# ---- reorder_buffer ----
[config.mk]
export PLATFORM = sky130hd
export DESIGN_NAME = reorder_buffer
export DESIGN_NICKNAME = d
export VERILOG_FILES = /design/src/rtl/reorder_buffer.sv
export SDC_FILE = /design/constraint.sdc
export NUM_CORES = 1
export LEC_CHECK = 0
export CELL_PAD_IN_SITES_DETAIL_PLACEMENT = 1
export CELL_PAD_IN_SITES_GLOBAL_PLACEMENT = 2
export CORE_MARGIN = 2
export CORE_UTILIZATION = 30
export DETAILED_ROUTE_END_ITERATION = 7
export GPL_TIMING_DRIVEN = 0
export PLACE_DENSITY_LB_ADDON = 0.1
export SLEW_MARGIN = 20
export SYNTH_ARGS = -nofsm -noshare
export SYNTH_HDL_FRONTEND = slang
export SYNTH_SLANG_ARGS = --single-unit
export TNS_END_PERCENT = 100
[constraint.sdc]
create_clock -name clk -period 3.6 [get_ports clk]
set_clock_uncertainty 0.05 [all_clocks]
set_input_delay 0.36 -clock clk [delete_from_list [all_inputs] [get_ports clk]]
set_output_delay 0.36 -clock clk [all_outputs]
set_load 0.01 [all_outputs]
[src/rtl/reorder_buffer.sv]
// ---------------------------------------------------------------------------
// reorder_buffer
//   In-order retirement buffer. Rename allocates one entry per cycle at the
//   tail, a single writeback port marks entries done, and at most one done
//   entry retires per cycle from the head, returning its superseded PRN to
//   the rename free list.
//
// Ports
//   clk, rst_n        clock, asynchronous active-low reset
//   alloc_valid       rename presents an instruction
//   alloc_ready       ROB can accept an allocation this cycle
//   alloc_has_dest    instruction writes a register
//   alloc_dest_arch   architectural destination
//   alloc_p_new       PRN newly mapped to the destination
//   alloc_p_old       PRN previously mapped (from the RAT)
//   alloc_idx         index assigned to the allocation (current tail)
//   wb_valid, wb_idx  execution completion of entry wb_idx
//   flush             synchronous discard of all entries
//   commit_valid      head entry retires this cycle
//   commit_has_dest   retiring entry frees a register
//   commit_dest_arch  arch register of the retiring entry
//   commit_p_new      committed mapping
//   commit_p_old      PRN to push onto the free list
//   empty, full       occupancy status
// ---------------------------------------------------------------------------
module reorder_buffer #(
  parameter int ROB_ENTRIES = 16,
  parameter int NUM_A_REGS  = 32,
  parameter int NUM_P_REGS  = 48,
  localparam int AW = $clog2(NUM_A_REGS),
  localparam int PW = $clog2(NUM_P_REGS),
  localparam int IW = $clog2(ROB_ENTRIES)
) (
  input  logic          clk,
  input  logic          rst_n,
  input  logic          alloc_valid,
  output logic          alloc_ready,
  input  logic          alloc_has_dest,
  input  logic [AW-1:0] alloc_dest_arch,
  input  logic [PW-1:0] alloc_p_new,
  input  logic [PW-1:0] alloc_p_old,
  output logic [IW-1:0] alloc_idx,
  input  logic          wb_valid,
  input  logic [IW-1:0] wb_idx,
  input  logic          flush,
  output logic          commit_valid,
  output logic          commit_has_dest,
  output logic [AW-1:0] commit_dest_arch,
  output logic [PW-1:0] commit_p_new,
  output logic [PW-1:0] commit_p_old,
  output logic          empty,
  output logic          full
);

  // Pointers carry one extra wrap bit so full and empty are distinguishable.
  localparam int              PTRW    = IW + 1;
  localparam logic [PTRW-1:0] PTR_ONE = PTRW'(1);

  logic [PTRW-1:0] head_reg, head_next;
  logic [PTRW-1:0] tail_reg, tail_next;
  logic [PTRW-1:0] count_reg, count_next;

  logic [ROB_ENTRIES-1:0] valid_reg, valid_next;
  logic [ROB_ENTRIES-1:0] done_reg, done_next;

  // Payload storage; only read while the entry is valid, so it needs no reset.
  logic          has_dest_mem  [ROB_ENTRIES];
  logic [AW-1:0] dest_arch_mem [ROB_ENTRIES];
  logic [PW-1:0] p_new_mem     [ROB_ENTRIES];
  logic [PW-1:0] p_old_mem     [ROB_ENTRIES];

  logic [IW-1:0] head_idx;
  logic [IW-1:0] tail_idx;
  logic          do_alloc;
  logic          do_commit;
  logic          wb_ok;
  logic          alloc_dest_norm;

  assign head_idx = head_reg[IW-1:0];
  assign tail_idx = tail_reg[IW-1:0];

  // ---------------------------------------------------------------- status
  assign full        = (head_idx == tail_idx) && (head_reg[IW] != tail_reg[IW]);
  assign empty       = (head_reg == tail_reg);
  assign alloc_ready = !full && !flush;
  assign alloc_idx   = tail_idx;

  // Flush gates all three events: alloc via alloc_ready, commit via
  // commit_valid, writeback explicitly here.
  assign do_alloc  = alloc_valid && alloc_ready;
  assign do_commit = commit_valid;
  assign wb_ok     = wb_valid && !flush && valid_reg[wb_idx];

  // Writes to arch register 0 are architecturally discarded, so such an
  // entry must never hand a PRN back to the free list.
  assign alloc_dest_norm = alloc_has_dest && (alloc_dest_arch != '0);

  // ---------------------------------------------------------------- commit
  assign commit_valid = valid_reg[head_idx] && done_reg[head_idx] && !flush;

  always_comb begin
    commit_has_dest  = 1'b0;
    commit_dest_arch = '0;
    commit_p_new     = '0;
    commit_p_old     = '0;
    if (commit_valid) begin
      commit_has_dest  = has_dest_mem[head_idx];
      commit_dest_arch = dest_arch_mem[head_idx];
      commit_p_new     = p_new_mem[head_idx];
      commit_p_old     = p_old_mem[head_idx];
    end
  end

  // ---------------------------------------------------------------- pointers
  always_comb begin
    head_next  = head_reg;
    tail_next  = tail_reg;
    count_next = count_reg;
    if (flush) begin
      head_next  = '0;
      tail_next  = '0;
      count_next = '0;
    end else begin
      if (do_commit) head_next = head_reg + PTR_ONE;
      if (do_alloc)  tail_next = tail_reg + PTR_ONE;
      case ({do_alloc, do_commit})
        2'b10:   count_next = count_reg + PTR_ONE;
        2'b01:   count_next = count_reg - PTR_ONE;
        default: count_next = count_reg;
      endcase
    end
  end

  always_ff @(posedge clk or negedge rst_n) begin
    if (!rst_n) begin
      head_reg  <= '0;
      tail_reg  <= '0;
      count_reg <= '0;
    end else begin
      head_reg  <= head_next;
      tail_reg  <= tail_next;
      count_reg <= count_next;
    end
  end

  // ---------------------------------------------------------------- entries
  // Alloc and commit never target the same slot in one cycle: the head slot
  // is also the tail slot only when empty (no commit) or full (no alloc).
  // Likewise a writeback cannot hit the slot being allocated, because that
  // slot is invalid and wb_ok filters it out.
  for (genvar gi = 0; gi < ROB_ENTRIES; gi++) begin : g_entry
    logic alloc_hit;
    logic commit_hit;
    logic wb_hit;

    assign alloc_hit  = do_alloc  && (tail_idx == IW'(gi));
    assign commit_hit = do_commit && (head_idx == IW'(gi));
    assign wb_hit     = wb_ok     && (wb_idx   == IW'(gi));

    always_comb begin
      valid_next[gi] = valid_reg[gi];
      done_next[gi]  = done_reg[gi];
      if (flush) begin
        valid_next[gi] = 1'b0;
        done_next[gi]  = 1'b0;
      end else if (alloc_hit) begin
        valid_next[gi] = 1'b1;
        done_next[gi]  = 1'b0;
      end else begin
        if (commit_hit) valid_next[gi] = 1'b0;
        if (wb_hit)     done_next[gi]  = 1'b1;
      end
    end
  end

  always_ff @(posedge clk or negedge rst_n) begin
    if (!rst_n) begin
      valid_reg <= '0;
      done_reg  <= '0;
    end else begin
      valid_reg <= valid_next;
      done_reg  <= done_next;
    end
  end

  always_ff @(posedge clk) begin
    if (do_alloc) begin
      has_dest_mem[tail_idx]  <= alloc_dest_norm;
      dest_arch_mem[tail_idx] <= alloc_dest_arch;
      p_new_mem[tail_idx]     <= alloc_p_new;
      p_old_mem[tail_idx]     <= alloc_dest_norm ? alloc_p_old : '0;
    end
  end

  // The occupancy counter must always agree with the pointer distance.
  count_matches_pointers: assert property (
    @(posedge clk) disable iff (!rst_n) count_reg == PTRW'(tail_reg - head_reg)
  );

endmodule

# ---- seg_scan_ctrl ----
### config.mk
export PLATFORM = sky130hd
export DESIGN_NAME = seg_scan_ctrl
export DESIGN_NICKNAME = d
export VERILOG_FILES = /design/src/rtl/seg_pkg.sv /design/src/rtl/seg_decode.sv /design/src/rtl/seg_scan_ctrl.sv
export SDC_FILE = /design/constraint.sdc
export NUM_CORES = 1
export LEC_CHECK = 0
export CAP_MARGIN = 15
export CORE_MARGIN = 2
export CORE_UTILIZATION = 30
export CTS_BUF_LIST = sky130_fd_sc_hd__clkbuf_8
export DETAILED_ROUTE_END_ITERATION = 16
export PLACE_DENSITY = 0.52
export SLEW_MARGIN = 10
export SYNTH_ARGS = -nofsm -noshare
export SYNTH_HDL_FRONTEND = slang
export SYNTH_SLANG_ARGS = --single-unit
### constraint.sdc
create_clock -name clk -period 5.21 [get_ports clk]
set_input_delay 0.521 -clock clk [delete_from_list [all_inputs] [get_ports clk]]
set_output_delay 0.521 -clock clk [all_outputs]
set_load 0.005 [all_outputs]
### src/rtl/seg_pkg.sv
// Shared constants for the 3-digit seven-segment scan controller:
// segment codes, conversion FSM states and the double-dabble adjust step.
package seg_pkg;

  localparam logic [7:0] SEG_0     = 8'hfc;
  localparam logic [7:0] SEG_1     = 8'h60;
  localparam logic [7:0] SEG_2     = 8'hda;
  localparam logic [7:0] SEG_3     = 8'hf2;
  localparam logic [7:0] SEG_4     = 8'h66;
  localparam logic [7:0] SEG_5     = 8'hb6;
  localparam logic [7:0] SEG_6     = 8'hbe;
  localparam logic [7:0] SEG_7     = 8'he0;
  localparam logic [7:0] SEG_8     = 8'hfe;
  localparam logic [7:0] SEG_9     = 8'hf6;
  localparam logic [7:0] SEG_BLANK = 8'h00;
  localparam logic [7:0] SEG_DASH  = 8'h02;

  // Any non-decimal nibble decodes to a dark digit; used for blanking.
  localparam logic [3:0] NIB_BLANK  = 4'hf;
  localparam logic [3:0] SHIFT_LAST = 4'd9;

  typedef enum logic [1:0] {
    ST_IDLE  = 2'd0,
    ST_SHIFT = 2'd1,
    ST_LATCH = 2'd2
  } conv_state_e;

  // Double-dabble correction: every BCD nibble >= 5 gets +3 before the shift.
  function automatic logic [11:0] dd_adjust(input logic [11:0] bcd);
    logic [11:0] r;
    r[3:0]  = (bcd[3:0]  >= 4'd5) ? bcd[3:0]  + 4'd3 : bcd[3:0];
    r[7:4]  = (bcd[7:4]  >= 4'd5) ? bcd[7:4]  + 4'd3 : bcd[7:4];
    r[11:8] = (bcd[11:8] >= 4'd5) ? bcd[11:8] + 4'd3 : bcd[11:8];
    return r;
  endfunction

endpackage

### src/rtl/seg_decode.sv
// Combinational BCD nibble to active-high seven-segment code (bit7=a .. bit1=g, bit0=dp).
module seg_decode
  import seg_pkg::*;
(
  input  logic [3:0] nib,
  output logic [7:0] code
);

  always_comb begin
    code = SEG_BLANK;
    case (nib)
      4'd0:    code = SEG_0;
      4'd1:    code = SEG_1;
      4'd2:    code = SEG_2;
      4'd3:    code = SEG_3;
      4'd4:    code = SEG_4;
      4'd5:    code = SEG_5;
      4'd6:    code = SEG_6;
      4'd7:    code = SEG_7;
      4'd8:    code = SEG_8;
      4'd9:    code = SEG_9;
      default: code = SEG_BLANK;
    endcase
  end

endmodule

### src/rtl/seg_scan_ctrl.sv
// Binary-to-BCD conversion (one double-dabble step per clock) feeding a
// continuously multiplexed 3-digit seven-segment display.
module seg_scan_ctrl
  import seg_pkg::*;
#(
  parameter int unsigned SCAN_DIV = 50000
) (
  input  logic       clk,
  input  logic       rst,
  input  logic [9:0] data,
  input  logic       load,
  output logic       busy,
  output logic       ready,
  output logic       ovf,
  output logic [7:0] seg,
  output logic [2:0] dig_sel
);

  localparam logic [19:0] SCAN_MAX = 20'(SCAN_DIV - 32'd1);

  conv_state_e state_q, state_d;
  logic [3:0]  cnt_q, cnt_d;
  logic [9:0]  sh_q, sh_d;
  logic [11:0] bcd_q, bcd_d;
  logic        over_q, over_d;
  logic        busy_q, busy_d;
  logic        ready_q, ready_d;
  logic        ovf_q, ovf_d;
  logic [11:0] digits_q, digits_d;
  logic [19:0] scan_q, scan_d;
  logic [1:0]  idx_q, idx_d;
  logic [7:0]  seg_q, seg_d;
  logic [2:0]  dig_sel_q, dig_sel_d;

  logic [21:0] dd_s;
  logic [3:0]  nib_s;
  logic [7:0]  dec_s;
  logic        hund_blank_s;
  logic        tens_blank_s;

  // Conversion FSM next-state: capture, ten shift steps, then latch digits.
  always_comb begin
    state_d  = state_q;
    cnt_d    = cnt_q;
    sh_d     = sh_q;
    bcd_d    = bcd_q;
    over_d   = over_q;
    ready_d  = 1'b0;
    ovf_d    = ovf_q;
    digits_d = digits_q;
    dd_s     = {dd_adjust(bcd_q), sh_q} << 1;
    case (state_q)
      ST_IDLE: begin
        if (load) begin
          state_d = ST_SHIFT;
          sh_d    = data;
          bcd_d   = 12'd0;
          cnt_d   = 4'd0;
          over_d  = (data > 10'd999);
        end else begin
          state_d = ST_IDLE;
        end
      end
      ST_SHIFT: begin
        bcd_d = dd_s[21:10];
        sh_d  = dd_s[9:0];
        if (cnt_q == SHIFT_LAST) begin
          state_d = ST_LATCH;
        end else begin
          cnt_d = cnt_q + 4'd1;
        end
      end
      ST_LATCH: begin
        digits_d = bcd_q;
        ovf_d    = over_q;
        ready_d  = 1'b1;
        state_d  = ST_IDLE;
      end
      default: begin
        state_d = ST_IDLE;
      end
    endcase
    busy_d = (state_d == ST_SHIFT);
  end

  // Digit scan and output mux; uses next-cycle digits so a fresh latch shows with ready.
  always_comb begin
    if (scan_q == SCAN_MAX) begin
      scan_d = 20'd0;
      case (idx_q)
        2'd0:    idx_d = 2'd1;
        2'd1:    idx_d = 2'd2;
        default: idx_d = 2'd0;
      endcase
    end else begin
      scan_d = scan_q + 20'd1;
      idx_d  = idx_q;
    end
    hund_blank_s = (digits_d[11:8] == 4'd0);
    tens_blank_s = hund_blank_s && (digits_d[7:4] == 4'd0);
    case (idx_d)
      2'd0: begin
        nib_s     = digits_d[3:0];
        dig_sel_d = 3'b001;
      end
      2'd1: begin
        nib_s     = tens_blank_s ? NIB_BLANK : digits_d[7:4];
        dig_sel_d = 3'b010;
      end
      2'd2: begin
        nib_s     = hund_blank_s ? NIB_BLANK : digits_d[11:8];
        dig_sel_d = 3'b100;
      end
      default: begin
        nib_s     = digits_d[3:0];
        dig_sel_d = 3'b001;
      end
    endcase
    seg_d = ovf_d ? SEG_DASH : dec_s;
  end

  seg_decode u_seg_decode (
    .nib  (nib_s),
    .code (dec_s)
  );

  // Conversion state and status registers.
  always_ff @(posedge clk or negedge rst) begin
    if (!rst) begin
      state_q  <= ST_IDLE;
      cnt_q    <= 4'd0;
      sh_q     <= 10'd0;
      bcd_q    <= 12'd0;
      over_q   <= 1'b0;
      busy_q   <= 1'b0;
      ready_q  <= 1'b0;
      ovf_q    <= 1'b0;
      digits_q <= 12'd0;
    end else begin
      state_q  <= state_d;
      cnt_q    <= cnt_d;
      sh_q     <= sh_d;
      bcd_q    <= bcd_d;
      over_q   <= over_d;
      busy_q   <= busy_d;
      ready_q  <= ready_d;
      ovf_q    <= ovf_d;
      digits_q <= digits_d;
    end
  end

  // Scan counter and registered display outputs.
  always_ff @(posedge clk or negedge rst) begin
    if (!rst) begin
      scan_q    <= 20'd0;
      idx_q     <= 2'd0;
      seg_q     <= SEG_0;
      dig_sel_q <= 3'b001;
    end else begin
      scan_q    <= scan_d;
      idx_q     <= idx_d;
      seg_q     <= seg_d;
      dig_sel_q <= dig_sel_d;
    end
  end

  assign busy    = busy_q;
  assign ready   = ready_q;
  assign ovf     = ovf_q;
  assign seg     = seg_q;
  assign dig_sel = dig_sel_q;

endmodule

# ---- cska8b_op_sequencer ----
<file path="src/rtl/cska_pkg.sv">
// Shared types for the cska8b operand sequencer.
// State encoding and byte width used across the slice.
package cska_pkg;

  localparam int BYTE_W         = 8;
  localparam int SETTLE_DEFAULT = 2;

  typedef enum logic [2:0] {
    IDLE,
    WAIT_B,
    GUARD,
    SETTLE,
    HOLD
  } state_e;

endpackage

</file>
<file path="src/rtl/cska8b_op_sequencer.sv">
// Feeds A/B bytes into the cska8b controller latch safely and
// returns each byte result with a carry chained across a word.
module cska8b_op_sequencer
  import cska_pkg::*;
#(
  parameter int SETTLE_CYCLES = SETTLE_DEFAULT,
  parameter int CNT_W         = 4
) (
  input  logic              clk,
  input  logic              rst_n,
  input  logic              op_valid,
  output logic              op_ready,
  input  logic [BYTE_W-1:0] op_data,
  input  logic              op_first,
  input  logic              op_sub,
  output logic              res_valid,
  input  logic              res_ready,
  output logic [BYTE_W-1:0] res_data,
  output logic              res_cout,
  output logic [BYTE_W-1:0] add_in,
  output logic              add_store_a,
  output logic              add_cin,
  input  logic [BYTE_W-1:0] add_out,
  input  logic              add_cout
);

  localparam logic [CNT_W-1:0] LAST =
    CNT_W'(SETTLE_CYCLES - 1);

  state_e            state_q, state_d;
  logic [BYTE_W-1:0] a_q, a_d;
  logic [BYTE_W-1:0] b_q, b_d;
  logic              sub_q, sub_d;
  logic              first_q, first_d;
  logic              carry_q, carry_d;
  logic [CNT_W-1:0]  cnt_q, cnt_d;
  logic              rv_q, rv_d;
  logic [BYTE_W-1:0] rd_q, rd_d;
  logic              rc_q, rc_d;
  logic              cin_eff;

  assign cin_eff   = first_q ? sub_q : carry_q;
  assign res_valid = rv_q;
  assign res_data  = rd_q;
  assign res_cout  = rc_q;

  always_comb begin
    state_d     = state_q;
    a_d         = a_q;
    b_d         = b_q;
    sub_d       = sub_q;
    first_d     = first_q;
    carry_d     = carry_q;
    cnt_d       = cnt_q;
    rv_d        = rv_q;
    rd_d        = rd_q;
    rc_d        = rc_q;
    op_ready    = 1'b0;
    add_in      = '0;
    add_store_a = 1'b0;
    add_cin     = 1'b0;
    unique case (state_q)
      IDLE: begin
        op_ready = rst_n;
        if (op_valid) begin
          a_d     = op_data;
          sub_d   = op_sub;
          first_d = op_first;
          state_d = WAIT_B;
        end
      end
      WAIT_B: begin
        add_in      = a_q;
        add_store_a = 1'b1;
        op_ready    = rst_n;
        if (op_valid) begin
          b_d     = sub_q ? ~op_data : op_data;
          state_d = GUARD;
        end
      end
      // latch closes on A before the bus switches to B
      GUARD: begin
        add_in  = a_q;
        cnt_d   = '0;
        state_d = SETTLE;
      end
      SETTLE: begin
        add_in  = b_q;
        add_cin = cin_eff;
        cnt_d   = cnt_q + 1'b1;
        if (cnt_q == LAST) begin
          rd_d    = add_out;
          rc_d    = add_cout;
          carry_d = add_cout;
          rv_d    = 1'b1;
          state_d = HOLD;
        end
      end
      HOLD: begin
        add_in  = b_q;
        add_cin = cin_eff;
        if (res_ready) begin
          rv_d    = 1'b0;
          state_d = IDLE;
        end
      end
      default: state_d = IDLE;
    endcase
  end

  always_ff @(posedge clk) begin
    if (!rst_n) begin
      state_q <= IDLE;
      a_q     <= '0;
      b_q     <= '0;
      sub_q   <= 1'b0;
      first_q <= 1'b0;
      carry_q <= 1'b0;
      cnt_q   <= '0;
      rv_q    <= 1'b0;
      rd_q    <= '0;
      rc_q    <= 1'b0;
    end else begin
      state_q <= state_d;
      a_q     <= a_d;
      b_q     <= b_d;
      sub_q   <= sub_d;
      first_q <= first_d;
      carry_q <= carry_d;
      cnt_q   <= cnt_d;
      rv_q    <= rv_d;
      rd_q    <= rd_d;
      rc_q    <= rc_d;
    end
  end

endmodule

</file>
<file path="config.mk">
export PLATFORM = sky130hd
export DESIGN_NAME = cska8b_op_sequencer
export DESIGN_NICKNAME = d
export VERILOG_FILES = /design/src/rtl/cska_pkg.sv /design/src/rtl/cska8b_op_sequencer.sv
export SDC_FILE = /design/constraint.sdc
export NUM_CORES = 1
export LEC_CHECK = 0
export CORE_MARGIN = 2
export CORE_UTILIZATION = 41
export DETAILED_ROUTE_END_ITERATION = 10
export PLACE_DENSITY_LB_ADDON = 0.25
export SLEW_MARGIN = 20
export SYNTH_ARGS = -nofsm -noshare
export SYNTH_HDL_FRONTEND = slang
export SYNTH_SLANG_ARGS = --single-unit
</file>
<file path="constraint.sdc">
create_clock -name clk -period 2.8 [get_ports clk]
set_clock_uncertainty 0.2 [all_clocks]
set_input_delay 0.42 -clock clk [delete_from_list [all_inputs] [get_ports clk]]
set_output_delay 0.42 -clock clk [all_outputs]
set_load 0.02 [all_outputs]
</file>
# ---- ps2_host_tx ----
--- src/rtl/ps2_host_tx.sv ---
// PS/2 host-to-device command transmitter: inhibits the bus, requests to send,
// shifts an odd-parity frame on device clock falling edges and checks the ack.
module ps2_host_tx #(
  parameter int unsigned INHIBIT_CYCLES = 5000,
  parameter int unsigned TIMEOUT_CYCLES = 1000000
) (
  input  logic       clk,
  input  logic       rst,
  input  logic [7:0] cmd_data,
  input  logic       cmd_valid,
  output logic       cmd_ready,
  input  logic       ps2_clk_in,
  input  logic       ps2_dat_in,
  output logic       ps2_clk_oe,
  output logic       ps2_dat_oe,
  output logic       busy,
  output logic       done,
  output logic       error
);

  localparam int unsigned CNT_MAX = (INHIBIT_CYCLES > TIMEOUT_CYCLES) ?
                                    INHIBIT_CYCLES : TIMEOUT_CYCLES;
  localparam int unsigned CW      = $clog2(CNT_MAX + 1);

  typedef enum logic [2:0] {
    IDLE,
    INHIBIT,
    RTS,
    SHIFT,
    ACK,
    WAIT_REL
  } state_t;

  state_t        state, state_n;
  logic [CW-1:0] cnt, cnt_n;
  logic [3:0]    bit_idx, bit_idx_n;
  logic [10:0]   frame, frame_n;
  logic          ack_q, ack_n;
  logic          ready_en;

  logic [1:0]    clk_sync, dat_sync;
  logic          clk_prev;
  logic          clk_s, dat_s, dev_fall, timed_out;

  // Synchronizers reset to the idle-high bus level so reset never looks like an edge.
  always_ff @(posedge clk or posedge rst) begin
    if (rst) begin
      clk_sync <= '1;
      dat_sync <= '1;
      clk_prev <= 1'b1;
    end else begin
      clk_sync <= {clk_sync[0], ps2_clk_in};
      dat_sync <= {dat_sync[0], ps2_dat_in};
      clk_prev <= clk_sync[1];
    end
  end

  assign clk_s     = clk_sync[1];
  assign dat_s     = dat_sync[1];
  assign dev_fall  = clk_prev & ~clk_s;
  assign timed_out = (cnt == CW'(TIMEOUT_CYCLES));

  // Holds cmd_ready low for as long as rst is asserted, high from the first edge after.
  always_ff @(posedge clk or posedge rst) begin
    if (rst) ready_en <= 1'b0;
    else     ready_en <= 1'b1;
  end

  always_ff @(posedge clk or posedge rst) begin
    if (rst) begin
      state   <= IDLE;
      cnt     <= '0;
      bit_idx <= '0;
      frame   <= '1;
      ack_q   <= 1'b1;
    end else begin
      state   <= state_n;
      cnt     <= cnt_n;
      bit_idx <= bit_idx_n;
      frame   <= frame_n;
      ack_q   <= ack_n;
    end
  end

  always_comb begin
    state_n    = state;
    cnt_n      = cnt + CW'(1);
    bit_idx_n  = bit_idx;
    frame_n    = frame;
    ack_n      = ack_q;
    ps2_clk_oe = 1'b0;
    ps2_dat_oe = 1'b0;
    done       = 1'b0;
    error      = 1'b0;

    case (state)
      IDLE: begin
        cnt_n = '0;
        if (cmd_valid && ready_en) begin
          frame_n = {1'b1, ~^cmd_data, cmd_data, 1'b0};
          state_n = INHIBIT;
        end
      end

      INHIBIT: begin
        ps2_clk_oe = 1'b1;
        // Final inhibit cycle overlaps the start bit before the clock is released.
        if (cnt == CW'(INHIBIT_CYCLES)) begin
          ps2_dat_oe = 1'b1;
          cnt_n      = '0;
          state_n    = RTS;
        end
      end

      RTS: begin
        ps2_dat_oe = 1'b1;
        if (dev_fall) begin
          cnt_n     = '0;
          bit_idx_n = 4'd1;
          state_n   = SHIFT;
        end else if (timed_out) begin
          ps2_dat_oe = 1'b0;
          error      = 1'b1;
          state_n    = IDLE;
        end
      end

      SHIFT: begin
        ps2_dat_oe = ~frame[bit_idx];
        if (dev_fall) begin
          cnt_n = '0;
          // The edge after the stop bit carries the device's ack level.
          if (bit_idx == 4'd10) begin
            ack_n   = dat_s;
            state_n = ACK;
          end else begin
            bit_idx_n = bit_idx + 4'd1;
          end
        end else if (timed_out) begin
          ps2_dat_oe = 1'b0;
          error      = 1'b1;
          state_n    = IDLE;
        end
      end

      ACK: begin
        cnt_n = '0;
        if (ack_q) begin
          error   = 1'b1;
          state_n = IDLE;
        end else begin
          state_n = WAIT_REL;
        end
      end

      WAIT_REL: begin
        if (clk_s && dat_s) begin
          done    = 1'b1;
          state_n = IDLE;
        end else if (timed_out) begin
          error   = 1'b1;
          state_n = IDLE;
        end
      end

      default: state_n = IDLE;
    endcase
  end

  assign busy      = (state != IDLE);
  assign cmd_ready = ready_en && (state == IDLE);

endmodule

--- config.mk ---
export PLATFORM = sky130hd
export DESIGN_NAME = ps2_host_tx
export DESIGN_NICKNAME = d
export VERILOG_FILES = /design/src/rtl/ps2_host_tx.sv
export SDC_FILE = /design/constraint.sdc
export NUM_CORES = 1
export LEC_CHECK = 0
export CAP_MARGIN = 10
export CELL_PAD_IN_SITES_DETAIL_PLACEMENT = 1
export CELL_PAD_IN_SITES_GLOBAL_PLACEMENT = 1
export CORE_AREA = 2 2 59 89
export CTS_BUF_LIST = sky130_fd_sc_hd__clkbuf_8
export DETAILED_ROUTE_END_ITERATION = 8
export DIE_AREA = 0 0 61 91
export GPL_ROUTABILITY_DRIVEN = 0
export HOLD_SLACK_MARGIN = 0.02
export PLACE_DENSITY_LB_ADDON = 0.1
export SYNTH_ARGS = -nofsm -noshare
export SYNTH_HDL_FRONTEND = slang
export SYNTH_SLANG_ARGS = --single-unit
--- constraint.sdc ---
create_clock -name clk -period 6 [get_ports clk]
set_input_delay 1.8 -clock clk [delete_from_list [all_inputs] [get_ports clk]]
set_output_delay 1.8 -clock clk [all_outputs]
set_load 0.1 [all_outputs]
seg_scan_ctrl/placement_by_type.png
Bar = 20 µm. Fill, decap, tap and diode cells in grey.
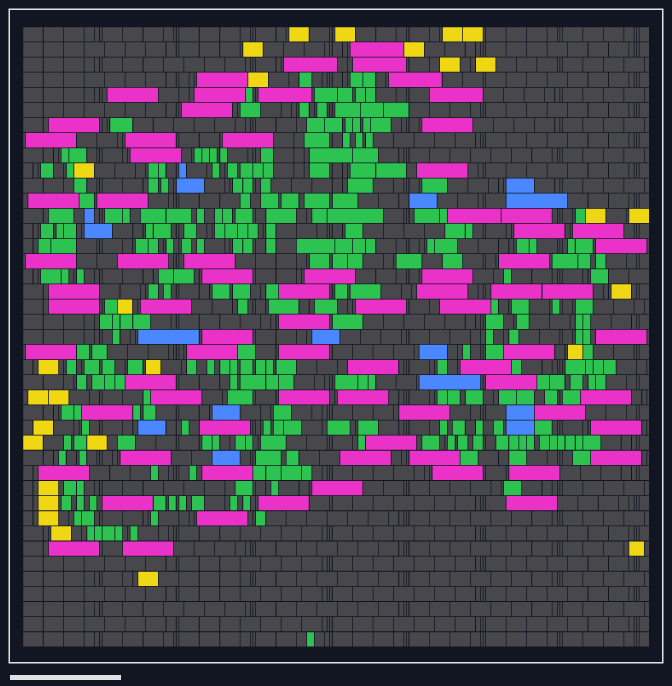
| class | colour | cells | share of their area |
|---|---|---|---|
| flops | magenta | 76 | 45% |
| other buffers and delay cells | yellow | 28 | 6.3% |
| clock drivers and dummy loads | blue | 16 | 5.8% |
| combinational and other logic | green | 279 | 43% |

==> qor.csv, seg_scan_ctrl <==
metric,value,unit
ys_cells,368,
insertion_delay,0.35,ns
crit_required,5.49,ns
tool_warnings,36,
met2_usage,19.3,%
dp_slack,0.958,ns
cts-htree-levels,3,
swShare,33.8,%
worst_slew_pin_slew,0.955,ns
syn_area_per_cell,10.5,µm²
edf_count,0,
drv_cap,0,
buffers_excl_clock,28,
critPathLaunchType,flip-flop,
synth.distinct_cells,57,
outcome,completed,
common_cells,"dfrtp_1, nand2_1, nor2_1, ha_1, inv_1",
vias,2699,
setup.worst_path.end_class,flip-flop,
powerDensity,488,mW/mm²
cts_hold_buf,0,
final_nets,424,
## seg_scan_ctrl: power groups by stage
stage                     combinational, µW  sequential [µW]  clock (µW)
after floorplan                         604              851           0
final                                   761              882         557
after CTS                               767              883         576
after detailed placement                762              894           0
after global routing                    877              909         606
after global placement                  758              888           0
## seg_scan_ctrl: worst max-delay path: stages (launching register included)
cell,delay [ns]
dfrtp_1,0.45
or4_1,0.48
nor4_1,0.18
nand4_1,0.17
nor3_2,0.18
buf_4,0.21
mux2i_1,0.31
ha_1,0.44
nor2b_1,0.15
and2_4,0.19
a2111oi_4,0.55
inv_1,0.14
ha_1,0.32
mux2_1,0.29
o22ai_1,0.13
## seg_scan_ctrl: flip-flops by register name, indices dropped and copies added, names as in the netlist
register / cells
sh_q: 10
digits_q: 12
ovf: 1
bcd_q: 12
cnt_q: 4
state_q: 2
ready: 1
seg: 7
over_q: 1
busy: 1
idx_q: 2
scan_q: 20
dig_sel: 3
## seg_scan_ctrl: kinds of logic after synthesis
logic type      after synthesis  share of synthesized area [%]
buf+inv                      31                           3.74
other cells                   1                         0.0974
xor+xnor                     23                           5.23
mux                          18                           5.43
simple gates                137                           18.2
flops                        76                           49.6
compound gates               65                           12.1
fa+ha+maj                    17                           5.53
cska8b_op_sequencer/placement.png
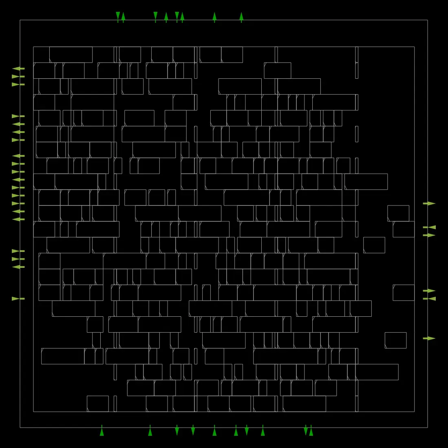
flop share of the area: 29.9%
fin cells: 302

==> qor.csv, cska8b_op_sequencer <==
metric,value,unit
outcome,completed,
cpPeakStageDelay,0.63,ns
crit_required,2.18,ns
post_dp_cell_area,0.00223,mm²
cts.root.buffer_cell,clkbuf_8,
power,1200,µW
dpl.hpwl,2600,µm
clock_path_buffers,2,
bufAreaShareNonClock,21.2,%
io_pins,44,
dp_slack,0.316,ns
min_path_cells,2,
period_used_share,94.9,%
critPathMaxFanout,9,
worst_slew_pin_slew,0.758,ns
yosysSeqAreaShare,39.4,%
hold_viol,0,
critical_path.top_delay_family,buffers and inverters,
reg2reg_setup_slack,0.95,ns
chipWidth,69.9,µm
synth_flops,35,
grt_pass1_wl,6540,µm
ys_sh_simple,24.7,%
port_buffers,43,
first_pass_iters,4,
cska8b_op_sequencer: what timing repair did:
item / in CTS / in global routing
cloned: 0 / 0
setup endpoints to repair: 3 / 7
buffers inserted: 0 / 0
resized: 2 / 1
cska8b_op_sequencer: Yosys cell counts (all sizes together), types with 3 or more instances:
library cell  count  area, µm²
mux2i             9       90.1
a211oi            8       70.1
dfxtp            35        701
clkbuf            7       26.3
o21ai             7       35.0
buf               9       83.8
inv               3       11.3
xnor2             8       70.1
nor2b             6       37.5
a22oi             7       52.6
a21oi            14       70.1
nor4bb            3       30.0
nor2             10       37.5
nand2b            4       25.0
nand2            52        195
nor3              3       20.0
cska8b_op_sequencer: flip-flops by register name, summed over array words and instances, names as in the netlist:
signal,cells
a_q,8
b_q,8
cnt_q,4
first_q,1
res_cout,1
res_data,8
res_valid,1
state_q,3
sub_q,1
cska8b_op_sequencer: cells by family after synthesis:
family	count (synthesis)
and+or+nand+nor	87
DFF	35
muxes	11
adders and majority gates	2
xor gates and xnor gates	9
AOI/OAI and AO/OA	45
buffers and inverters	19
ps2_host_tx/placement.png
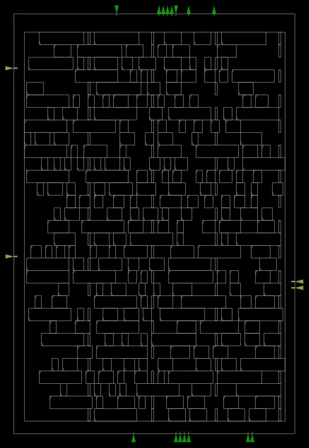
floorplan row count: 31
number of flip-flops and latches: 44
Finished Core Util: 55.9%

==> qor.csv, ps2_host_tx <==
metric,value,unit
gr-usage-met1,22.5,%
postSynthCellCount,234,
crit_cells,8,
insertion_delay,0.29,ns
tool_warnings,28,
critPathCapture,error,
critPathMaxFanout,5,
slew_viol_final,0,
r2r_start,cnt[0]$_DFF_PP0_,
synth_dominant_cell_count,nor2_1,
reg_top3,"cnt: 20 flops, frame: 10 flops, bit_idx: 4 flops",
worst_slew_pin_slew,0.973,ns
ctsResizeCount,0,
path_class,reg -> out,
highest_layer,met4,
clk_pin_slew,0.09,ns
crit_buf_inv,2,
route.met3.wl,77,µm
lay_top_count,nor2_1,
chipWidth,61,µm
io_pins,19,
routed_wirelength,5190,µm
drc_errors,0,
grt_max_degree,45,
p_comb_share,4.4,%
post_dp_cell_area,0.00254,mm²
syn_area,0.00232,mm²
internal_power,449,µW
die_h,91,µm
outcome,completed,
drive_gt1_share,14.0,%
top_usage_layer,met2,
vias,1711,
dieArea,0.00555,mm²
met2_usage,39.3,%
cp.arrival,3.19,ns
final_nets,266,
hold_viol,0,
critPathLaunchType,flip-flop,
period_used_share,83.1,%
syn-num-nets,251,
reg2regPathDepth,7,
-- ps2_host_tx: final cells by class --
class / instances / share of cell area [%]
Sequential cell: 44 / 42.1
Multi-Input combinational cell: 169 / 41.9
Clock buffer: 6 / 3.10
Timing Repair Buffer: 19 / 6.95
Tap cell: 66 / 3.10
Clock inverter: 2 / 1.46
Inverter: 10 / 1.41
-- ps2_host_tx: power by group through the flow --
stage	clock network [µW]	registers [µW]	logic (µW)
6_report	239	301	24.8
5_1_grt	258	302	27.5
4_1_cts	244	301	25.3
3_5_place_dp	0	307	25.2
3_3_place_gp	0	307	24.7
2_1_floorplan	0	306	12.6
-- ps2_host_tx: cell families after synthesis --
| kind of cell | after synthesis | synth area share, % |
|---|---|---|
| AND/OR/NAND/NOR | 100 | 21.9 |
| flip-flops | 44 | 48.3 |
| AND-OR/OR-AND | 26 | 7.82 |
| XOR/XNOR | 25 | 9.44 |
| buffers and inverters | 21 | 3.51 |
| multiplexers | 13 | 6.69 |
| adder cells (fa/ha/maj) | 4 | 2.16 |
| other | 1 | 0.162 |
reorder_buffer/clk_routes.png
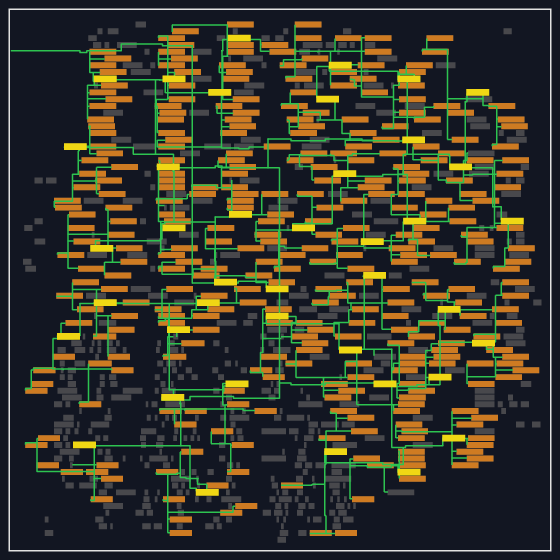
[flip-flops] orange | count: 330
[clock drivers] yellow | count: 40
[clock wires] green | length: 4590 µm
flops lie: spread over the die

==> qor.csv, reorder_buffer <==
metric,value,unit
layout_top_cells,"edfxtp_1, mux4_2, clkbuf_16, clkdlybuf4s50_1, dfrtp_1",
power.share.clock,47.4,%
slew_headroom,38.0,%
rsz0062_at_grt,false,
fin_crit,3.48,ns
grt_max_degree,30,
power,8500,µW
path_class,reg -> out,
highest_layer,met4,
syn-num-nets,714,
cp.arrival,3.07,ns
outcome,completed,
ys_sh_adder,0.738,%
ctsResizeCount,54,
cpPeakStageDelay,0.53,ns
crit_required,3.19,ns
fin_area,0.0166,mm²
top_area_cell,edfxtp_1,
drc_errors,0,
critPathLaunchType,flip-flop,
drt_iter0_markers,320,
clock_area_share,7.86,%
gp_congestion,0.742,
setup.worst_path.end_class,output port,
p_sw,1740,µW
wl_per_cell,27.5,µm
setup_ws,0.125,ns
synthTopCellsByArea,"edfxtp_1, mux4_2, dfrtp_1, nor2b_1, a32o_1",
vias,7069,
synth.distinct_cells,39,
syn_area,0.0136,mm²
postSynthCellCount,679,
buffers_excl_clock,109,
grt_usage,17.0,%
clock_path_buffers,3,
chipWidth,217,µm
taps,592,
whs,0.220,ns
clkSinkCount,330,
final_nets,818,
io_pins,53,
dpl.hpwl,23600,µm
hold_viol,0,
powerDensity,512,mW/mm²
route.met3.wl,1420,µm
-- reorder_buffer: per-layer routing --
layer	up-vias	track usage, %
li1	3018	-
met1	3865	21.8
met2	130	29.6
met3	56	3.13
met4	0	4.38
met5	-	0
-- reorder_buffer: critical path, delay by kind of cell (launching register included) --
kind,cells,cell delay [ns]
buffers and inverters,4,0.99
multiplexers,2,1.00
AND/OR/NAND/NOR,1,0.14
flip-flops,1,0.38
-- reorder_buffer: how the worst max path moves through the flow --
stage,start,end,slack (ns),depth (start not counted)
after global placement,head_reg[0]$_DFFE_PN0P_,p_new_mem[15][4]$_DFFE_PP_,-0.80,6
after CTS,head_reg[1]$_DFFE_PN0P_,commit_dest_arch[4],-0.0003,7
final,head_reg[0]$_DFFE_PN0P_,commit_p_old[1],0.12,7
after floorplan,head_reg[0]$_DFFE_PN0P_,dest_arch_mem[15][0]$_DFFE_PP_,1.01,6
after detailed placement,head_reg[1]$_DFFE_PN0P_,commit_dest_arch[0],-0.50,7
after global routing,head_reg[0]$_DFFE_PN0P_,commit_p_old[1],0.01,7

==> screenshots <==
Metal 2.
image #1
Bar = 50 µm.
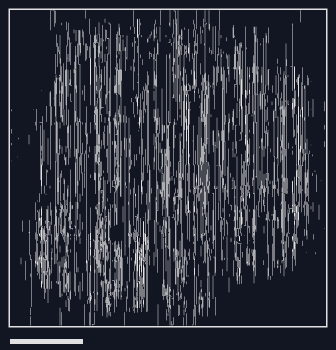
image #2
Bar = 20 µm.
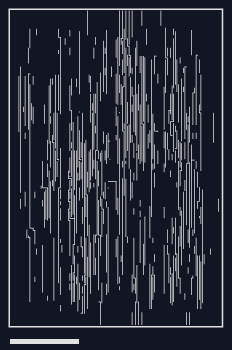
image #3
Bar = 20 µm.
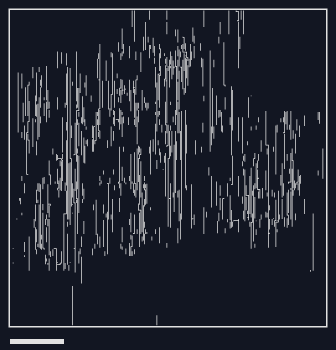
image #4
Bar = 20 µm.
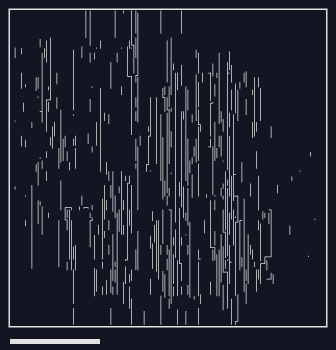
image #4: cska8b_op_sequencer
image #2: ps2_host_tx
image #3: seg_scan_ctrl
image #1: reorder_buffer

Key to image #3:
main direction: vertical
wire length on this layer: 3500 µm
share of all routed wire: 47%


# ---- gnrl_rr_arb16 ----
gnrl_rr_arb16/layer_met2.png
Bar = 50 µm.
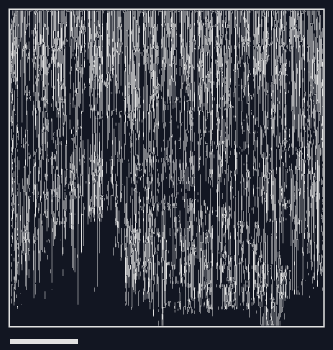

`src/rtl/gnrl_rr_arb16.sv`:
```
// 16:1 payload mux with a one-hot select; an all-zero select presents din[15].
// Latency: combinational.
// Backpressure: none, pure datapath.
module mux16_module #(
    parameter int DATA_WIDTH = 32
) (
    input  logic [DATA_WIDTH-1:0] din [16],
    input  logic [14:0]           sel,
    output logic [DATA_WIDTH-1:0] dout
);

    always_comb begin
        dout = '0;
        for (int i = 0; i < 15; i++) begin
            if (sel[i]) begin
                dout = dout | din[i];
            end
        end
        if (sel == 15'd0) begin
            dout = din[15];
        end
    end

endmodule

// Round-robin arbiter over 16 requesters feeding a single registered output slot.
// Latency: accepted in cycle N, visible on out_* in cycle N+1; one result per cycle.
// Backpressure: a full slot with out_ready low (or flush) withholds every req_ready.
module gnrl_rr_arb16 #(
    parameter int DATA_WIDTH = 32
) (
    input  logic                     clk,
    input  logic                     rst_n,
    input  logic                     flush,
    input  logic [15:0]              req_valid,
    input  logic [16*DATA_WIDTH-1:0] req_data,
    output logic [15:0]              req_ready,
    output logic                     out_valid,
    input  logic                     out_ready,
    output logic [DATA_WIDTH-1:0]    out_data,
    output logic [3:0]               out_idx
);

    typedef enum logic {
        EMPTY = 1'b0,
        FULL  = 1'b1
    } slot_state_t;

    slot_state_t           state_q;
    slot_state_t           state_d;
    logic [3:0]            ptr;
    logic                  can_load;
    logic                  grant_any;
    logic [3:0]            grant_idx;
    logic [3:0]            scan_idx;
    logic [15:0]           grant;
    logic [14:0]           mux_sel;
    logic [DATA_WIDTH-1:0] mux_din [16];
    logic [DATA_WIDTH-1:0] mux_dout;

    assign out_valid = (state_q == FULL);

    // rst_n gates the grant so nothing is accepted while the slot is held in reset.
    assign can_load = rst_n & ~flush & (~out_valid | out_ready);

    always_comb begin
        grant     = '0;
        grant_any = 1'b0;
        grant_idx = '0;
        scan_idx  = '0;
        if (can_load) begin
            for (int k = 0; k < 16; k++) begin
                scan_idx = ptr + 4'(k);
                if (!grant_any && req_valid[scan_idx]) begin
                    grant_any = 1'b1;
                    grant_idx = scan_idx;
                end
            end
        end
        if (grant_any) begin
            grant[grant_idx] = 1'b1;
        end
    end

    assign req_ready = grant;
    assign mux_sel   = grant[14:0];

    for (genvar i = 0; i < 16; i++) begin : g_din
        assign mux_din[i] = req_data[i*DATA_WIDTH +: DATA_WIDTH];
    end

    mux16_module #(
        .DATA_WIDTH (DATA_WIDTH)
    ) u_mux (
        .din  (mux_din),
        .sel  (mux_sel),
        .dout (mux_dout)
    );

    always_comb begin
        state_d = state_q;
        case (state_q)
            EMPTY: begin
                if (grant_any) begin
                    state_d = FULL;
                end
            end
            FULL: begin
                if (flush) begin
                    state_d = EMPTY;
                end else if (grant_any) begin
                    state_d = FULL;
                end else if (out_ready) begin
                    state_d = EMPTY;
                end
            end
            default: state_d = EMPTY;
        endcase
    end

    always_ff @(posedge clk or negedge rst_n) begin
        if (!rst_n) begin
            state_q <= EMPTY;
        end else begin
            state_q <= state_d;
        end
    end

    // grant_any is the only load enable; the mux's din15 default never reaches the slot alone.
    always_ff @(posedge clk or negedge rst_n) begin
        if (!rst_n) begin
            out_data <= '0;
            out_idx  <= '0;
            ptr      <= '0;
        end else if (grant_any) begin
            out_data <= mux_dout;
            out_idx  <= grant_idx;
            ptr      <= grant_idx + 4'd1;
        end
    end

endmodule

```
`config.mk`:
```
export PLATFORM = sky130hd
export DESIGN_NAME = gnrl_rr_arb16
export DESIGN_NICKNAME = d
export VERILOG_FILES = /design/src/rtl/gnrl_rr_arb16.sv
export SDC_FILE = /design/constraint.sdc
export NUM_CORES = 1
export LEC_CHECK = 0
export CAP_MARGIN = 25
export CELL_PAD_IN_SITES_DETAIL_PLACEMENT = 1
export CELL_PAD_IN_SITES_GLOBAL_PLACEMENT = 2
export CORE_AREA = 2 2 230 232
export CTS_BUF_LIST = sky130_fd_sc_hd__clkbuf_8 sky130_fd_sc_hd__clkbuf_16
export CTS_CLUSTER_SIZE = 14
export DETAILED_ROUTE_END_ITERATION = 10
export DIE_AREA = 0 0 232 234
export MAX_ROUTING_LAYER = met4
export PLACE_DENSITY_LB_ADDON = 0.08
export SYNTH_ARGS = -nofsm -noshare
export SYNTH_HDL_FRONTEND = slang
export SYNTH_SLANG_ARGS = --single-unit
```
`constraint.sdc`:
```
create_clock -name clk -period 8.5 [get_ports clk]
set_input_delay 1.275 -clock clk [delete_from_list [all_inputs] [get_ports clk]]
set_output_delay 1.275 -clock clk [all_outputs]
set_load 0.02 [all_outputs]
```
# ---- ov7670_stream_gen_flat ----
==> src/rtl/ov7670_pkg.sv <==
// Shared types, default timing and helper functions for the OV7670-style stream generator.
package ov7670_pkg;

    typedef enum logic [2:0] {
        StIdle,
        StVsync,
        StVback,
        StActive,
        StVfront
    } state_e;

    localparam int unsigned DEF_H_ACTIVE    = 640;
    localparam int unsigned DEF_H_BLANK     = 144;
    localparam int unsigned DEF_V_ACTIVE    = 480;
    localparam int unsigned DEF_VSYNC_LINES = 3;
    localparam int unsigned DEF_V_BACK      = 17;
    localparam int unsigned DEF_V_FRONT     = 10;
    localparam int unsigned DEF_ADDR_W      = 19;
    localparam logic [7:0]  DEF_PAD_BYTE    = 8'h00;

    // Each pixel period (active or blank) is two byte cycles.
    function automatic int unsigned line_len(input int unsigned h_active,
                                             input int unsigned h_blank);
        return 2 * (h_active + h_blank);
    endfunction

    function automatic int unsigned cnt_w(input int unsigned n);
        return (n < 2) ? 1 : $clog2(n);
    endfunction

    function automatic int unsigned max_u(input int unsigned a, input int unsigned b);
        return (a > b) ? a : b;
    endfunction

endpackage

==> src/rtl/ov7670_stream_gen_if.sv <==
// Frame-buffer read port plus OV7670 camera output bus, as seen by the generator.
interface ov7670_stream_gen_if #(
    parameter int unsigned ADDR_W = 19
);
    logic [ADDR_W-1:0] fb_addr;
    logic              fb_re;
    logic [7:0]        fb_rdata;
    logic              vsync;
    logic              href;
    logic [7:0]        dout;
    logic              frame_done;

    modport master (
        output fb_addr,
        output fb_re,
        input  fb_rdata,
        output vsync,
        output href,
        output dout,
        output frame_done
    );

    modport slave (
        input  fb_addr,
        input  fb_re,
        output fb_rdata,
        input  vsync,
        input  href,
        input  dout,
        input  frame_done
    );
endinterface

==> src/rtl/ov7670_line_timer.sv <==
// Horizontal byte counter: wraps every line, flags the last cycle and the pre-href window.
module ov7670_line_timer #(
    parameter int unsigned LINE  = 1568,
    parameter int unsigned H_WIN = 1280,
    parameter int unsigned HW    = 11
) (
    input  logic          pclk,
    input  logic          rst_n,
    input  logic          i_run,
    output logic [HW-1:0] o_h_cnt,
    output logic          o_line_end,
    output logic          o_href_pre
);

    localparam logic [HW-1:0] H_LAST  = HW'(LINE - 1);
    localparam logic [HW-1:0] H_WIN_W = HW'(H_WIN);

    logic [HW-1:0] r_h_cnt;
    logic [HW-1:0] w_h_wrap;
    logic [HW-1:0] w_h_nxt;

    always_comb begin
        o_line_end = (r_h_cnt == H_LAST);
        w_h_wrap   = o_line_end ? '0 : r_h_cnt + 1'b1;
        // True when the following cycle lies inside the href window.
        o_href_pre = (w_h_wrap < H_WIN_W);
        w_h_nxt    = i_run ? w_h_wrap : '0;
    end

    always_ff @(posedge pclk or negedge rst_n) begin
        if (!rst_n) begin
            r_h_cnt <= '0;
        end else begin
            r_h_cnt <= w_h_nxt;
        end
    end

    assign o_h_cnt = r_h_cnt;

endmodule

==> src/rtl/ov7670_stream_gen.sv <==
// OV7670 parallel-output emulator: streams a frame buffer as {pad, pixel} byte pairs with
// vsync/href framing; all outputs registered one cycle behind the timing counters.
module ov7670_stream_gen
    import ov7670_pkg::*;
#(
    parameter int unsigned H_ACTIVE    = DEF_H_ACTIVE,
    parameter int unsigned H_BLANK     = DEF_H_BLANK,
    parameter int unsigned V_ACTIVE    = DEF_V_ACTIVE,
    parameter int unsigned VSYNC_LINES = DEF_VSYNC_LINES,
    parameter int unsigned V_BACK      = DEF_V_BACK,
    parameter int unsigned V_FRONT     = DEF_V_FRONT,
    parameter int unsigned ADDR_W      = DEF_ADDR_W,
    parameter logic [7:0]  PAD_BYTE    = DEF_PAD_BYTE
) (
    input  logic                pclk,
    input  logic                rst_n,
    input  logic                i_en,
    ov7670_stream_gen_if.master io_cam
);

    localparam int unsigned LINE  = line_len(H_ACTIVE, H_BLANK);
    localparam int unsigned H_WIN = 2 * H_ACTIVE;
    localparam int unsigned HW    = cnt_w(LINE);
    localparam int unsigned V_MAX = max_u(max_u(VSYNC_LINES, V_BACK), max_u(V_ACTIVE, V_FRONT));
    localparam int unsigned VW    = cnt_w(V_MAX);

    localparam logic [HW-1:0] H_WIN_W = HW'(H_WIN);

    state_e            r_state;
    state_e            w_state_nxt;
    logic [VW-1:0]     r_v_cnt;
    logic [VW-1:0]     w_v_nxt;
    logic [VW-1:0]     w_v_last;
    logic              w_frame_end;
    logic              w_frame_start;
    logic              w_rd_issue;
    logic              w_href_now;

    logic [HW-1:0]     w_h_cnt;
    logic              w_line_end;
    logic              w_href_pre;

    logic [ADDR_W-1:0] r_addr_nxt;
    logic [ADDR_W-1:0] r_fb_addr;
    logic              r_fb_re;
    logic              r_vsync;
    logic              r_href;
    logic [7:0]        r_dout;
    logic              r_frame_done;

    ov7670_line_timer #(
        .LINE  (LINE),
        .H_WIN (H_WIN),
        .HW    (HW)
    ) u_line_timer (
        .pclk       (pclk),
        .rst_n      (rst_n),
        .i_run      (r_state != StIdle),
        .o_h_cnt    (w_h_cnt),
        .o_line_end (w_line_end),
        .o_href_pre (w_href_pre)
    );

    always_comb begin
        w_v_last = '0;
        unique case (r_state)
            StVsync:  w_v_last = VW'(VSYNC_LINES - 1);
            StVback:  w_v_last = VW'(V_BACK - 1);
            StActive: w_v_last = VW'(V_ACTIVE - 1);
            StVfront: w_v_last = VW'(V_FRONT - 1);
            default:  w_v_last = '0;
        endcase
    end

    always_comb begin
        w_state_nxt = r_state;
        w_v_nxt     = r_v_cnt;
        w_frame_end = 1'b0;
        if (r_state == StIdle) begin
            if (i_en) begin
                w_state_nxt = StVsync;
            end
        end else if (w_line_end) begin
            if (r_v_cnt == w_v_last) begin
                w_v_nxt = '0;
                unique case (r_state)
                    StVsync:  w_state_nxt = StVback;
                    StVback:  w_state_nxt = StActive;
                    StActive: w_state_nxt = StVfront;
                    StVfront: begin
                        w_frame_end = 1'b1;
                        w_state_nxt = i_en ? StVsync : StIdle;
                    end
                    default:  w_state_nxt = StIdle;
                endcase
            end else begin
                w_v_nxt = r_v_cnt + 1'b1;
            end
        end
    end

    always_ff @(posedge pclk or negedge rst_n) begin
        if (!rst_n) begin
            r_state <= StIdle;
            r_v_cnt <= '0;
        end else begin
            r_state <= w_state_nxt;
            r_v_cnt <= w_v_nxt;
        end
    end

    // The read is issued one output cycle before the pad byte, so it keys off the
    // odd counter value preceding it and the state that the next cycle will be in.
    assign w_rd_issue    = (w_state_nxt == StActive) && w_href_pre && w_h_cnt[0];
    assign w_frame_start = (w_state_nxt == StVsync) && (r_state != StVsync);
    assign w_href_now    = (r_state == StActive) && (w_h_cnt < H_WIN_W);

    always_ff @(posedge pclk or negedge rst_n) begin
        if (!rst_n) begin
            r_addr_nxt   <= '0;
            r_fb_addr    <= '0;
            r_fb_re      <= 1'b0;
            r_vsync      <= 1'b0;
            r_href       <= 1'b0;
            r_dout       <= 8'h00;
            r_frame_done <= 1'b0;
        end else begin
            r_fb_re      <= w_rd_issue;
            r_vsync      <= (r_state == StVsync);
            r_href       <= w_href_now;
            r_frame_done <= w_frame_end;
            if (!w_href_now) begin
                r_dout <= 8'h00;
            end else if (w_h_cnt[0]) begin
                r_dout <= io_cam.fb_rdata;
            end else begin
                r_dout <= PAD_BYTE;
            end
            if (w_frame_start) begin
                r_fb_addr  <= '0;
                r_addr_nxt <= '0;
            end else if (w_rd_issue) begin
                r_fb_addr  <= r_addr_nxt;
                r_addr_nxt <= r_addr_nxt + 1'b1;
            end
        end
    end

    assign io_cam.fb_addr    = r_fb_addr;
    assign io_cam.fb_re      = r_fb_re;
    assign io_cam.vsync      = r_vsync;
    assign io_cam.href       = r_href;
    assign io_cam.dout       = r_dout;
    assign io_cam.frame_done = r_frame_done;

endmodule

==> src/flat_wrapper.sv <==
// flat-port wrapper written by rule: the top's interface ports become plain ports
module ov7670_stream_gen_flat import ov7670_pkg::*;
#(
    parameter int unsigned H_ACTIVE    = DEF_H_ACTIVE,
    parameter int unsigned H_BLANK     = DEF_H_BLANK,
    parameter int unsigned V_ACTIVE    = DEF_V_ACTIVE,
    parameter int unsigned VSYNC_LINES = DEF_VSYNC_LINES,
    parameter int unsigned V_BACK      = DEF_V_BACK,
    parameter int unsigned V_FRONT     = DEF_V_FRONT,
    parameter int unsigned ADDR_W      = DEF_ADDR_W,
    parameter logic [7:0]  PAD_BYTE    = DEF_PAD_BYTE
)
  (pclk, rst_n, i_en, io_cam_fb_addr, io_cam_fb_re, io_cam_fb_rdata, io_cam_vsync, io_cam_href, io_cam_dout, io_cam_frame_done);
  ov7670_stream_gen_if #(.ADDR_W(ADDR_W)) io_cam_i ();
  input  logic pclk;
  input  logic rst_n;
  input  logic i_en;
  output wire logic [$bits(io_cam_i.fb_addr)-1:0] io_cam_fb_addr;
  output wire logic [$bits(io_cam_i.fb_re)-1:0] io_cam_fb_re;
  input wire logic [$bits(io_cam_i.fb_rdata)-1:0] io_cam_fb_rdata;
  output wire logic [$bits(io_cam_i.vsync)-1:0] io_cam_vsync;
  output wire logic [$bits(io_cam_i.href)-1:0] io_cam_href;
  output wire logic [$bits(io_cam_i.dout)-1:0] io_cam_dout;
  output wire logic [$bits(io_cam_i.frame_done)-1:0] io_cam_frame_done;
  assign io_cam_fb_addr = io_cam_i.fb_addr;
  assign io_cam_fb_re = io_cam_i.fb_re;
  assign io_cam_i.fb_rdata = io_cam_fb_rdata;
  assign io_cam_vsync = io_cam_i.vsync;
  assign io_cam_href = io_cam_i.href;
  assign io_cam_dout = io_cam_i.dout;
  assign io_cam_frame_done = io_cam_i.frame_done;
  ov7670_stream_gen #(.H_ACTIVE(H_ACTIVE), .H_BLANK(H_BLANK), .V_ACTIVE(V_ACTIVE), .VSYNC_LINES(VSYNC_LINES), .V_BACK(V_BACK), .V_FRONT(V_FRONT), .ADDR_W(ADDR_W), .PAD_BYTE(PAD_BYTE)) u_core (.pclk(pclk), .rst_n(rst_n), .i_en(i_en), .io_cam(io_cam_i));
endmodule
==> config.mk <==
export PLATFORM = sky130hd
export DESIGN_NAME = ov7670_stream_gen_flat
export DESIGN_NICKNAME = d
export VERILOG_FILES = /design/src/rtl/ov7670_pkg.sv /design/src/rtl/ov7670_stream_gen_if.sv /design/src/rtl/ov7670_line_timer.sv /design/src/rtl/ov7670_stream_gen.sv /design/src/flat_wrapper.sv
export SDC_FILE = /design/constraint.sdc
export NUM_CORES = 1
export LEC_CHECK = 0
export CORE_MARGIN = 4
export CORE_UTILIZATION = 56
export CTS_CLUSTER_DIAMETER = 100
export DETAILED_ROUTE_END_ITERATION = 16
export PLACE_DENSITY_LB_ADDON = 0.05
export SYNTH_ARGS = -nofsm -noshare
export SYNTH_HDL_FRONTEND = slang
export SYNTH_HIERARCHICAL = 1
export SYNTH_SLANG_ARGS = --single-unit
export TNS_END_PERCENT = 5
==> constraint.sdc <==
create_clock -name pclk -period 4.45 [get_ports pclk]
set_input_delay 0.89 -clock pclk [delete_from_list [all_inputs] [get_ports pclk]]
set_output_delay 0.89 -clock pclk [all_outputs]
set_load 0.01 [all_outputs]
# ---- pipeline_hazard_ctrl ----
===== src/rtl/pipeline_hazard_ctrl.sv =====
// Stall/flush/forward controller for the 5-stage pipeline.
// Control and forwarding outputs are combinational; the last action, perf counters and watchdog are registered.
module pipeline_hazard_ctrl #(
    parameter int CNT_W   = 32,
    parameter int TIMEOUT = 255,
    parameter int ZR      = 31
) (
    input  logic             clk,
    input  logic             reset,
    input  logic [4:0]       id_rn,
    input  logic [4:0]       id_rm,
    input  logic             id_uses_rm,
    input  logic [4:0]       ex_rn,
    input  logic [4:0]       ex_rm,
    input  logic [4:0]       ex_rd,
    input  logic             ex_memread,
    input  logic [4:0]       mem_rd,
    input  logic [4:0]       wb_rd,
    input  logic             mem_regwrite,
    input  logic             wb_regwrite,
    input  logic             br_taken,
    input  logic             mem_busy,
    output logic             pc_write,
    output logic             pc_sel_br,
    output logic             ifid_write,
    output logic             ifid_flush,
    output logic             idex_bubble,
    output logic             exmem_bubble,
    output logic             pipe_hold,
    output logic [1:0]       fwd_a,
    output logic [1:0]       fwd_b,
    output logic [1:0]       state,
    output logic [CNT_W-1:0] stall_cnt,
    output logic [CNT_W-1:0] flush_cnt,
    output logic             mem_timeout
);

    localparam int         WC_W   = (TIMEOUT < 1) ? 1 : $clog2(TIMEOUT + 1);
    localparam logic [4:0] ZR_IDX = 5'(ZR);
    localparam logic [WC_W-1:0] WC_MAX = WC_W'(TIMEOUT);

    typedef enum logic [1:0] {
        RUN      = 2'b00,
        LU_STALL = 2'b01,
        FLUSH    = 2'b10,
        MEM_WAIT = 2'b11
    } state_t;

    state_t            state_q, state_d;
    logic [CNT_W-1:0]  stall_cnt_q, stall_cnt_d;
    logic [CNT_W-1:0]  flush_cnt_q, flush_cnt_d;
    logic [WC_W-1:0]   wait_cnt_q, wait_cnt_d;
    logic              mem_timeout_q, mem_timeout_d;
    logic              load_use;
    logic              stall_inc;
    logic              flush_inc;

    assign load_use = ex_memread && (ex_rd != ZR_IDX) &&
                      ((ex_rd == id_rn) || (id_uses_rm && (ex_rd == id_rm)));

    always_comb begin
        pc_write     = 1'b1;
        ifid_write   = 1'b1;
        pc_sel_br    = 1'b0;
        ifid_flush   = 1'b0;
        idex_bubble  = 1'b0;
        exmem_bubble = 1'b0;
        pipe_hold    = 1'b0;
        fwd_a        = 2'b00;
        fwd_b        = 2'b00;
        state_d      = RUN;
        stall_inc    = 1'b0;
        flush_inc    = 1'b0;
        if (reset) begin
            if (mem_busy) begin
                // Whole pipe frozen; a taken branch stays latched in EX/MEM until memory returns.
                pipe_hold  = 1'b1;
                pc_write   = 1'b0;
                ifid_write = 1'b0;
                stall_inc  = 1'b1;
                state_d    = MEM_WAIT;
            end else if (br_taken) begin
                pc_sel_br    = 1'b1;
                ifid_flush   = 1'b1;
                idex_bubble  = 1'b1;
                exmem_bubble = 1'b1;
                flush_inc    = 1'b1;
                state_d      = FLUSH;
            end else if (load_use) begin
                pc_write    = 1'b0;
                ifid_write  = 1'b0;
                idex_bubble = 1'b1;
                stall_inc   = 1'b1;
                state_d     = LU_STALL;
            end

            if (mem_regwrite && (mem_rd != ZR_IDX) && (mem_rd == ex_rn))
                fwd_a = 2'b10;
            else if (wb_regwrite && (wb_rd != ZR_IDX) && (wb_rd == ex_rn))
                fwd_a = 2'b01;

            if (mem_regwrite && (mem_rd != ZR_IDX) && (mem_rd == ex_rm))
                fwd_b = 2'b10;
            else if (wb_regwrite && (wb_rd != ZR_IDX) && (wb_rd == ex_rm))
                fwd_b = 2'b01;
        end
    end

    always_comb begin
        stall_cnt_d   = stall_cnt_q;
        flush_cnt_d   = flush_cnt_q;
        wait_cnt_d    = '0;
        mem_timeout_d = mem_timeout_q;
        if (stall_inc && (stall_cnt_q != '1))
            stall_cnt_d = stall_cnt_q + 1'b1;
        if (flush_inc && (flush_cnt_q != '1))
            flush_cnt_d = flush_cnt_q + 1'b1;
        if (mem_busy) begin
            // wait_cnt parks at TIMEOUT; any further busy cycle trips the sticky flag.
            if (wait_cnt_q == WC_MAX)
                mem_timeout_d = 1'b1;
            else
                wait_cnt_d = wait_cnt_q + 1'b1;
            if (wait_cnt_q == WC_MAX)
                wait_cnt_d = wait_cnt_q;
        end
    end

    always_ff @(posedge clk) begin
        if (!reset) begin
            state_q       <= RUN;
            stall_cnt_q   <= '0;
            flush_cnt_q   <= '0;
            wait_cnt_q    <= '0;
            mem_timeout_q <= 1'b0;
        end else begin
            state_q       <= state_d;
            stall_cnt_q   <= stall_cnt_d;
            flush_cnt_q   <= flush_cnt_d;
            wait_cnt_q    <= wait_cnt_d;
            mem_timeout_q <= mem_timeout_d;
        end
    end

    assign state       = state_q;
    assign stall_cnt   = stall_cnt_q;
    assign flush_cnt   = flush_cnt_q;
    assign mem_timeout = mem_timeout_q;

endmodule


===== config.mk =====
export PLATFORM = sky130hd
export DESIGN_NAME = pipeline_hazard_ctrl
export DESIGN_NICKNAME = d
export VERILOG_FILES = /design/src/rtl/pipeline_hazard_ctrl.sv
export SDC_FILE = /design/constraint.sdc
export NUM_CORES = 1
export LEC_CHECK = 0
export CORE_ASPECT_RATIO = 0.5
export CORE_MARGIN = 10
export CORE_UTILIZATION = 40
export CTS_CLUSTER_DIAMETER = 200
export DETAILED_ROUTE_END_ITERATION = 12
export DONT_BUFFER_PORTS = 1
export PLACE_DENSITY_LB_ADDON = 0.15
export SYNTH_ARGS = -nofsm -noshare
export SYNTH_HDL_FRONTEND = slang
export SYNTH_SLANG_ARGS = --single-unit

===== constraint.sdc =====
create_clock -name clk -period 2.3 [get_ports clk]
set_input_delay 0.345 -clock clk [delete_from_list [all_inputs] [get_ports clk]]
set_output_delay 0.345 -clock clk [all_outputs]
set_load 0.05 [all_outputs]

# ---- qea_state_reader ----
==> config.mk <==
export PLATFORM = sky130hd
export DESIGN_NAME = qea_state_reader
export DESIGN_NICKNAME = d
export VERILOG_FILES = /design/src/rtl/qea_state_reader.sv
export SDC_FILE = /design/constraint.sdc
export NUM_CORES = 1
export LEC_CHECK = 0
export CAP_MARGIN = 20
export CORE_UTILIZATION = 50
export CTS_CLUSTER_SIZE = 10
export DETAILED_ROUTE_END_ITERATION = 6
export PLACE_DENSITY = 0.89
export SLEW_MARGIN = 0
export SYNTH_ARGS = -nofsm -noshare
export SYNTH_HDL_FRONTEND = slang
export SYNTH_SLANG_ARGS = --single-unit
==> constraint.sdc <==
create_clock -name clk -period 12.7 [get_ports clk]
set_input_delay 2.54 -clock clk [delete_from_list [all_inputs] [get_ports clk]]
set_output_delay 2.54 -clock clk [all_outputs]
set_load 0.05 [all_outputs]
==> src/rtl/qea_state_reader.sv <==
// qea_state_reader
// Host-side readback engine for the QEA state RAM. After a run it reads
// every state-RAM word in ascending address order, splits each word into
// PE_NUM complex amplitudes (MSB slice first) and streams them out one per
// beat on a valid/ready interface together with their global index.
//
// Ports:
//   clk, rst        - clock (rising edge), asynchronous active-high reset
//   i_start         - begin readback (sampled in IDLE only)
//   i_qbit_num      - qubit count, sampled with i_start
//   i_abort         - synchronous abort back to IDLE
//   o_busy          - high whenever not IDLE
//   o_done          - one-cycle pulse after the final beat
//   o_err           - one-cycle pulse on a rejected start
//   o_state_ena     - per-PE read enable toward QEA (all ones in READ)
//   o_state_wea     - write enable toward QEA, always zero
//   o_state_addra   - state-RAM word address
//   i_state_dout    - QEA read data, valid RD_LATENCY cycles after enable
//   o_amp_valid/i_amp_ready - amplitude stream handshake
//   o_amp_data      - one complex amplitude {re, im}
//   o_amp_index     - global amplitude index = addr*PE_NUM + k
//   o_amp_last      - marks the final amplitude of the run
module qea_state_reader #(
    parameter int PE_NUM_WIDTH     = 2,
    parameter int PE_NUM           = 4,
    parameter int STATE_DATA_WIDTH = 64,
    parameter int STATE_ADDR_WIDTH = 16,
    parameter int MAX_QBIT_WIDTH   = 6,
    parameter int RD_LATENCY       = 2
) (
    input  logic                                     clk,
    input  logic                                     rst,
    input  logic                                     i_start,
    input  logic [MAX_QBIT_WIDTH-1:0]                i_qbit_num,
    input  logic                                     i_abort,
    output logic                                     o_busy,
    output logic                                     o_done,
    output logic                                     o_err,
    output logic [PE_NUM-1:0]                        o_state_ena,
    output logic [PE_NUM-1:0]                        o_state_wea,
    output logic [STATE_ADDR_WIDTH-1:0]              o_state_addra,
    input  logic [PE_NUM*STATE_DATA_WIDTH-1:0]       i_state_dout,
    output logic                                     o_amp_valid,
    input  logic                                     i_amp_ready,
    output logic [STATE_DATA_WIDTH-1:0]              o_amp_data,
    output logic [STATE_ADDR_WIDTH+PE_NUM_WIDTH-1:0] o_amp_index,
    output logic                                     o_amp_last
);
    localparam int W   = STATE_DATA_WIDTH;
    localparam int AW1 = STATE_ADDR_WIDTH + 1;
    localparam int CW  = (RD_LATENCY > 1) ? $clog2(RD_LATENCY) : 1;

    typedef enum logic [2:0] {
        S_IDLE,
        S_READ,
        S_WAIT,
        S_EMIT,
        S_FINISH
    } state_t;

    state_t                    state_q, state_d;
    // One spare address bit so a full 2^STATE_ADDR_WIDTH-word run ends cleanly.
    logic [AW1-1:0]            addr_q, addr_d;
    logic [AW1-1:0]            last_addr_q, last_addr_d;
    logic [CW-1:0]             wait_cnt_q, wait_cnt_d;
    logic [PE_NUM_WIDTH-1:0]   k_q, k_d;
    logic [PE_NUM*W-1:0]       buf_q, buf_d;
    logic                      err_q, err_d;

    logic                      start_ok;
    logic [MAX_QBIT_WIDTH-1:0] shamt;
    logic                      k_last;
    logic                      addr_last;

    assign start_ok  = (int'(i_qbit_num) >= PE_NUM_WIDTH) &&
                       (int'(i_qbit_num) <= PE_NUM_WIDTH + STATE_ADDR_WIDTH);
    assign shamt     = i_qbit_num - MAX_QBIT_WIDTH'(PE_NUM_WIDTH);
    assign k_last    = (k_q == PE_NUM_WIDTH'(PE_NUM - 1));
    assign addr_last = (addr_q == last_addr_q);

    always_comb begin
        state_d     = state_q;
        addr_d      = addr_q;
        last_addr_d = last_addr_q;
        wait_cnt_d  = wait_cnt_q;
        k_d         = k_q;
        buf_d       = buf_q;
        err_d       = 1'b0;

        case (state_q)
            S_IDLE: begin
                if (i_start) begin
                    if (start_ok) begin
                        addr_d      = '0;
                        k_d         = '0;
                        last_addr_d = (AW1'(1) << shamt) - AW1'(1);
                        state_d     = S_READ;
                    end else begin
                        err_d = 1'b1;
                    end
                end
            end
            S_READ: begin
                wait_cnt_d = CW'(RD_LATENCY - 1);
                state_d    = S_WAIT;
            end
            S_WAIT: begin
                if (wait_cnt_q == '0) begin
                    buf_d   = i_state_dout;
                    k_d     = '0;
                    state_d = S_EMIT;
                end else begin
                    wait_cnt_d = wait_cnt_q - CW'(1);
                end
            end
            S_EMIT: begin
                if (i_amp_ready) begin
                    if (k_last) begin
                        k_d = '0;
                        if (addr_last) begin
                            state_d = S_FINISH;
                        end else begin
                            addr_d  = addr_q + AW1'(1);
                            state_d = S_READ;
                        end
                    end else begin
                        k_d = k_q + PE_NUM_WIDTH'(1);
                    end
                end
            end
            S_FINISH: begin
                state_d = S_IDLE;
            end
            default: begin
                state_d = S_IDLE;
            end
        endcase

        // Abort outranks any handshake or progress made above.
        if (i_abort && (state_q != S_IDLE)) begin
            state_d = S_IDLE;
            k_d     = '0;
        end
    end

    always_ff @(posedge clk or posedge rst) begin
        if (rst) begin
            state_q     <= S_IDLE;
            addr_q      <= '0;
            last_addr_q <= '0;
            wait_cnt_q  <= '0;
            k_q         <= '0;
            buf_q       <= '0;
            err_q       <= 1'b0;
        end else begin
            state_q     <= state_d;
            addr_q      <= addr_d;
            last_addr_q <= last_addr_d;
            wait_cnt_q  <= wait_cnt_d;
            k_q         <= k_d;
            buf_q       <= buf_d;
            err_q       <= err_d;
        end
    end

    // Beat k carries the k-th slice counted from the MSB end of the word.
    always_comb begin
        o_amp_data = '0;
        for (int unsigned i = 0; i < PE_NUM; i++) begin
            if (k_q == PE_NUM_WIDTH'(i)) begin
                o_amp_data = buf_q[(PE_NUM-1-i)*W +: W];
            end
        end
    end

    assign o_busy        = (state_q != S_IDLE);
    assign o_done        = (state_q == S_FINISH);
    assign o_err         = err_q;
    assign o_state_ena   = (state_q == S_READ) ? '1 : '0;
    assign o_state_wea   = '0;
    assign o_state_addra = addr_q[STATE_ADDR_WIDTH-1:0];
    assign o_amp_valid   = (state_q == S_EMIT);
    assign o_amp_index   = {addr_q[STATE_ADDR_WIDTH-1:0], k_q};
    assign o_amp_last    = o_amp_valid && k_last && addr_last;

endmodule


## Gallery

Clock distribution.
Plate I
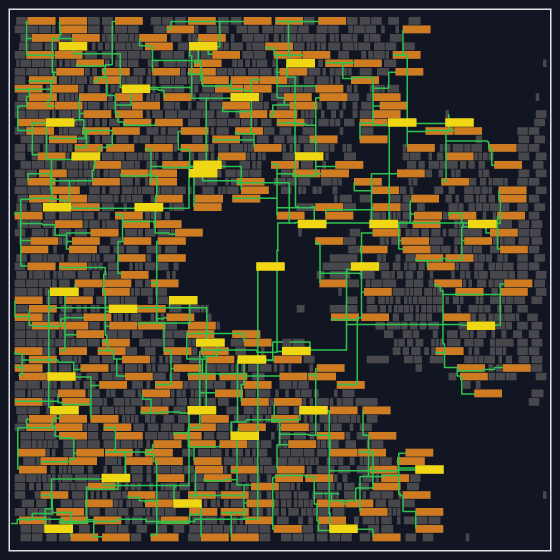
Plate II
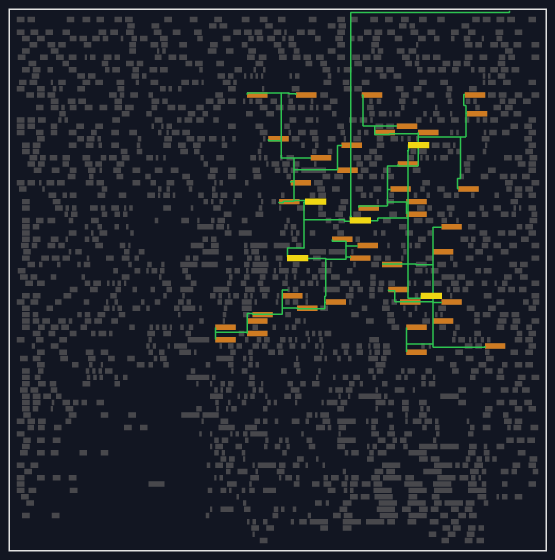
Plate III
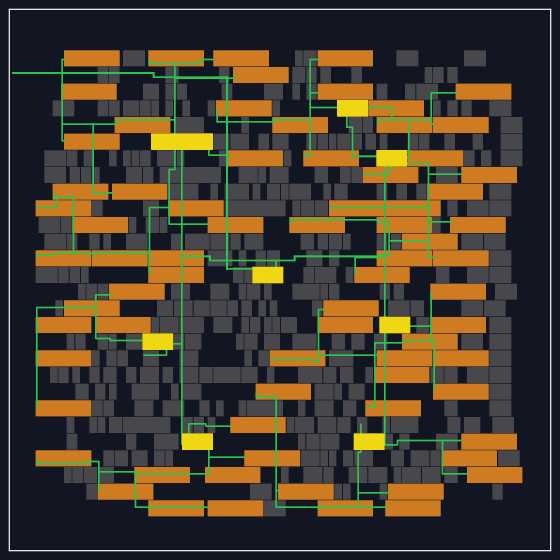
Plate IV
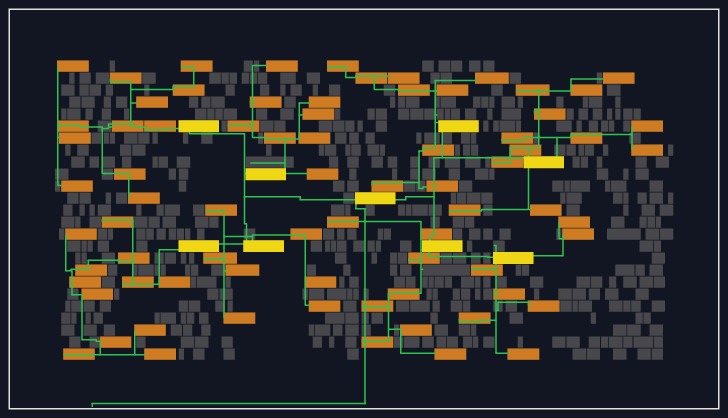
The one with the fewest sequential cells is Plate II.
The one with the most sequential cells is Plate I.
Plate I comes from qea_state_reader.
Plate II comes from gnrl_rr_arb16.
Plate IV comes from pipeline_hazard_ctrl.
Plate III comes from ov7670_stream_gen_flat.

Key to Plate IV:
[clock drivers] yellow | count: 9
[clock wires] green | length: 1070 µm
[flip-flops] orange | count: 75
flops lie: spread over the die
routed clock nets: 10

qea_state_reader/placement_by_type.png
Bar = 50 µm. Fill, decap, tap and diode cells in grey.
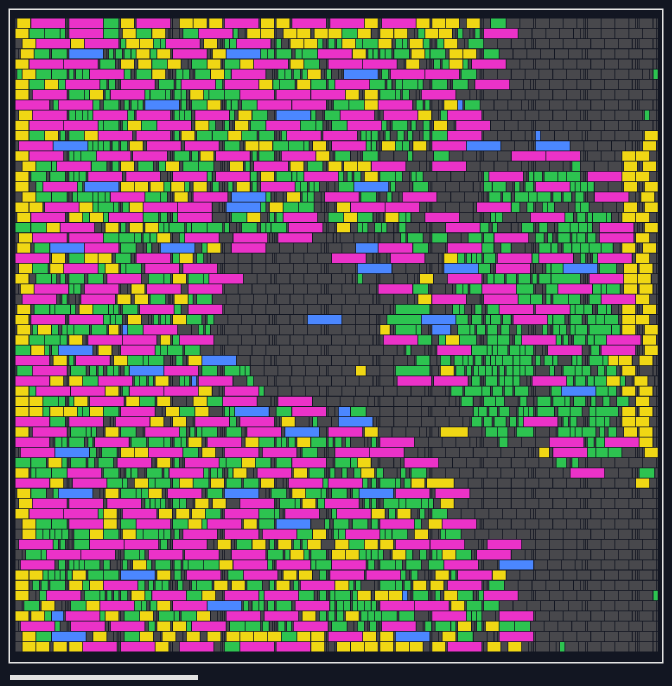
| class | colour | cells | share of their area |
|---|---|---|---|
| clock drivers and dummy loads | blue | 45 | 5.1% |
| other buffers and delay cells | yellow | 381 | 20% |
| flops | magenta | 297 | 40% |
| combinational and other logic | green | 966 | 35% |

qea_state_reader/power_grid.png
Pins as bars on the die edge. Tap cells in grey.
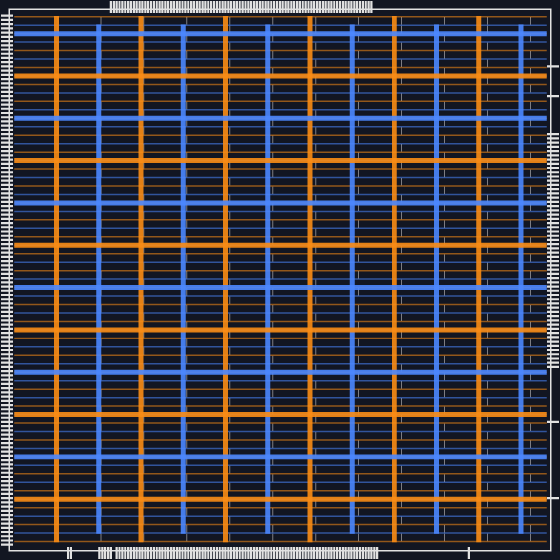
| net | colour |
|---|---|
| VSS | orange |
| VDD | blue |
signal pins: 378
met5 straps: 12
tap cells: 384

==> qor.csv, qea_state_reader <==
metric,value,unit
min_from,buf_q[227]$_DFFE_PP0P_,
clk_pin_slew,0.05,ns
clock_area_share,5.02,%
setup.worst_path.end_class,output port,
p_comb_share,43.5,%
crit_required,10.16,ns
ctsResizeCount,0,
synth_flops,297,
fp-utilization,51.0,%
worst_slew_pin_slew,1.38,ns
cts-htree-levels,2,
gp_congestion,0.914,
outcome,completed,
tritoncts,yes,
critPathCapture,o_amp_data[35],
worstHoldEndpoint,buf_q[227]$_DFFE_PP0P_,
common_cells,"dfrtp_1, mux2_2, nand2_1, nor2_1, a21oi_1",
area.sequential,0.00743,mm²
==> qea_state_reader: worst register-to-register path: cells and delay by family, from the launching register on <==
| kind | cells | cell delay [ns] |
|---|---|---|
| flops | 1 | 0.57 |
| buf+inv | 2 | 1.18 |
| simple gates | 2 | 0.31 |
| mux | 1 | 0.86 |
==> qea_state_reader: cell usage in the layout (no fill, tap or decap), types with 14 or more instances in the layout <==
| master | count |
|---|---|
| a21oi_1 | 142 |
| clkbuf_16 | 36 |
| clkdlybuf4s50_1 | 373 |
| dfrtp_1 | 297 |
| mux2_1 | 34 |
| mux2_2 | 223 |
| nand2_1 | 165 |
| nand4_1 | 15 |
| nor2_1 | 147 |
| o21ai_0 | 68 |
| xnor2_1 | 14 |
==> qea_state_reader: metrics by stage <==
step | total power (µW) | util (%) | setup WS, ns | std cells | hold WS [ns]
after floorplan | 2960 | - | 1.96 | 1401 | 0.458
after global placement | 3480 | 63.4 | 6.80 | 2028 | 0.467
after detailed placement | 3570 | 63.4 | 6.70 | 2028 | 0.475
after CTS | 4500 | 66.8 | 6.19 | 2073 | 0.486
after global routing | 4710 | 66.8 | 6.00 | 2078 | 0.496
final | 4480 | 66.8 | 6.15 | 2080 | 0.484
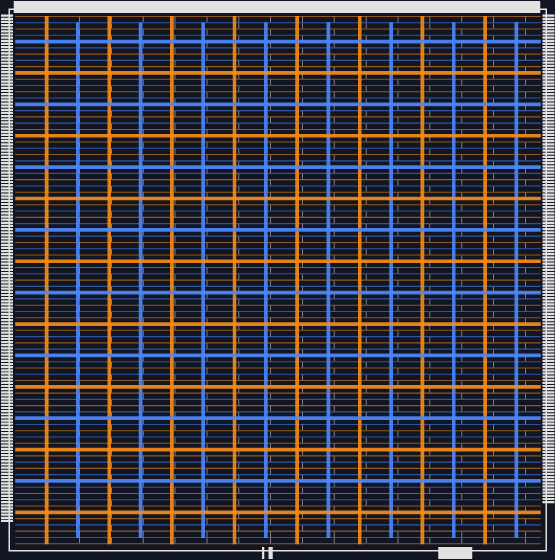
gnrl_rr_arb16/power_grid.png
Pins as bars on the die edge. Tap cells in grey.
| net | colour |
|---|---|
| VSS | orange |
| VDD | blue |
rows: 84
met5 straps: 16

## Picture notes: gnrl_rr_arb16/layer_met2.png
share of all routed wire: 47%
wire length on this layer: 39.7 mm
nets with wire on the layer: 1961
longest straight run: 105 µm

==> qor.csv, gnrl_rr_arb16 <==
metric,value,unit
synth_dominant_cell_count,nand2_1,
cp_slowest_cell,clkdlybuf4s50_1,
yosys-stat-area,0.00866,mm²
first_pass_iters,5,
cts_hold_buf,0,
drv_cap,0,
drive_gt1_share,13.5,%
grt_usage,30.5,%
outcome,completed,
area.sequential,0.00103,mm²
postSynthCellCount,1084,
power.leakage,0.00559,µW
insertion_delay,0.30,ns
top_area_cell,dfrtp_1,
fmax,128,MHz
reg2reg_setup_slack,1.31,ns
critical_path.top_delay_family,simple AND/OR/NAND/NOR gates,
grt_max_degree,44,
critical_path.cell_chain,clkdlybuf4s50_1 -> mux2_2 -> nor3_1 -> or4_1 -> mux2i_4 -> or3_1 -> nor3b_1 -> o31ai_1 -> o21ai_0 -> a21oi_1 -> a31oi_1 -> o21a_1 -> inv_1 -> ha_1 -> and2_2 -> nand2_1 -> nor3_2 -> clkdlybuf4s50_1,
hp-class,reg -> reg,
lay_top_count,clkdlybuf4s50_1,
dieArea,0.0543,mm²
fp-utilization,16.6,%
dp_slack,0.755,ns
r2r_end,out_data[1]$_DFFE_PN0P_,
tritoncts,yes,
slew_headroom,19.8,%
setup.worst_path.end_class,output port,
grt_overflow_total,0,
cp_common_cell,clkdlybuf4s50_1,
crit_required,7.22,ns
setup_viol,0,
clock_skew,0.00825,ns
ys_top_logic_family,AND-OR/OR-AND gates,
yosysTopAreaCellShare,11.9,%
## gnrl_rr_arb16: sequential cells by signal, indices dropped and copies added, names as in the netlist
name / flops
ptr: 4
out_valid: 1
out_data: 32
out_idx: 4
## gnrl_rr_arb16: layout make-up
type	count	area share, %
multi-input combinational	935	45.0
timing repair buffer	677	41.5
sequential	41	6.44
tap	688	5.40
clock buffer	6	0.872
inverter	13	0.306
antenna	19	0.298
clock inverter	2	0.212
## gnrl_rr_arb16: logic make-up (layout without fill, tap and decap cells)
| family | after synthesis | after routing |
|---|---|---|
| buf+inv | 108 | 698 |
| simple gates | 341 | 341 |
| flops | 41 | 41 |
| xor+xnor | 12 | 12 |
| fa+ha+maj | 11 | 11 |
| mux | 111 | 111 |
| other cells | 0 | 19 |
| compound gates | 460 | 460 |
## gnrl_rr_arb16: routing by layer
| metal | global-route usage [%] | wire, µm |
|---|---|---|
| met5 | - | 0 |
| met4 | 5.21 | 1160 |
| met3 | 5.87 | 5790 |
| met2 | 49.1 | 39700 |
| met1 | 40.0 | 38100 |
## gnrl_rr_arb16: power by group
part	internal (µW)	total, µW	switching, µW
logic	2040	5640	3600
registers	289	363	73.5
clock network	146	240	93.7
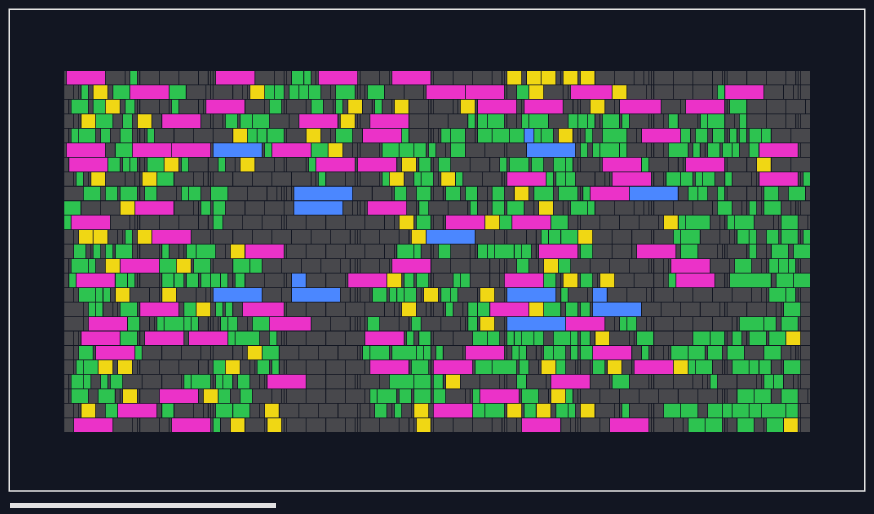
pipeline_hazard_ctrl/placement_by_type.png
Bar = 50 µm. Fill, decap, tap and diode cells in grey.
| class | colour | cells | share of their area |
|---|---|---|---|
| flops | magenta | 75 | 32% |
| clock drivers and dummy loads | blue | 14 | 6.4% |
| combinational and other logic | green | 380 | 50% |
| other buffers and delay cells | yellow | 78 | 12% |

==> qor.csv, pipeline_hazard_ctrl <==
metric,value,unit
period_used_share,90.2,%
xor_share,15.5,%
dp_slack,0.154,ns
dpl.hpwl,8430,µm
clock_path_buffers,2,
grt_pass1_wl,18400,µm
antenna_found_initial,0,
fin_crit,2.08,ns
comb-power,176,µW
ys_top_logic_family,simple AND/OR/NAND/NOR gates,
pg_seq,1320,µW
critical_path.cell_chain,ha_1 -> nand3_1 -> nor2_1 -> and4_1 -> nand2b_1 -> nand2_2 -> buf_4 -> o311ai_0 -> o41ai_1,
cp_slowest_cell,o311ai_0,
critPathLaunchType,flip-flop,
grt_max_degree,42,
ctsResizeCount,0,
fin_area,0.00493,mm²
post_dp_cell_area,0.00463,mm²
crit_buf_inv,1,
port_buffers,0,
grt_use_met3,6.32,%
top_usage_layer,met2,
synth_dominant_cell_count,dfxtp_1,
final_nets,590,
ir_drop,322,µV
synthTopCellsByArea,"dfxtp_1, xnor2_1, xor2_1, nor2_1, nand4_1",
chipWidth,160,µm
highest_layer,met4,
postCtsSetupBuffers,0,
outcome,completed,
yosysWarnings,0,
tool_warnings,26,
grt_pass1_vias,3516,
cpPeakStageDelay,0.34,ns
first_pass_iters,4,
power.share.clock,49.4,%
edf_count,0,
==> pipeline_hazard_ctrl: path summary, 6_finish.rpt <==
kind                                                 start                         end  slack (ns)  cells past startpoint
worst max-delay path             stall_cnt[0]$_SDFFE_PN0P_  stall_cnt[17]$_SDFFE_PN0P_        0.22                      9
worst min-delay path                                 reset    mem_timeout$_SDFFE_PN0P_        0.13                      1
worst min register to register  wait_cnt_q[5]$_SDFFE_PN0P_  wait_cnt_q[5]$_SDFFE_PN0P_        0.50                      2
worst max register to register   stall_cnt[0]$_SDFFE_PN0P_  stall_cnt[17]$_SDFFE_PN0P_        0.22                      9
==> pipeline_hazard_ctrl: final cells by class <==
| type | count | area [µm²] | area share, % |
|---|---|---|---|
| clock inverters | 5 | 80.1 | 1.62 |
| repair buffers | 78 | 586 | 11.9 |
| multi-input cells | 369 | 2330 | 47.2 |
| clock buffers | 9 | 225 | 4.56 |
| flip-flops and latches | 75 | 1510 | 30.5 |
| inverters | 11 | 41.3 | 0.837 |
| well taps | 135 | 169 | 3.42 |
==> pipeline_hazard_ctrl: sequential cells by signal, indices dropped and copies added, names as in the netlist <==
register,cells
flush_cnt,32
mem_timeout,1
stall_cnt,32
state,2
wait_cnt_q,8
ov7670_stream_gen_flat/placement_by_type.png
Bar = 20 µm. Fill, decap, tap and diode cells in grey.
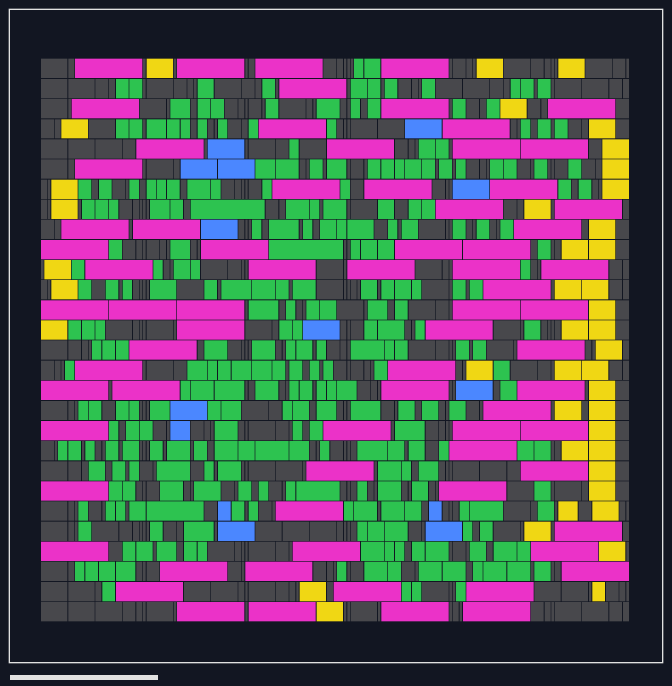
| class | colour | cells | share of their area |
|---|---|---|---|
| other buffers and delay cells | yellow | 42 | 10% |
| clock drivers and dummy loads | blue | 14 | 4.1% |
| flops | magenta | 73 | 45% |
| combinational and other logic | green | 277 | 41% |

==> qor.csv, ov7670_stream_gen_flat <==
metric,value,unit
outcome,completed,
insertion_delay,0.34,ns
dominant_cells,registers,
seqPwrFrac,58.2,%
power.share.clock,39.9,%
r2r_start,u_core/u_line_timer/o_h_cnt[0]$_DFF_PN0_,
layout_top_cells,"dfrtp_1, o21ai_0, clkdlybuf4s50_1, nand3_1, nor2_1",
worstHoldEndpoint,u_core/r_addr_nxt[18]$_DFFE_PN0P_,
rows,28,
cts_buffers,9,
fill_cells,494,
fin_crit,3.39,ns
top_area_cell,dfrtp_1,
power.leakage,0.00189,µW
p_sw,243,µW
grt_max_degree,52,
comb_cells,254,
sh_comb_area,37.9,%
cts.root.buffer_cell,clkbuf_8,
fp-utilization,59.4,%
r2r_end,u_core/r_addr_nxt[5]$_DFFE_PN0P_,
min_path_cells,1,
critPathLaunchType,flip-flop,
wl_met2,3210,µm
taps,75,
reg2regPathDepth,11,
comb-power,21.4,µW
grt_pass1_wl,12500,µm
slew_headroom,28.2,%
gp_congestion,0.803,
syn-num-nets,382,
syn_area,0.00360,mm²
critPathCapture,u_core/r_addr_nxt[5]$_DFFE_PN0P_,
critPathLaunch,u_core/u_line_timer/o_h_cnt[0]$_DFF_PN0_,
ant_nets,0,
async_flop_share,100,%
top_usage_layer,met2,
clkSinkCount,73,
top_power_group,sequential cells,
postCtsSetupBuffers,0,
logic_area,0.00158,mm²
## ov7670_stream_gen_flat: kinds of logic after synthesis
family	after synthesis	synth area share (%)
XOR/XNOR	14	3.41
multiplexers	3	0.835
buffers and inverters	41	5.36
AND/OR/NAND/NOR	150	22.9
adder cells (fa/ha/maj)	3	1.04
flip-flops	73	50.8
AND-OR/OR-AND	84	15.7
## ov7670_stream_gen_flat: flip-flops by register name, indices dropped and copies added (netlist names), 3 cells and up
register / cells
u_core/r_state: 3
u_core/u_line_timer/o_h_cnt: 11
u_core/r_addr_nxt: 19
u_core/r_v_cnt: 9
u_core/io_cam.dout: 8
u_core/io_cam.fb_addr: 19
## ov7670_stream_gen_flat: worst max-delay path, stage by stage, from the launching register on
cell	delay [ns]
dfrtp_1	0.49
ha_1	0.28
and4_1	0.27
and4_1	0.26
or3_1	0.32
nand4_1	0.09
and4b_2	0.25
nand3_1	0.17
or4_4	0.53
a2111oi_4	0.38
xnor2_1	0.16
nor2_1	0.05
## ov7670_stream_gen_flat: through the flow
stage	setup WS, ns	util, %
2_1_floorplan	1.33	-
3_3_place_gp	1.16	66.0
3_5_place_dp	1.08	66.0
4_1_cts	1.06	68.7
5_1_grt	0.791	68.7
6_report	1.06	68.7

# ---- serial_mag_comparator_ctrl ----
serial_mag_comparator_ctrl/placement.png
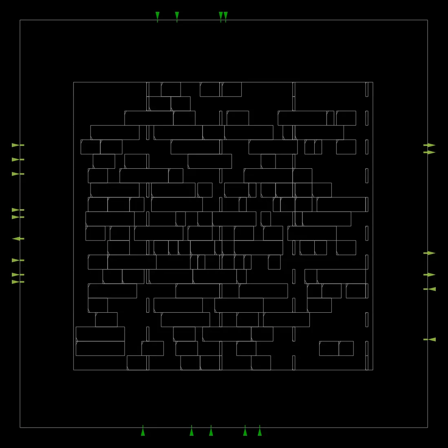

[src/rtl/serial_cmp_pkg.sv]
// Shared types and constants for the serial magnitude comparator.
// FSM state encoding and default operand width.
package serial_cmp_pkg;

  localparam int DEFAULT_WIDTH = 8;

  typedef enum logic [1:0] {
    IDLE    = 2'd0,
    COMPARE = 2'd1,
    DONE    = 2'd2
  } cmp_state_e;

endpackage

[src/rtl/serial_bit_cmp_cell.sv]
// One-bit magnitude compare cell: greater, less and equal flags.
// Purely combinational; the controller walks it over the operands MSB first.
module serial_bit_cmp_cell (
  input  logic a,
  input  logic b,
  output logic g,
  output logic l,
  output logic e
);

  assign g = a & ~b;
  assign l = ~a & b;
  assign e = ~(a ^ b);

endmodule

[src/rtl/serial_mag_comparator_ctrl.sv]
// Serial unsigned magnitude comparator, one bit per cycle, MSB first.
// Define SERIAL_CMP_EARLY_EXIT_EN to finish on the first differing bit.
module serial_mag_comparator_ctrl
  import serial_cmp_pkg::*;
#(
  parameter int WIDTH = DEFAULT_WIDTH
) (
  input  logic             clk,
  input  logic             rst_n,
  input  logic             start,
  input  logic [WIDTH-1:0] a,
  input  logic [WIDTH-1:0] b,
  output logic             busy,
  output logic             done,
  output logic             gt,
  output logic             lt,
  output logic             eq
);

  localparam int IDX_W = (WIDTH > 1) ? $clog2(WIDTH) : 1;
  localparam logic [IDX_W-1:0] IDX_MAX = IDX_W'(WIDTH - 1);

`ifdef SERIAL_CMP_EARLY_EXIT_EN
  localparam bit EARLY = 1'b1;
`else
  localparam bit EARLY = 1'b0;
`endif

  cmp_state_e state_q;
  cmp_state_e state_d;

  logic [WIDTH-1:0] a_q;
  logic [WIDTH-1:0] b_q;
  logic [IDX_W-1:0] idx_q;
  logic             decided_q;
  logic             res_gt_q;
  logic             res_lt_q;

  logic bit_a;
  logic bit_b;
  logic g;
  logic l;
  logic e;
  logic hit;
  logic last;
  logic fin_gt;
  logic fin_lt;
  logic fin_eq;

  assign bit_a = a_q[idx_q];
  assign bit_b = b_q[idx_q];

  serial_bit_cmp_cell u_cell (
    .a (bit_a),
    .b (bit_b),
    .g (g),
    .l (l),
    .e (e)
  );

  // First difference wins; later bits cannot overturn it.
  assign hit    = ~e & ~decided_q;
  assign last   = (idx_q == '0) | (EARLY & hit);
  assign fin_gt = decided_q ? res_gt_q : g;
  assign fin_lt = decided_q ? res_lt_q : l;
  assign fin_eq = ~decided_q & e;

  assign busy = (state_q == COMPARE);
  assign done = (state_q == DONE);

  always_comb begin
    state_d = state_q;
    unique case (state_q)
      IDLE:    if (start) state_d = COMPARE;
      COMPARE: if (last) state_d = DONE;
      DONE:    state_d = IDLE;
      default: state_d = IDLE;
    endcase
  end

  always_ff @(posedge clk or negedge rst_n) begin
    if (!rst_n) begin
      state_q <= IDLE;
    end else begin
      state_q <= state_d;
    end
  end

  always_ff @(posedge clk or negedge rst_n) begin
    if (!rst_n) begin
      a_q       <= '0;
      b_q       <= '0;
      idx_q     <= '0;
      decided_q <= 1'b0;
      res_gt_q  <= 1'b0;
      res_lt_q  <= 1'b0;
      gt        <= 1'b0;
      lt        <= 1'b0;
      eq        <= 1'b0;
    end else begin
      unique case (state_q)
        IDLE: begin
          if (start) begin
            a_q       <= a;
            b_q       <= b;
            idx_q     <= IDX_MAX;
            decided_q <= 1'b0;
            res_gt_q  <= 1'b0;
            res_lt_q  <= 1'b0;
          end
        end
        COMPARE: begin
          if (hit) begin
            decided_q <= 1'b1;
            res_gt_q  <= g;
            res_lt_q  <= l;
          end
          if (idx_q != '0) begin
            idx_q <= idx_q - 1'b1;
          end
          if (last) begin
            gt <= fin_gt;
            lt <= fin_lt;
            eq <= fin_eq;
          end
        end
        default: ;
      endcase
    end
  end

endmodule

[config.mk]
export PLATFORM = sky130hd
export DESIGN_NAME = serial_mag_comparator_ctrl
export DESIGN_NICKNAME = d
export VERILOG_FILES = /design/src/rtl/serial_cmp_pkg.sv /design/src/rtl/serial_bit_cmp_cell.sv /design/src/rtl/serial_mag_comparator_ctrl.sv
export SDC_FILE = /design/constraint.sdc
export NUM_CORES = 1
export LEC_CHECK = 0
export CAP_MARGIN = 20
export CORE_MARGIN = 10
export CORE_UTILIZATION = 40
export CTS_CLUSTER_DIAMETER = 120
export DETAILED_ROUTE_END_ITERATION = 8
export GPL_ROUTABILITY_DRIVEN = 0
export PLACE_DENSITY = 0.65
export SETUP_SLACK_MARGIN = 0.02
export SLEW_MARGIN = 40
export SYNTH_ARGS = -nofsm -noshare
export SYNTH_HDL_FRONTEND = slang
export SYNTH_SLANG_ARGS = --single-unit
[constraint.sdc]
create_clock -name clk -period 2.3 [get_ports clk]
set_input_delay 0.345 -clock clk [delete_from_list [all_inputs] [get_ports clk]]
set_output_delay 0.345 -clock clk [all_outputs]
set_load 0.02 [all_outputs]
# ---- hist_eq_divider ----
**src/rtl/hist_eq_pkg.sv**
```systemverilog
// Shared types and widths for the histogram-equalization divider.
// The width constants here describe the build configuration used by hist_eq_divider.
package hist_eq_pkg;

  localparam int CDF_W_DEF      = 16;
  localparam int PIX_W_DEF      = 8;
  localparam int NUM_PIXELS_DEF = 64;

  localparam int NUM_W = CDF_W_DEF + PIX_W_DEF;
  localparam int CNT_W = $clog2(NUM_W + 1);

  typedef enum logic [1:0] {
    IDLE = 2'd0,
    CALC = 2'd1,
    DONE = 2'd2
  } state_e;

  // d * (2^PIX_W - 1) without a multiplier.
  function automatic logic [NUM_W-1:0] scale_num(input logic [NUM_W-1:0] d);
    return (d << PIX_W_DEF) - d;
  endfunction

endpackage

```
**src/rtl/hist_eq_div_core.sv**
```systemverilog
// Unsigned radix-2 restoring divider: NUM_W iterations, one quotient bit per cycle, MSB first.
// done_o pulses for one cycle once quot_o holds the final quotient.
module hist_eq_div_core #(
  parameter int NUM_W = 24,
  parameter int DEN_W = 17
) (
  input  logic             clk,
  input  logic             reset,
  input  logic             start_i,
  input  logic [NUM_W-1:0] num_i,
  input  logic [DEN_W-1:0] den_i,
  output logic             done_o,
  output logic [NUM_W-1:0] quot_o
);

  localparam int CNT_W = $clog2(NUM_W + 1);

  logic [NUM_W-1:0] num_q, quot_q;
  logic [DEN_W-1:0] den_q, rem_q;
  logic [CNT_W-1:0] cnt_q;
  logic             run_q, done_q;

  logic [DEN_W:0] trial, diff;
  logic           ge;

  assign trial = {rem_q, num_q[NUM_W-1]};
  assign diff  = trial - {1'b0, den_q};
  assign ge    = (trial >= {1'b0, den_q});

  always_ff @(posedge clk) begin
    if (reset) begin
      num_q  <= '0;
      den_q  <= '0;
      rem_q  <= '0;
      quot_q <= '0;
      cnt_q  <= '0;
      run_q  <= 1'b0;
      done_q <= 1'b0;
    end else begin
      done_q <= 1'b0;
      if (start_i) begin
        num_q  <= num_i;
        den_q  <= den_i;
        rem_q  <= '0;
        quot_q <= '0;
        cnt_q  <= '0;
        run_q  <= 1'b1;
      end else if (run_q) begin
        // Remainder stays below den, so it always fits back in DEN_W bits.
        num_q  <= num_q << 1;
        rem_q  <= ge ? diff[DEN_W-1:0] : trial[DEN_W-1:0];
        quot_q <= {quot_q[NUM_W-2:0], ge};
        cnt_q  <= cnt_q + CNT_W'(1);
        if (cnt_q == CNT_W'(NUM_W - 1)) begin
          run_q  <= 1'b0;
          done_q <= 1'b1;
        end
      end
    end
  end

  assign done_o = done_q;
  assign quot_o = quot_q;

endmodule

```
**src/rtl/hist_eq_divider.sv**
```systemverilog
// Maps a CDF value to g = ((cdf_in-cdf_min)*(2^PIX_W-1))/(NUM_PIXELS-cdf_min); HIST_EQ_ROUND_EN selects round-half-up.
// States: IDLE accepting | CALC dividing (or one-cycle fast result) | DONE holding g_out until out_ready.
module hist_eq_divider
  import hist_eq_pkg::*;
#(
  parameter int CDF_W      = CDF_W_DEF,
  parameter int PIX_W      = PIX_W_DEF,
  parameter int NUM_PIXELS = NUM_PIXELS_DEF
) (
  input  logic             clk,
  input  logic             reset,
  input  logic             in_valid,
  output logic             in_ready,
  input  logic [CDF_W-1:0] cdf_in,
  input  logic [CDF_W-1:0] cdf_min,
  output logic             out_valid,
  input  logic             out_ready,
  output logic [PIX_W-1:0] g_out,
  output logic             div_zero,
  output logic             busy
);

  state_e           state_q, state_d;
  logic [PIX_W-1:0] g_q, g_d;
  logic             dz_q, dz_d;
  logic             fast_q, fast_d;
  logic             start;

  logic [CDF_W-1:0] d_diff;
  logic [CDF_W:0]   den_u;
  logic             den_pos;
  logic [NUM_W-1:0] num, num_div, quot;
  logic             core_done;

  assign d_diff  = cdf_in - cdf_min;
  assign den_u   = (CDF_W+1)'(NUM_PIXELS) - {1'b0, cdf_min};
  assign den_pos = !den_u[CDF_W] && (den_u != '0);
  assign num     = scale_num(NUM_W'(d_diff));

`ifdef HIST_EQ_ROUND_EN
  assign num_div = num + NUM_W'(den_u >> 1);
`else
  assign num_div = num;
`endif

  hist_eq_div_core #(
    .NUM_W (NUM_W),
    .DEN_W (CDF_W + 1)
  ) u_core (
    .clk     (clk),
    .reset   (reset),
    .start_i (start),
    .num_i   (num_div),
    .den_i   (den_u),
    .done_o  (core_done),
    .quot_o  (quot)
  );

  always_ff @(posedge clk) begin
    if (reset) begin
      state_q <= IDLE;
      g_q     <= '0;
      dz_q    <= 1'b0;
      fast_q  <= 1'b0;
    end else begin
      state_q <= state_d;
      g_q     <= g_d;
      dz_q    <= dz_d;
      fast_q  <= fast_d;
    end
  end

  always_comb begin
    state_d = state_q;
    g_d     = g_q;
    dz_d    = dz_q;
    fast_d  = fast_q;
    start   = 1'b0;
    unique case (state_q)
      IDLE: begin
        if (in_valid) begin
          state_d = CALC;
          // A degenerate image (cdf_min >= NUM_PIXELS) wins over the zero-gap case.
          if (!den_pos) begin
            g_d    = '1;
            dz_d   = 1'b1;
            fast_d = 1'b1;
          end else if (cdf_in <= cdf_min) begin
            g_d    = '0;
            dz_d   = 1'b0;
            fast_d = 1'b1;
          end else begin
            dz_d   = 1'b0;
            fast_d = 1'b0;
            start  = 1'b1;
          end
        end
      end
      CALC: begin
        if (fast_q) begin
          state_d = DONE;
        end else if (core_done) begin
          state_d = DONE;
          g_d     = (|quot[NUM_W-1:PIX_W]) ? '1 : quot[PIX_W-1:0];
        end
      end
      DONE: begin
        if (out_ready) state_d = IDLE;
      end
      default: state_d = IDLE;
    endcase
  end

  assign in_ready  = (state_q == IDLE);
  assign out_valid = (state_q == DONE);
  assign busy      = (state_q != IDLE);
  assign g_out     = g_q;
  assign div_zero  = dz_q;

endmodule

```
**config.mk**
```make
export PLATFORM = sky130hd
export DESIGN_NAME = hist_eq_divider
export DESIGN_NICKNAME = d
export VERILOG_FILES = /design/src/rtl/hist_eq_pkg.sv /design/src/rtl/hist_eq_div_core.sv /design/src/rtl/hist_eq_divider.sv
export SDC_FILE = /design/constraint.sdc
export NUM_CORES = 1
export LEC_CHECK = 0
export ABC_AREA = 1
export CELL_PAD_IN_SITES_DETAIL_PLACEMENT = 1
export CELL_PAD_IN_SITES_GLOBAL_PLACEMENT = 1
export CORE_ASPECT_RATIO = 1.1
export CORE_MARGIN = 1
export CORE_UTILIZATION = 46
export DETAILED_ROUTE_END_ITERATION = 8
export GPL_TIMING_DRIVEN = 0
export PLACE_DENSITY = 0.89
export REMOVE_ABC_BUFFERS = 1
export SLEW_MARGIN = 0
export SYNTH_ARGS = -nofsm -noshare
export SYNTH_HDL_FRONTEND = slang
export SYNTH_SLANG_ARGS = --single-unit
```
**constraint.sdc**
```tcl
create_clock -name clk -period 10 [get_ports clk]
set_input_delay 2 -clock clk [delete_from_list [all_inputs] [get_ports clk]]
set_output_delay 2 -clock clk [all_outputs]
set_load 0.05 [all_outputs]
```
# ---- safe_cracker_flat ----
==> src/rtl/safe_cracker_pkg.sv <==
// Shared definitions for the safe datapath and the automatic combination finder.
// Code and hint widths are common to the lock and the cracker.
package safe_pkg;
    localparam int CODE_W = 10;
    localparam int HINT_W = $clog2(CODE_W + 1);

    typedef enum logic [2:0] {
        IDLE,
        BASE,
        PROBE,
        SUBMIT,
        DONE,
        FAIL
    } state_e;
endpackage

==> src/rtl/safe_cracker_if.sv <==
// User-side connection between the cracker and the lock: probe codes out,
// hint/unlocked back, plus the start/status handshake.
interface safe_cracker_if #(
    parameter int WIDTH = safe_pkg::CODE_W
);
    localparam int HW = $clog2(WIDTH + 1);

    logic             start;
    logic [HW-1:0]    hint;
    logic             unlocked;
    logic [WIDTH-1:0] guess;
    logic             enter;
    logic             busy;
    logic             done;
    logic             fail;
    logic [WIDTH-1:0] found;

    modport master (
        input  start, hint, unlocked,
        output guess, enter, busy, done, fail, found
    );

    modport slave (
        output start, hint, unlocked,
        input  guess, enter, busy, done, fail, found
    );
endinterface

==> src/rtl/safe_cracker_probe_timer.sv <==
// Settle timer shared by every cracker phase: load starts a phase of SETTLE
// cycles and last flags the final cycle, where the lock's response is sampled.
module probe_timer #(
    parameter int SETTLE = 2
) (
    input  logic clk,
    input  logic reset,
    input  logic load,
    output logic last
);
    localparam int CW = (SETTLE > 1) ? $clog2(SETTLE) : 1;

    logic [CW-1:0] cnt_q, cnt_d;

    always_comb begin
        cnt_d = cnt_q;
        if (load) begin
            cnt_d = CW'(SETTLE - 1);
        end else if (cnt_q != '0) begin
            cnt_d = cnt_q - 1'b1;
        end
    end

    always_ff @(posedge clk) begin
        if (reset) begin
            cnt_q <= '0;
        end else begin
            cnt_q <= cnt_d;
        end
    end

    assign last = (cnt_q == '0);
endmodule

==> src/rtl/safe_cracker.sv <==
// Recovers the lock password one bit at a time from mismatch-count hints,
// then submits it with a single enter pulse and reports done or fail.
module safe_cracker
    import safe_pkg::*;
#(
    parameter int WIDTH  = CODE_W,
    parameter int SETTLE = 2
) (
    input  logic           clk,
    input  logic           reset,
    safe_cracker_if.master bus
);
    localparam int HW = $clog2(WIDTH + 1);
    localparam int BW = (WIDTH > 1) ? $clog2(WIDTH) : 1;

    state_e           state_q, state_d;
    logic [BW-1:0]    bit_q, bit_d;
    logic [HW-1:0]    h0_q, h0_d;
    logic [WIDTH-1:0] guess_q, guess_d;
    logic [WIDTH-1:0] found_q, found_d;
    logic             enter_q, enter_d;
    logic             busy_q, busy_d;
    logic             done_q, done_d;
    logic             fail_q, fail_d;
    logic             timer_load;
    logic             timer_last;
    logic [HW:0]      hint_x, h0_x;

    probe_timer #(.SETTLE(SETTLE)) u_timer (
        .clk  (clk),
        .reset(reset),
        .load (timer_load),
        .last (timer_last)
    );

    always_comb begin
        state_d    = state_q;
        bit_d      = bit_q;
        h0_d       = h0_q;
        guess_d    = guess_q;
        found_d    = found_q;
        enter_d    = 1'b0;
        busy_d     = busy_q;
        done_d     = done_q;
        fail_d     = fail_q;
        timer_load = 1'b0;
        // One extra bit so h0-1 with h0==0 cannot wrap onto a real hint value.
        hint_x     = {1'b0, bus.hint};
        h0_x       = {1'b0, h0_q};

        case (state_q)
            IDLE, DONE, FAIL: begin
                if (bus.start) begin
                    state_d    = BASE;
                    guess_d    = '0;
                    found_d    = '0;
                    busy_d     = 1'b1;
                    done_d     = 1'b0;
                    fail_d     = 1'b0;
                    timer_load = 1'b1;
                end
            end
            BASE: begin
                if (timer_last) begin
                    h0_d       = bus.hint;
                    bit_d      = '0;
                    guess_d    = WIDTH'(1);
                    state_d    = PROBE;
                    timer_load = 1'b1;
                end
            end
            PROBE: begin
                if (timer_last) begin
                    if (hint_x + {{HW{1'b0}}, 1'b1} == h0_x) begin
                        found_d[bit_q] = 1'b1;
                    end else if (hint_x == h0_x + {{HW{1'b0}}, 1'b1}) begin
                        found_d[bit_q] = 1'b0;
                    end else begin
                        state_d = FAIL;
                        busy_d  = 1'b0;
                        fail_d  = 1'b1;
                    end
                    if (state_d == PROBE) begin
                        timer_load = 1'b1;
                        if (bit_q == BW'(WIDTH - 1)) begin
                            state_d = SUBMIT;
                            guess_d = found_d;
                            enter_d = 1'b1;
                        end else begin
                            bit_d          = bit_q + 1'b1;
                            guess_d        = '0;
                            guess_d[bit_d] = 1'b1;
                        end
                    end
                end
            end
            SUBMIT: begin
                if (timer_last) begin
                    busy_d = 1'b0;
                    if (bus.unlocked) begin
                        state_d = DONE;
                        done_d  = 1'b1;
                    end else begin
                        state_d = FAIL;
                        fail_d  = 1'b1;
                    end
                end
            end
            default: state_d = IDLE;
        endcase
    end

    always_ff @(posedge clk) begin
        if (reset) begin
            state_q <= IDLE;
            bit_q   <= '0;
            h0_q    <= '0;
            guess_q <= '0;
            found_q <= '0;
            enter_q <= 1'b0;
            busy_q  <= 1'b0;
            done_q  <= 1'b0;
            fail_q  <= 1'b0;
        end else begin
            state_q <= state_d;
            bit_q   <= bit_d;
            h0_q    <= h0_d;
            guess_q <= guess_d;
            found_q <= found_d;
            enter_q <= enter_d;
            busy_q  <= busy_d;
            done_q  <= done_d;
            fail_q  <= fail_d;
        end
    end

    assign bus.guess = guess_q;
    assign bus.found = found_q;
    assign bus.enter = enter_q;
    assign bus.busy  = busy_q;
    assign bus.done  = done_q;
    assign bus.fail  = fail_q;
endmodule

==> src/flat_wrapper.sv <==
// flat-port wrapper written by rule: the top's interface ports become plain ports
module safe_cracker_flat import safe_pkg::*;
#(
    parameter int WIDTH  = CODE_W,
    parameter int SETTLE = 2
)
  (clk, reset, bus_start, bus_hint, bus_unlocked, bus_guess, bus_enter, bus_busy, bus_done, bus_fail, bus_found);
  safe_cracker_if #(.WIDTH(WIDTH)) bus_i ();
  input  logic clk;
  input  logic reset;
  input wire logic [$bits(bus_i.start)-1:0] bus_start;
  input wire logic [$bits(bus_i.hint)-1:0] bus_hint;
  input wire logic [$bits(bus_i.unlocked)-1:0] bus_unlocked;
  output wire logic [$bits(bus_i.guess)-1:0] bus_guess;
  output wire logic [$bits(bus_i.enter)-1:0] bus_enter;
  output wire logic [$bits(bus_i.busy)-1:0] bus_busy;
  output wire logic [$bits(bus_i.done)-1:0] bus_done;
  output wire logic [$bits(bus_i.fail)-1:0] bus_fail;
  output wire logic [$bits(bus_i.found)-1:0] bus_found;
  assign bus_i.start = bus_start;
  assign bus_i.hint = bus_hint;
  assign bus_i.unlocked = bus_unlocked;
  assign bus_guess = bus_i.guess;
  assign bus_enter = bus_i.enter;
  assign bus_busy = bus_i.busy;
  assign bus_done = bus_i.done;
  assign bus_fail = bus_i.fail;
  assign bus_found = bus_i.found;
  safe_cracker #(.WIDTH(WIDTH), .SETTLE(SETTLE)) u_core (.clk(clk), .reset(reset), .bus(bus_i));
endmodule
==> config.mk <==
export PLATFORM = sky130hd
export DESIGN_NAME = safe_cracker_flat
export DESIGN_NICKNAME = d
export VERILOG_FILES = /design/src/rtl/safe_cracker_pkg.sv /design/src/rtl/safe_cracker_if.sv /design/src/rtl/safe_cracker_probe_timer.sv /design/src/rtl/safe_cracker.sv /design/src/flat_wrapper.sv
export SDC_FILE = /design/constraint.sdc
export NUM_CORES = 1
export LEC_CHECK = 0
export CORE_MARGIN = 2
export CORE_UTILIZATION = 55
export CTS_CLUSTER_SIZE = 30
export DETAILED_ROUTE_END_ITERATION = 6
export PLACE_DENSITY = 0.8
export SKIP_LAST_GASP = 1
export SLEW_MARGIN = 30
export SYNTH_ARGS = -nofsm -noshare
export SYNTH_HDL_FRONTEND = slang
export SYNTH_SLANG_ARGS = --single-unit
==> constraint.sdc <==
create_clock -name clk -period 2.1 [get_ports clk]
set_input_delay 0.42 -clock clk [delete_from_list [all_inputs] [get_ports clk]]
set_output_delay 0.42 -clock clk [all_outputs]
set_load 0.01 [all_outputs]
hist_eq_divider/placement.png
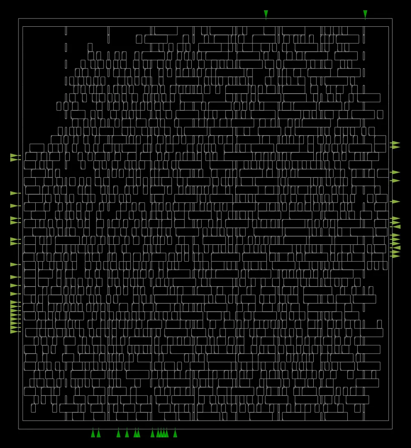
Finished Core Util: 53.0%
fin cells: 1364
number of flip-flops and latches: 101
flop share of the area: 25.2%

==> qor.csv, hist_eq_divider <==
metric,value,unit
pg_clk,341,µW
yosys-stat-area,0.00719,mm²
min_from,u_core.den_q[16]$_SDFFE_PP0P_,
dominant_cells,multi-input combinational cells,
grt_pass1_wl,34800,µm
clock_skew,0.0122,ns
slew_headroom,30.2,%
hold_viol,0,
worst_slew_pin_slew,1.04,ns
reg2reg_setup_slack,6.78,ns
vias_per_cell,5.41,
num_antenna_cells,0,
met2_usage,49.6,%
async_flop_share,0,%
cts.root.buffer_cell,clkbuf_16,
outcome,completed,
## hist_eq_divider: synth_stat cells, types with 3 or more instances
cell	number
xor2_1	21
nor3_1	14
xnor2_1	11
dfxtp_1	101
nor4_1	8
buf_4	5
a21o_1	3
a211oi_1	8
ha_1	42
a21boi_0	3
nand4_1	16
nand2_2	5
inv_1	152
nor2_1	92
nand3_1	99
nor2_2	3
buf_6	4
nand2_1	326
a21oi_1	115
buf_2	9
or2_2	6
clkbuf_1	18
a31oi_1	8
o21ai_0	43
nand3b_1	3
## hist_eq_divider: through the flow
stage / util [%] / cells
after floorplan: - / 1103
after global placement: 50.8 / 1346
after detailed placement: 51.1 / 1348
after CTS: 53.0 / 1364
after global routing: 53.0 / 1364
final: 53.0 / 1364
## hist_eq_divider: cells by family after synthesis
logic type | Yosys count | synth area share [%]
adder cells (fa/ha/maj) | 44 | 7.86
flip-flops | 101 | 28.1
AND/OR/NAND/NOR | 580 | 34.5
buffers and inverters | 189 | 10.7
AND-OR/OR-AND | 193 | 15.0
XOR/XNOR | 32 | 3.90
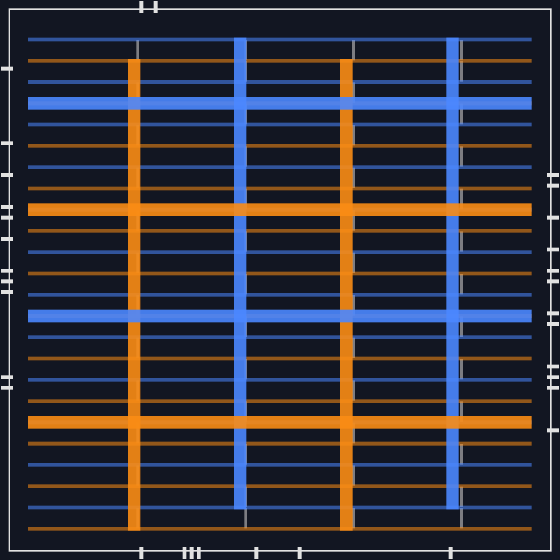
safe_cracker_flat/power_grid.png
Pins as bars on the die edge. Tap cells in grey.
| net | colour |
|---|---|
| VDD | blue |
| VSS | orange |
tap cells: 50
met4 straps: 4
signal pins: 32
met1 rails: 24
rows: 23

==> qor.csv, safe_cracker_flat <==
metric,value,unit
final_cells,387,
routed_wirelength,6100,µm
port_buffers,31,
synthTopCellsByArea,"dfxtp_1, ha_1, a21oi_1, nor2_1, o21ai_0",
grt_overflow_total,0,
chipWidth,69.1,µm
antenna_found_initial,0,
grt_pass1_wl,10100,µm
tritoncts,yes,
layout_top_cells,"dfxtp_1, buf_4, clkdlybuf4s50_1, nor2_1, nand2_1",
cp_slowest_cell,dfxtp_1,
clkSinkCount,36,
outcome,completed,
drc_errors,0,
min_from,u_core.bus.guess[9]$_SDFFE_PP0P_,
slew_headroom,61.7,%
setup.worst_path.end_class,flip-flop,
fill_cells,310,
yosysWarnings,0,
io_pins,32,
tool_warnings,35,
wl_per_cell,15.8,µm
cts_buffers,5,
dp.cells,379,
critical_path.cell_chain,ha_1 -> buf_4 -> nand4_1 -> nand2_1 -> o211ai_1 -> a21oi_1 -> a2111oi_4 -> a211oi_2,
critPathMaxFanout,8,
==> safe_cracker_flat: power breakdown <==
group	internal, µW	switching, µW	total (µW)
clock network	268	249	516
logic	441	540	981
registers	745	120	865
==> safe_cracker_flat: routing by layer <==
metal / wire, µm / global-route usage, % / vias up / share of wire (%)
met1: 2630 / 34.1 / 1089 / 43
met3: 593 / 7.16 / 22 / 9.7
met4: 193 / 10.5 / 0 / 3.2
li1: - / - / 1148 / -
met2: 2690 / 40.1 / 144 / 44
met5: 0 / 0 / - / 0
==> safe_cracker_flat: layout make-up <==
cell class / count / area, µm² / share of cell area, %
clock buffers: 8 / 90.1 / 2.99
inverters: 9 / 33.8 / 1.12
multi-input cells: 220 / 1530 / 50.7
flip-flops and latches: 36 / 721 / 23.9
well taps: 50 / 62.6 / 2.08
repair buffers: 64 / 578 / 19.2
==> safe_cracker_flat: repair_timing <==
action	CTS	global route
pin swaps	0	8
gates resized	1	14
hold buffers	0	0
endpoints found under the setup margin	4	19
hold endpoints to repair	0	0
serial_mag_comparator_ctrl/clk_routes.png
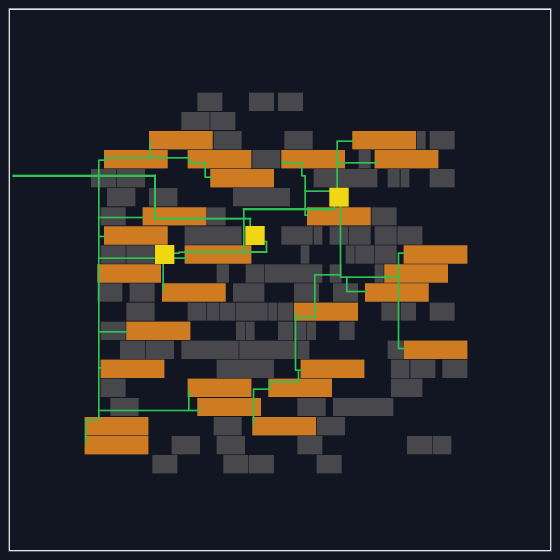
[clock wires] green | length: 300 µm
[clock drivers] yellow | count: 3
[flip-flops] orange | count: 27
routed clock nets: 4

## Picture notes: serial_mag_comparator_ctrl/placement.png
flop share of the area: 41.4%
core area: 0.00308 mm²

==> qor.csv, serial_mag_comparator_ctrl <==
metric,value,unit
outcome,completed,
vias_per_cell,5.01,
critical_path.top_delay_family,multiplexers,
clock_skew,0.00520,ns
fmax,466,MHz
reg2regPathDepth,6,
drive_gt1_share,20.2,%
setup.worst_path.end_class,flip-flop,
seq_cells,27,
ant_nets,0,
sh_comb_area,35.8,%
cpPeakStageDelay,0.54,ns
critPathMaxFanout,6,
post-route-util,53.1,%
antenna_found_initial,0,
top_power_group,combinational logic,
ys_cells,92,
p_sw,829,µW
synth_flops,27,
dpl.hpwl,1730,µm
rsz0062_at_grt,false,
powerDensity,1400,mW/mm²
logic_area,586,µm²
internal_power,1460,µW
taps,44,
port_buffers,23,
synth_dominant_cell_count,dfrtp_1,
edf_count,0,
dp_slack,-0.0106,ns
comb_cells,54,
bufAreaShareNonClock,16.4,%
crit_buf_inv,0,
routed_wirelength,2330,µm
crit_required,2.53,ns
power.leakage,0.000692,µW
period_used_share,93.3,%
tritoncts,yes,
## serial_mag_comparator_ctrl: worst max-delay path by stage
stage,start,end,slack (ns),cells past startpoint
after detailed placement,idx_q[0]$_DFFE_PN0P_,res_gt_q$_DFFE_PN0P_,-0.01,7
after CTS,idx_q[0]$_DFFE_PN0P_,res_gt_q$_DFFE_PN0P_,0.03,7
after global placement,idx_q[0]$_DFFE_PN0P_,res_gt_q$_DFFE_PN0P_,0.05,7
after global routing,idx_q[0]$_DFFE_PN0P_,res_lt_q$_DFFE_PN0P_,0.02,6
after floorplan,idx_q[0]$_DFFE_PN0P_,res_gt_q$_DFFE_PN0P_,0.12,8
final,idx_q[0]$_DFFE_PN0P_,res_gt_q$_DFFE_PN0P_,0.15,6
## serial_mag_comparator_ctrl: flip-flops by register name, indices dropped and copies added, names as in the netlist
signal	count
decided_q	1
eq	1
state_q	2
b_q	8
res_lt_q	1
res_gt_q	1
gt	1
idx_q	3
lt	1
a_q	8
## serial_mag_comparator_ctrl: metrics by stage
step	instances	TNS [ns]	total power, µW
final	163	0	2290
after global routing	163	0	2480
after CTS	163	0	2230
after detailed placement	158	-0.0185	1960
after global placement	158	0	1920
after floorplan	92	0	1690


==> layout pictures side by side <==
Cell classes on the final placement.
panel A
Bar = 50 µm. Fill, decap, tap and diode cells in grey.
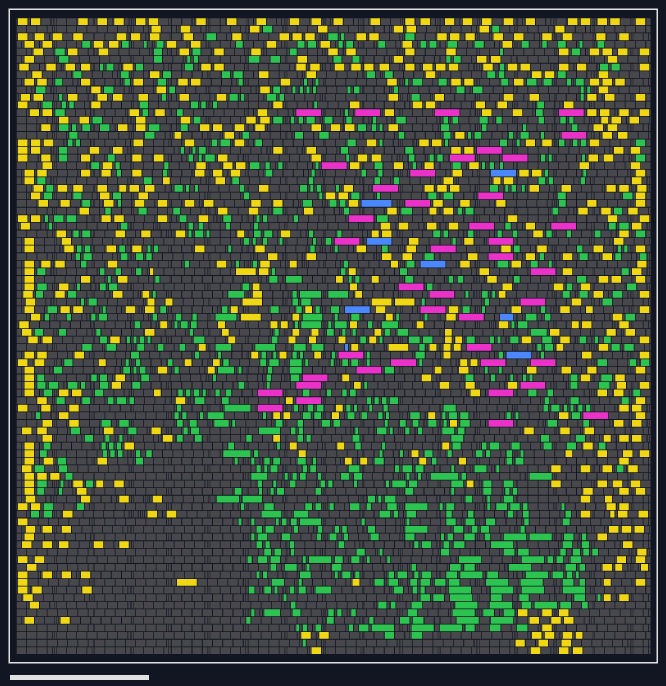
panel B
Bar = 50 µm. Fill, decap, tap and diode cells in grey.
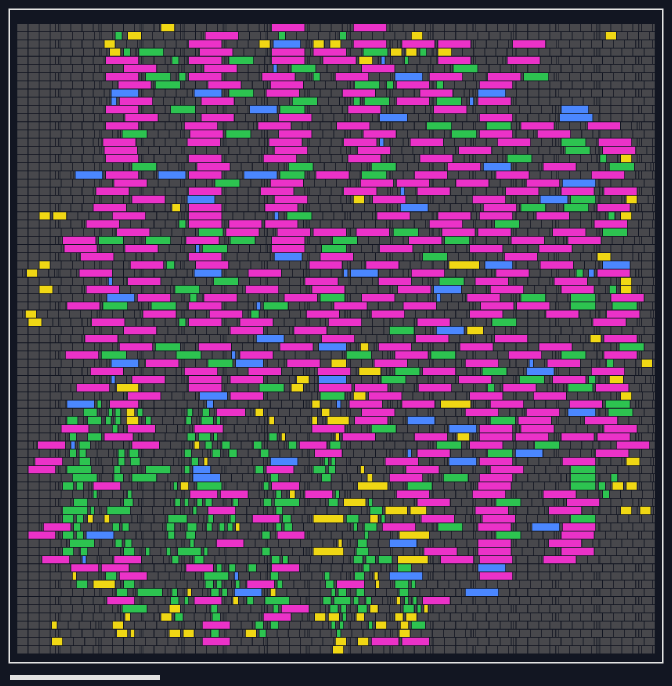
panel C
Bar = 20 µm. Fill, decap, tap and diode cells in grey.
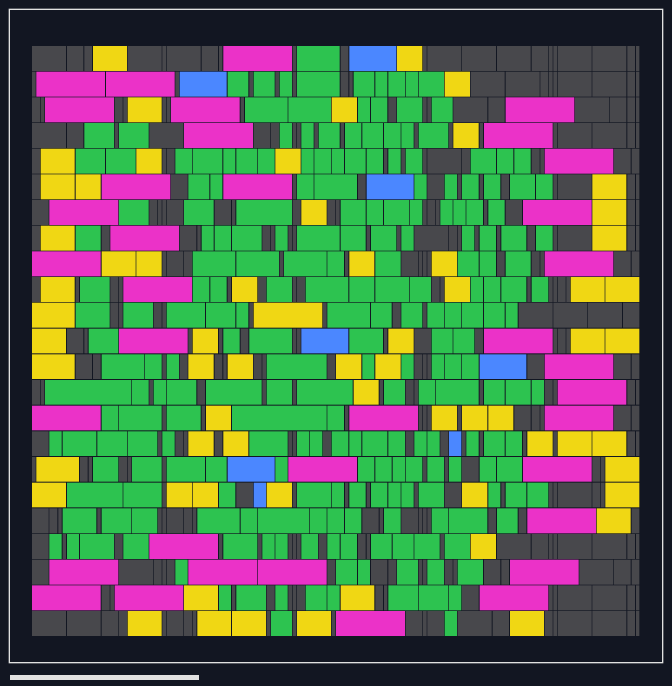
panel D
Bar = 20 µm. Fill, decap, tap and diode cells in grey.
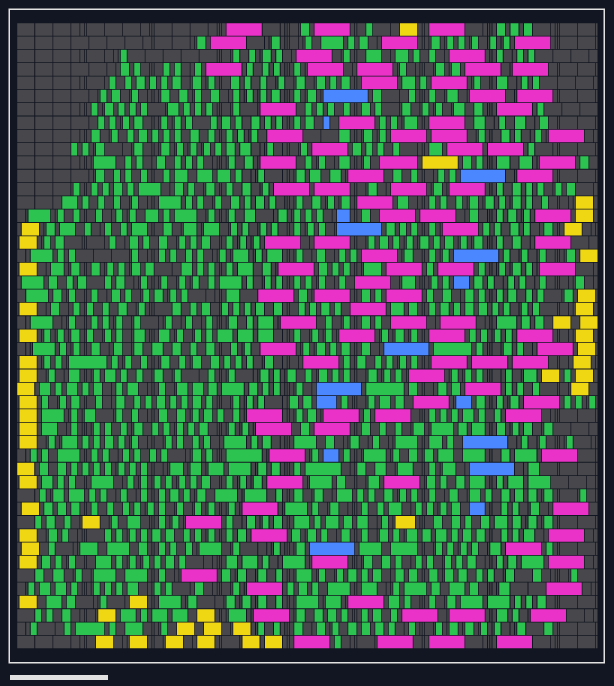
panel E
Bar = 20 µm. Fill, decap, tap and diode cells in grey.
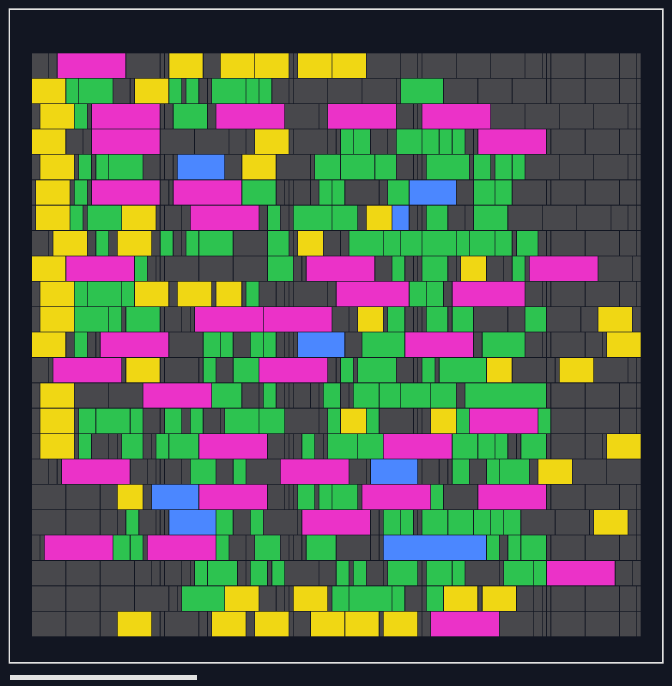
panel F
Bar = 20 µm. Fill, decap, tap and diode cells in grey.
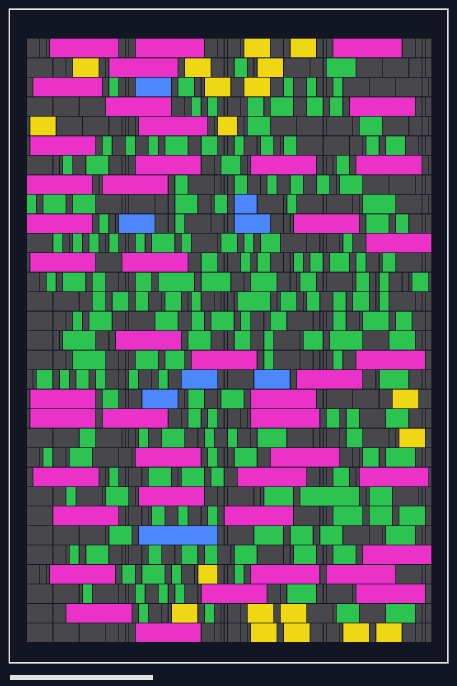
| picture | from |
|---|---|
| panel C | safe_cracker_flat |
| panel D | hist_eq_divider |
| panel A | gnrl_rr_arb16 |
| panel F | ps2_host_tx |
| panel B | reorder_buffer |
| panel E | cska8b_op_sequencer |


==> screenshots <==
Metal 2.
picture 1
Bar = 20 µm.
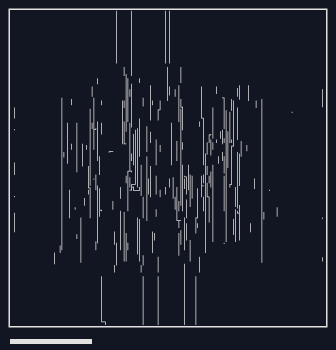
picture 2
Bar = 20 µm.
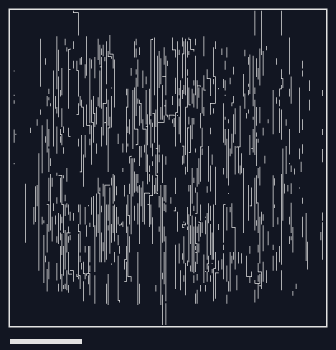
picture 3
Bar = 20 µm.
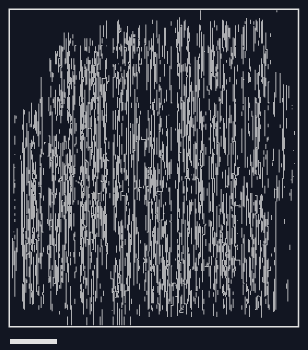
picture 4
Bar = 50 µm.
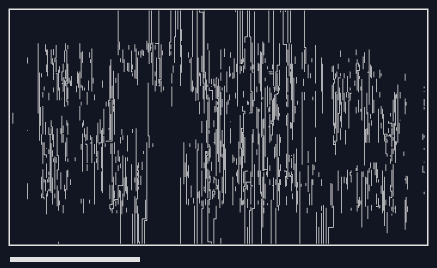
picture 5
Bar = 50 µm.
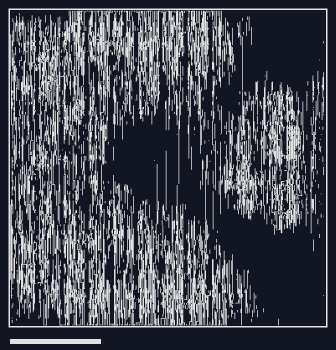
picture 6
Bar = 20 µm.
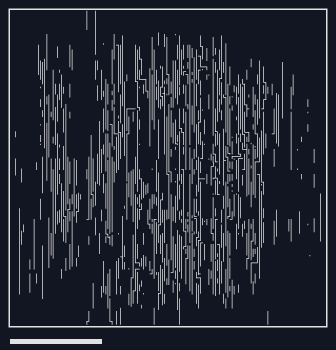
The one with the largest die is picture 5.
Picture 2 comes from ov7670_stream_gen_flat.
Picture 6 comes from safe_cracker_flat.
Picture 1 comes from serial_mag_comparator_ctrl.
Picture 5 comes from qea_state_reader.
Picture 4 comes from pipeline_hazard_ctrl.
Picture 3 comes from hist_eq_divider.

Power and IR drop assume default switching activity.
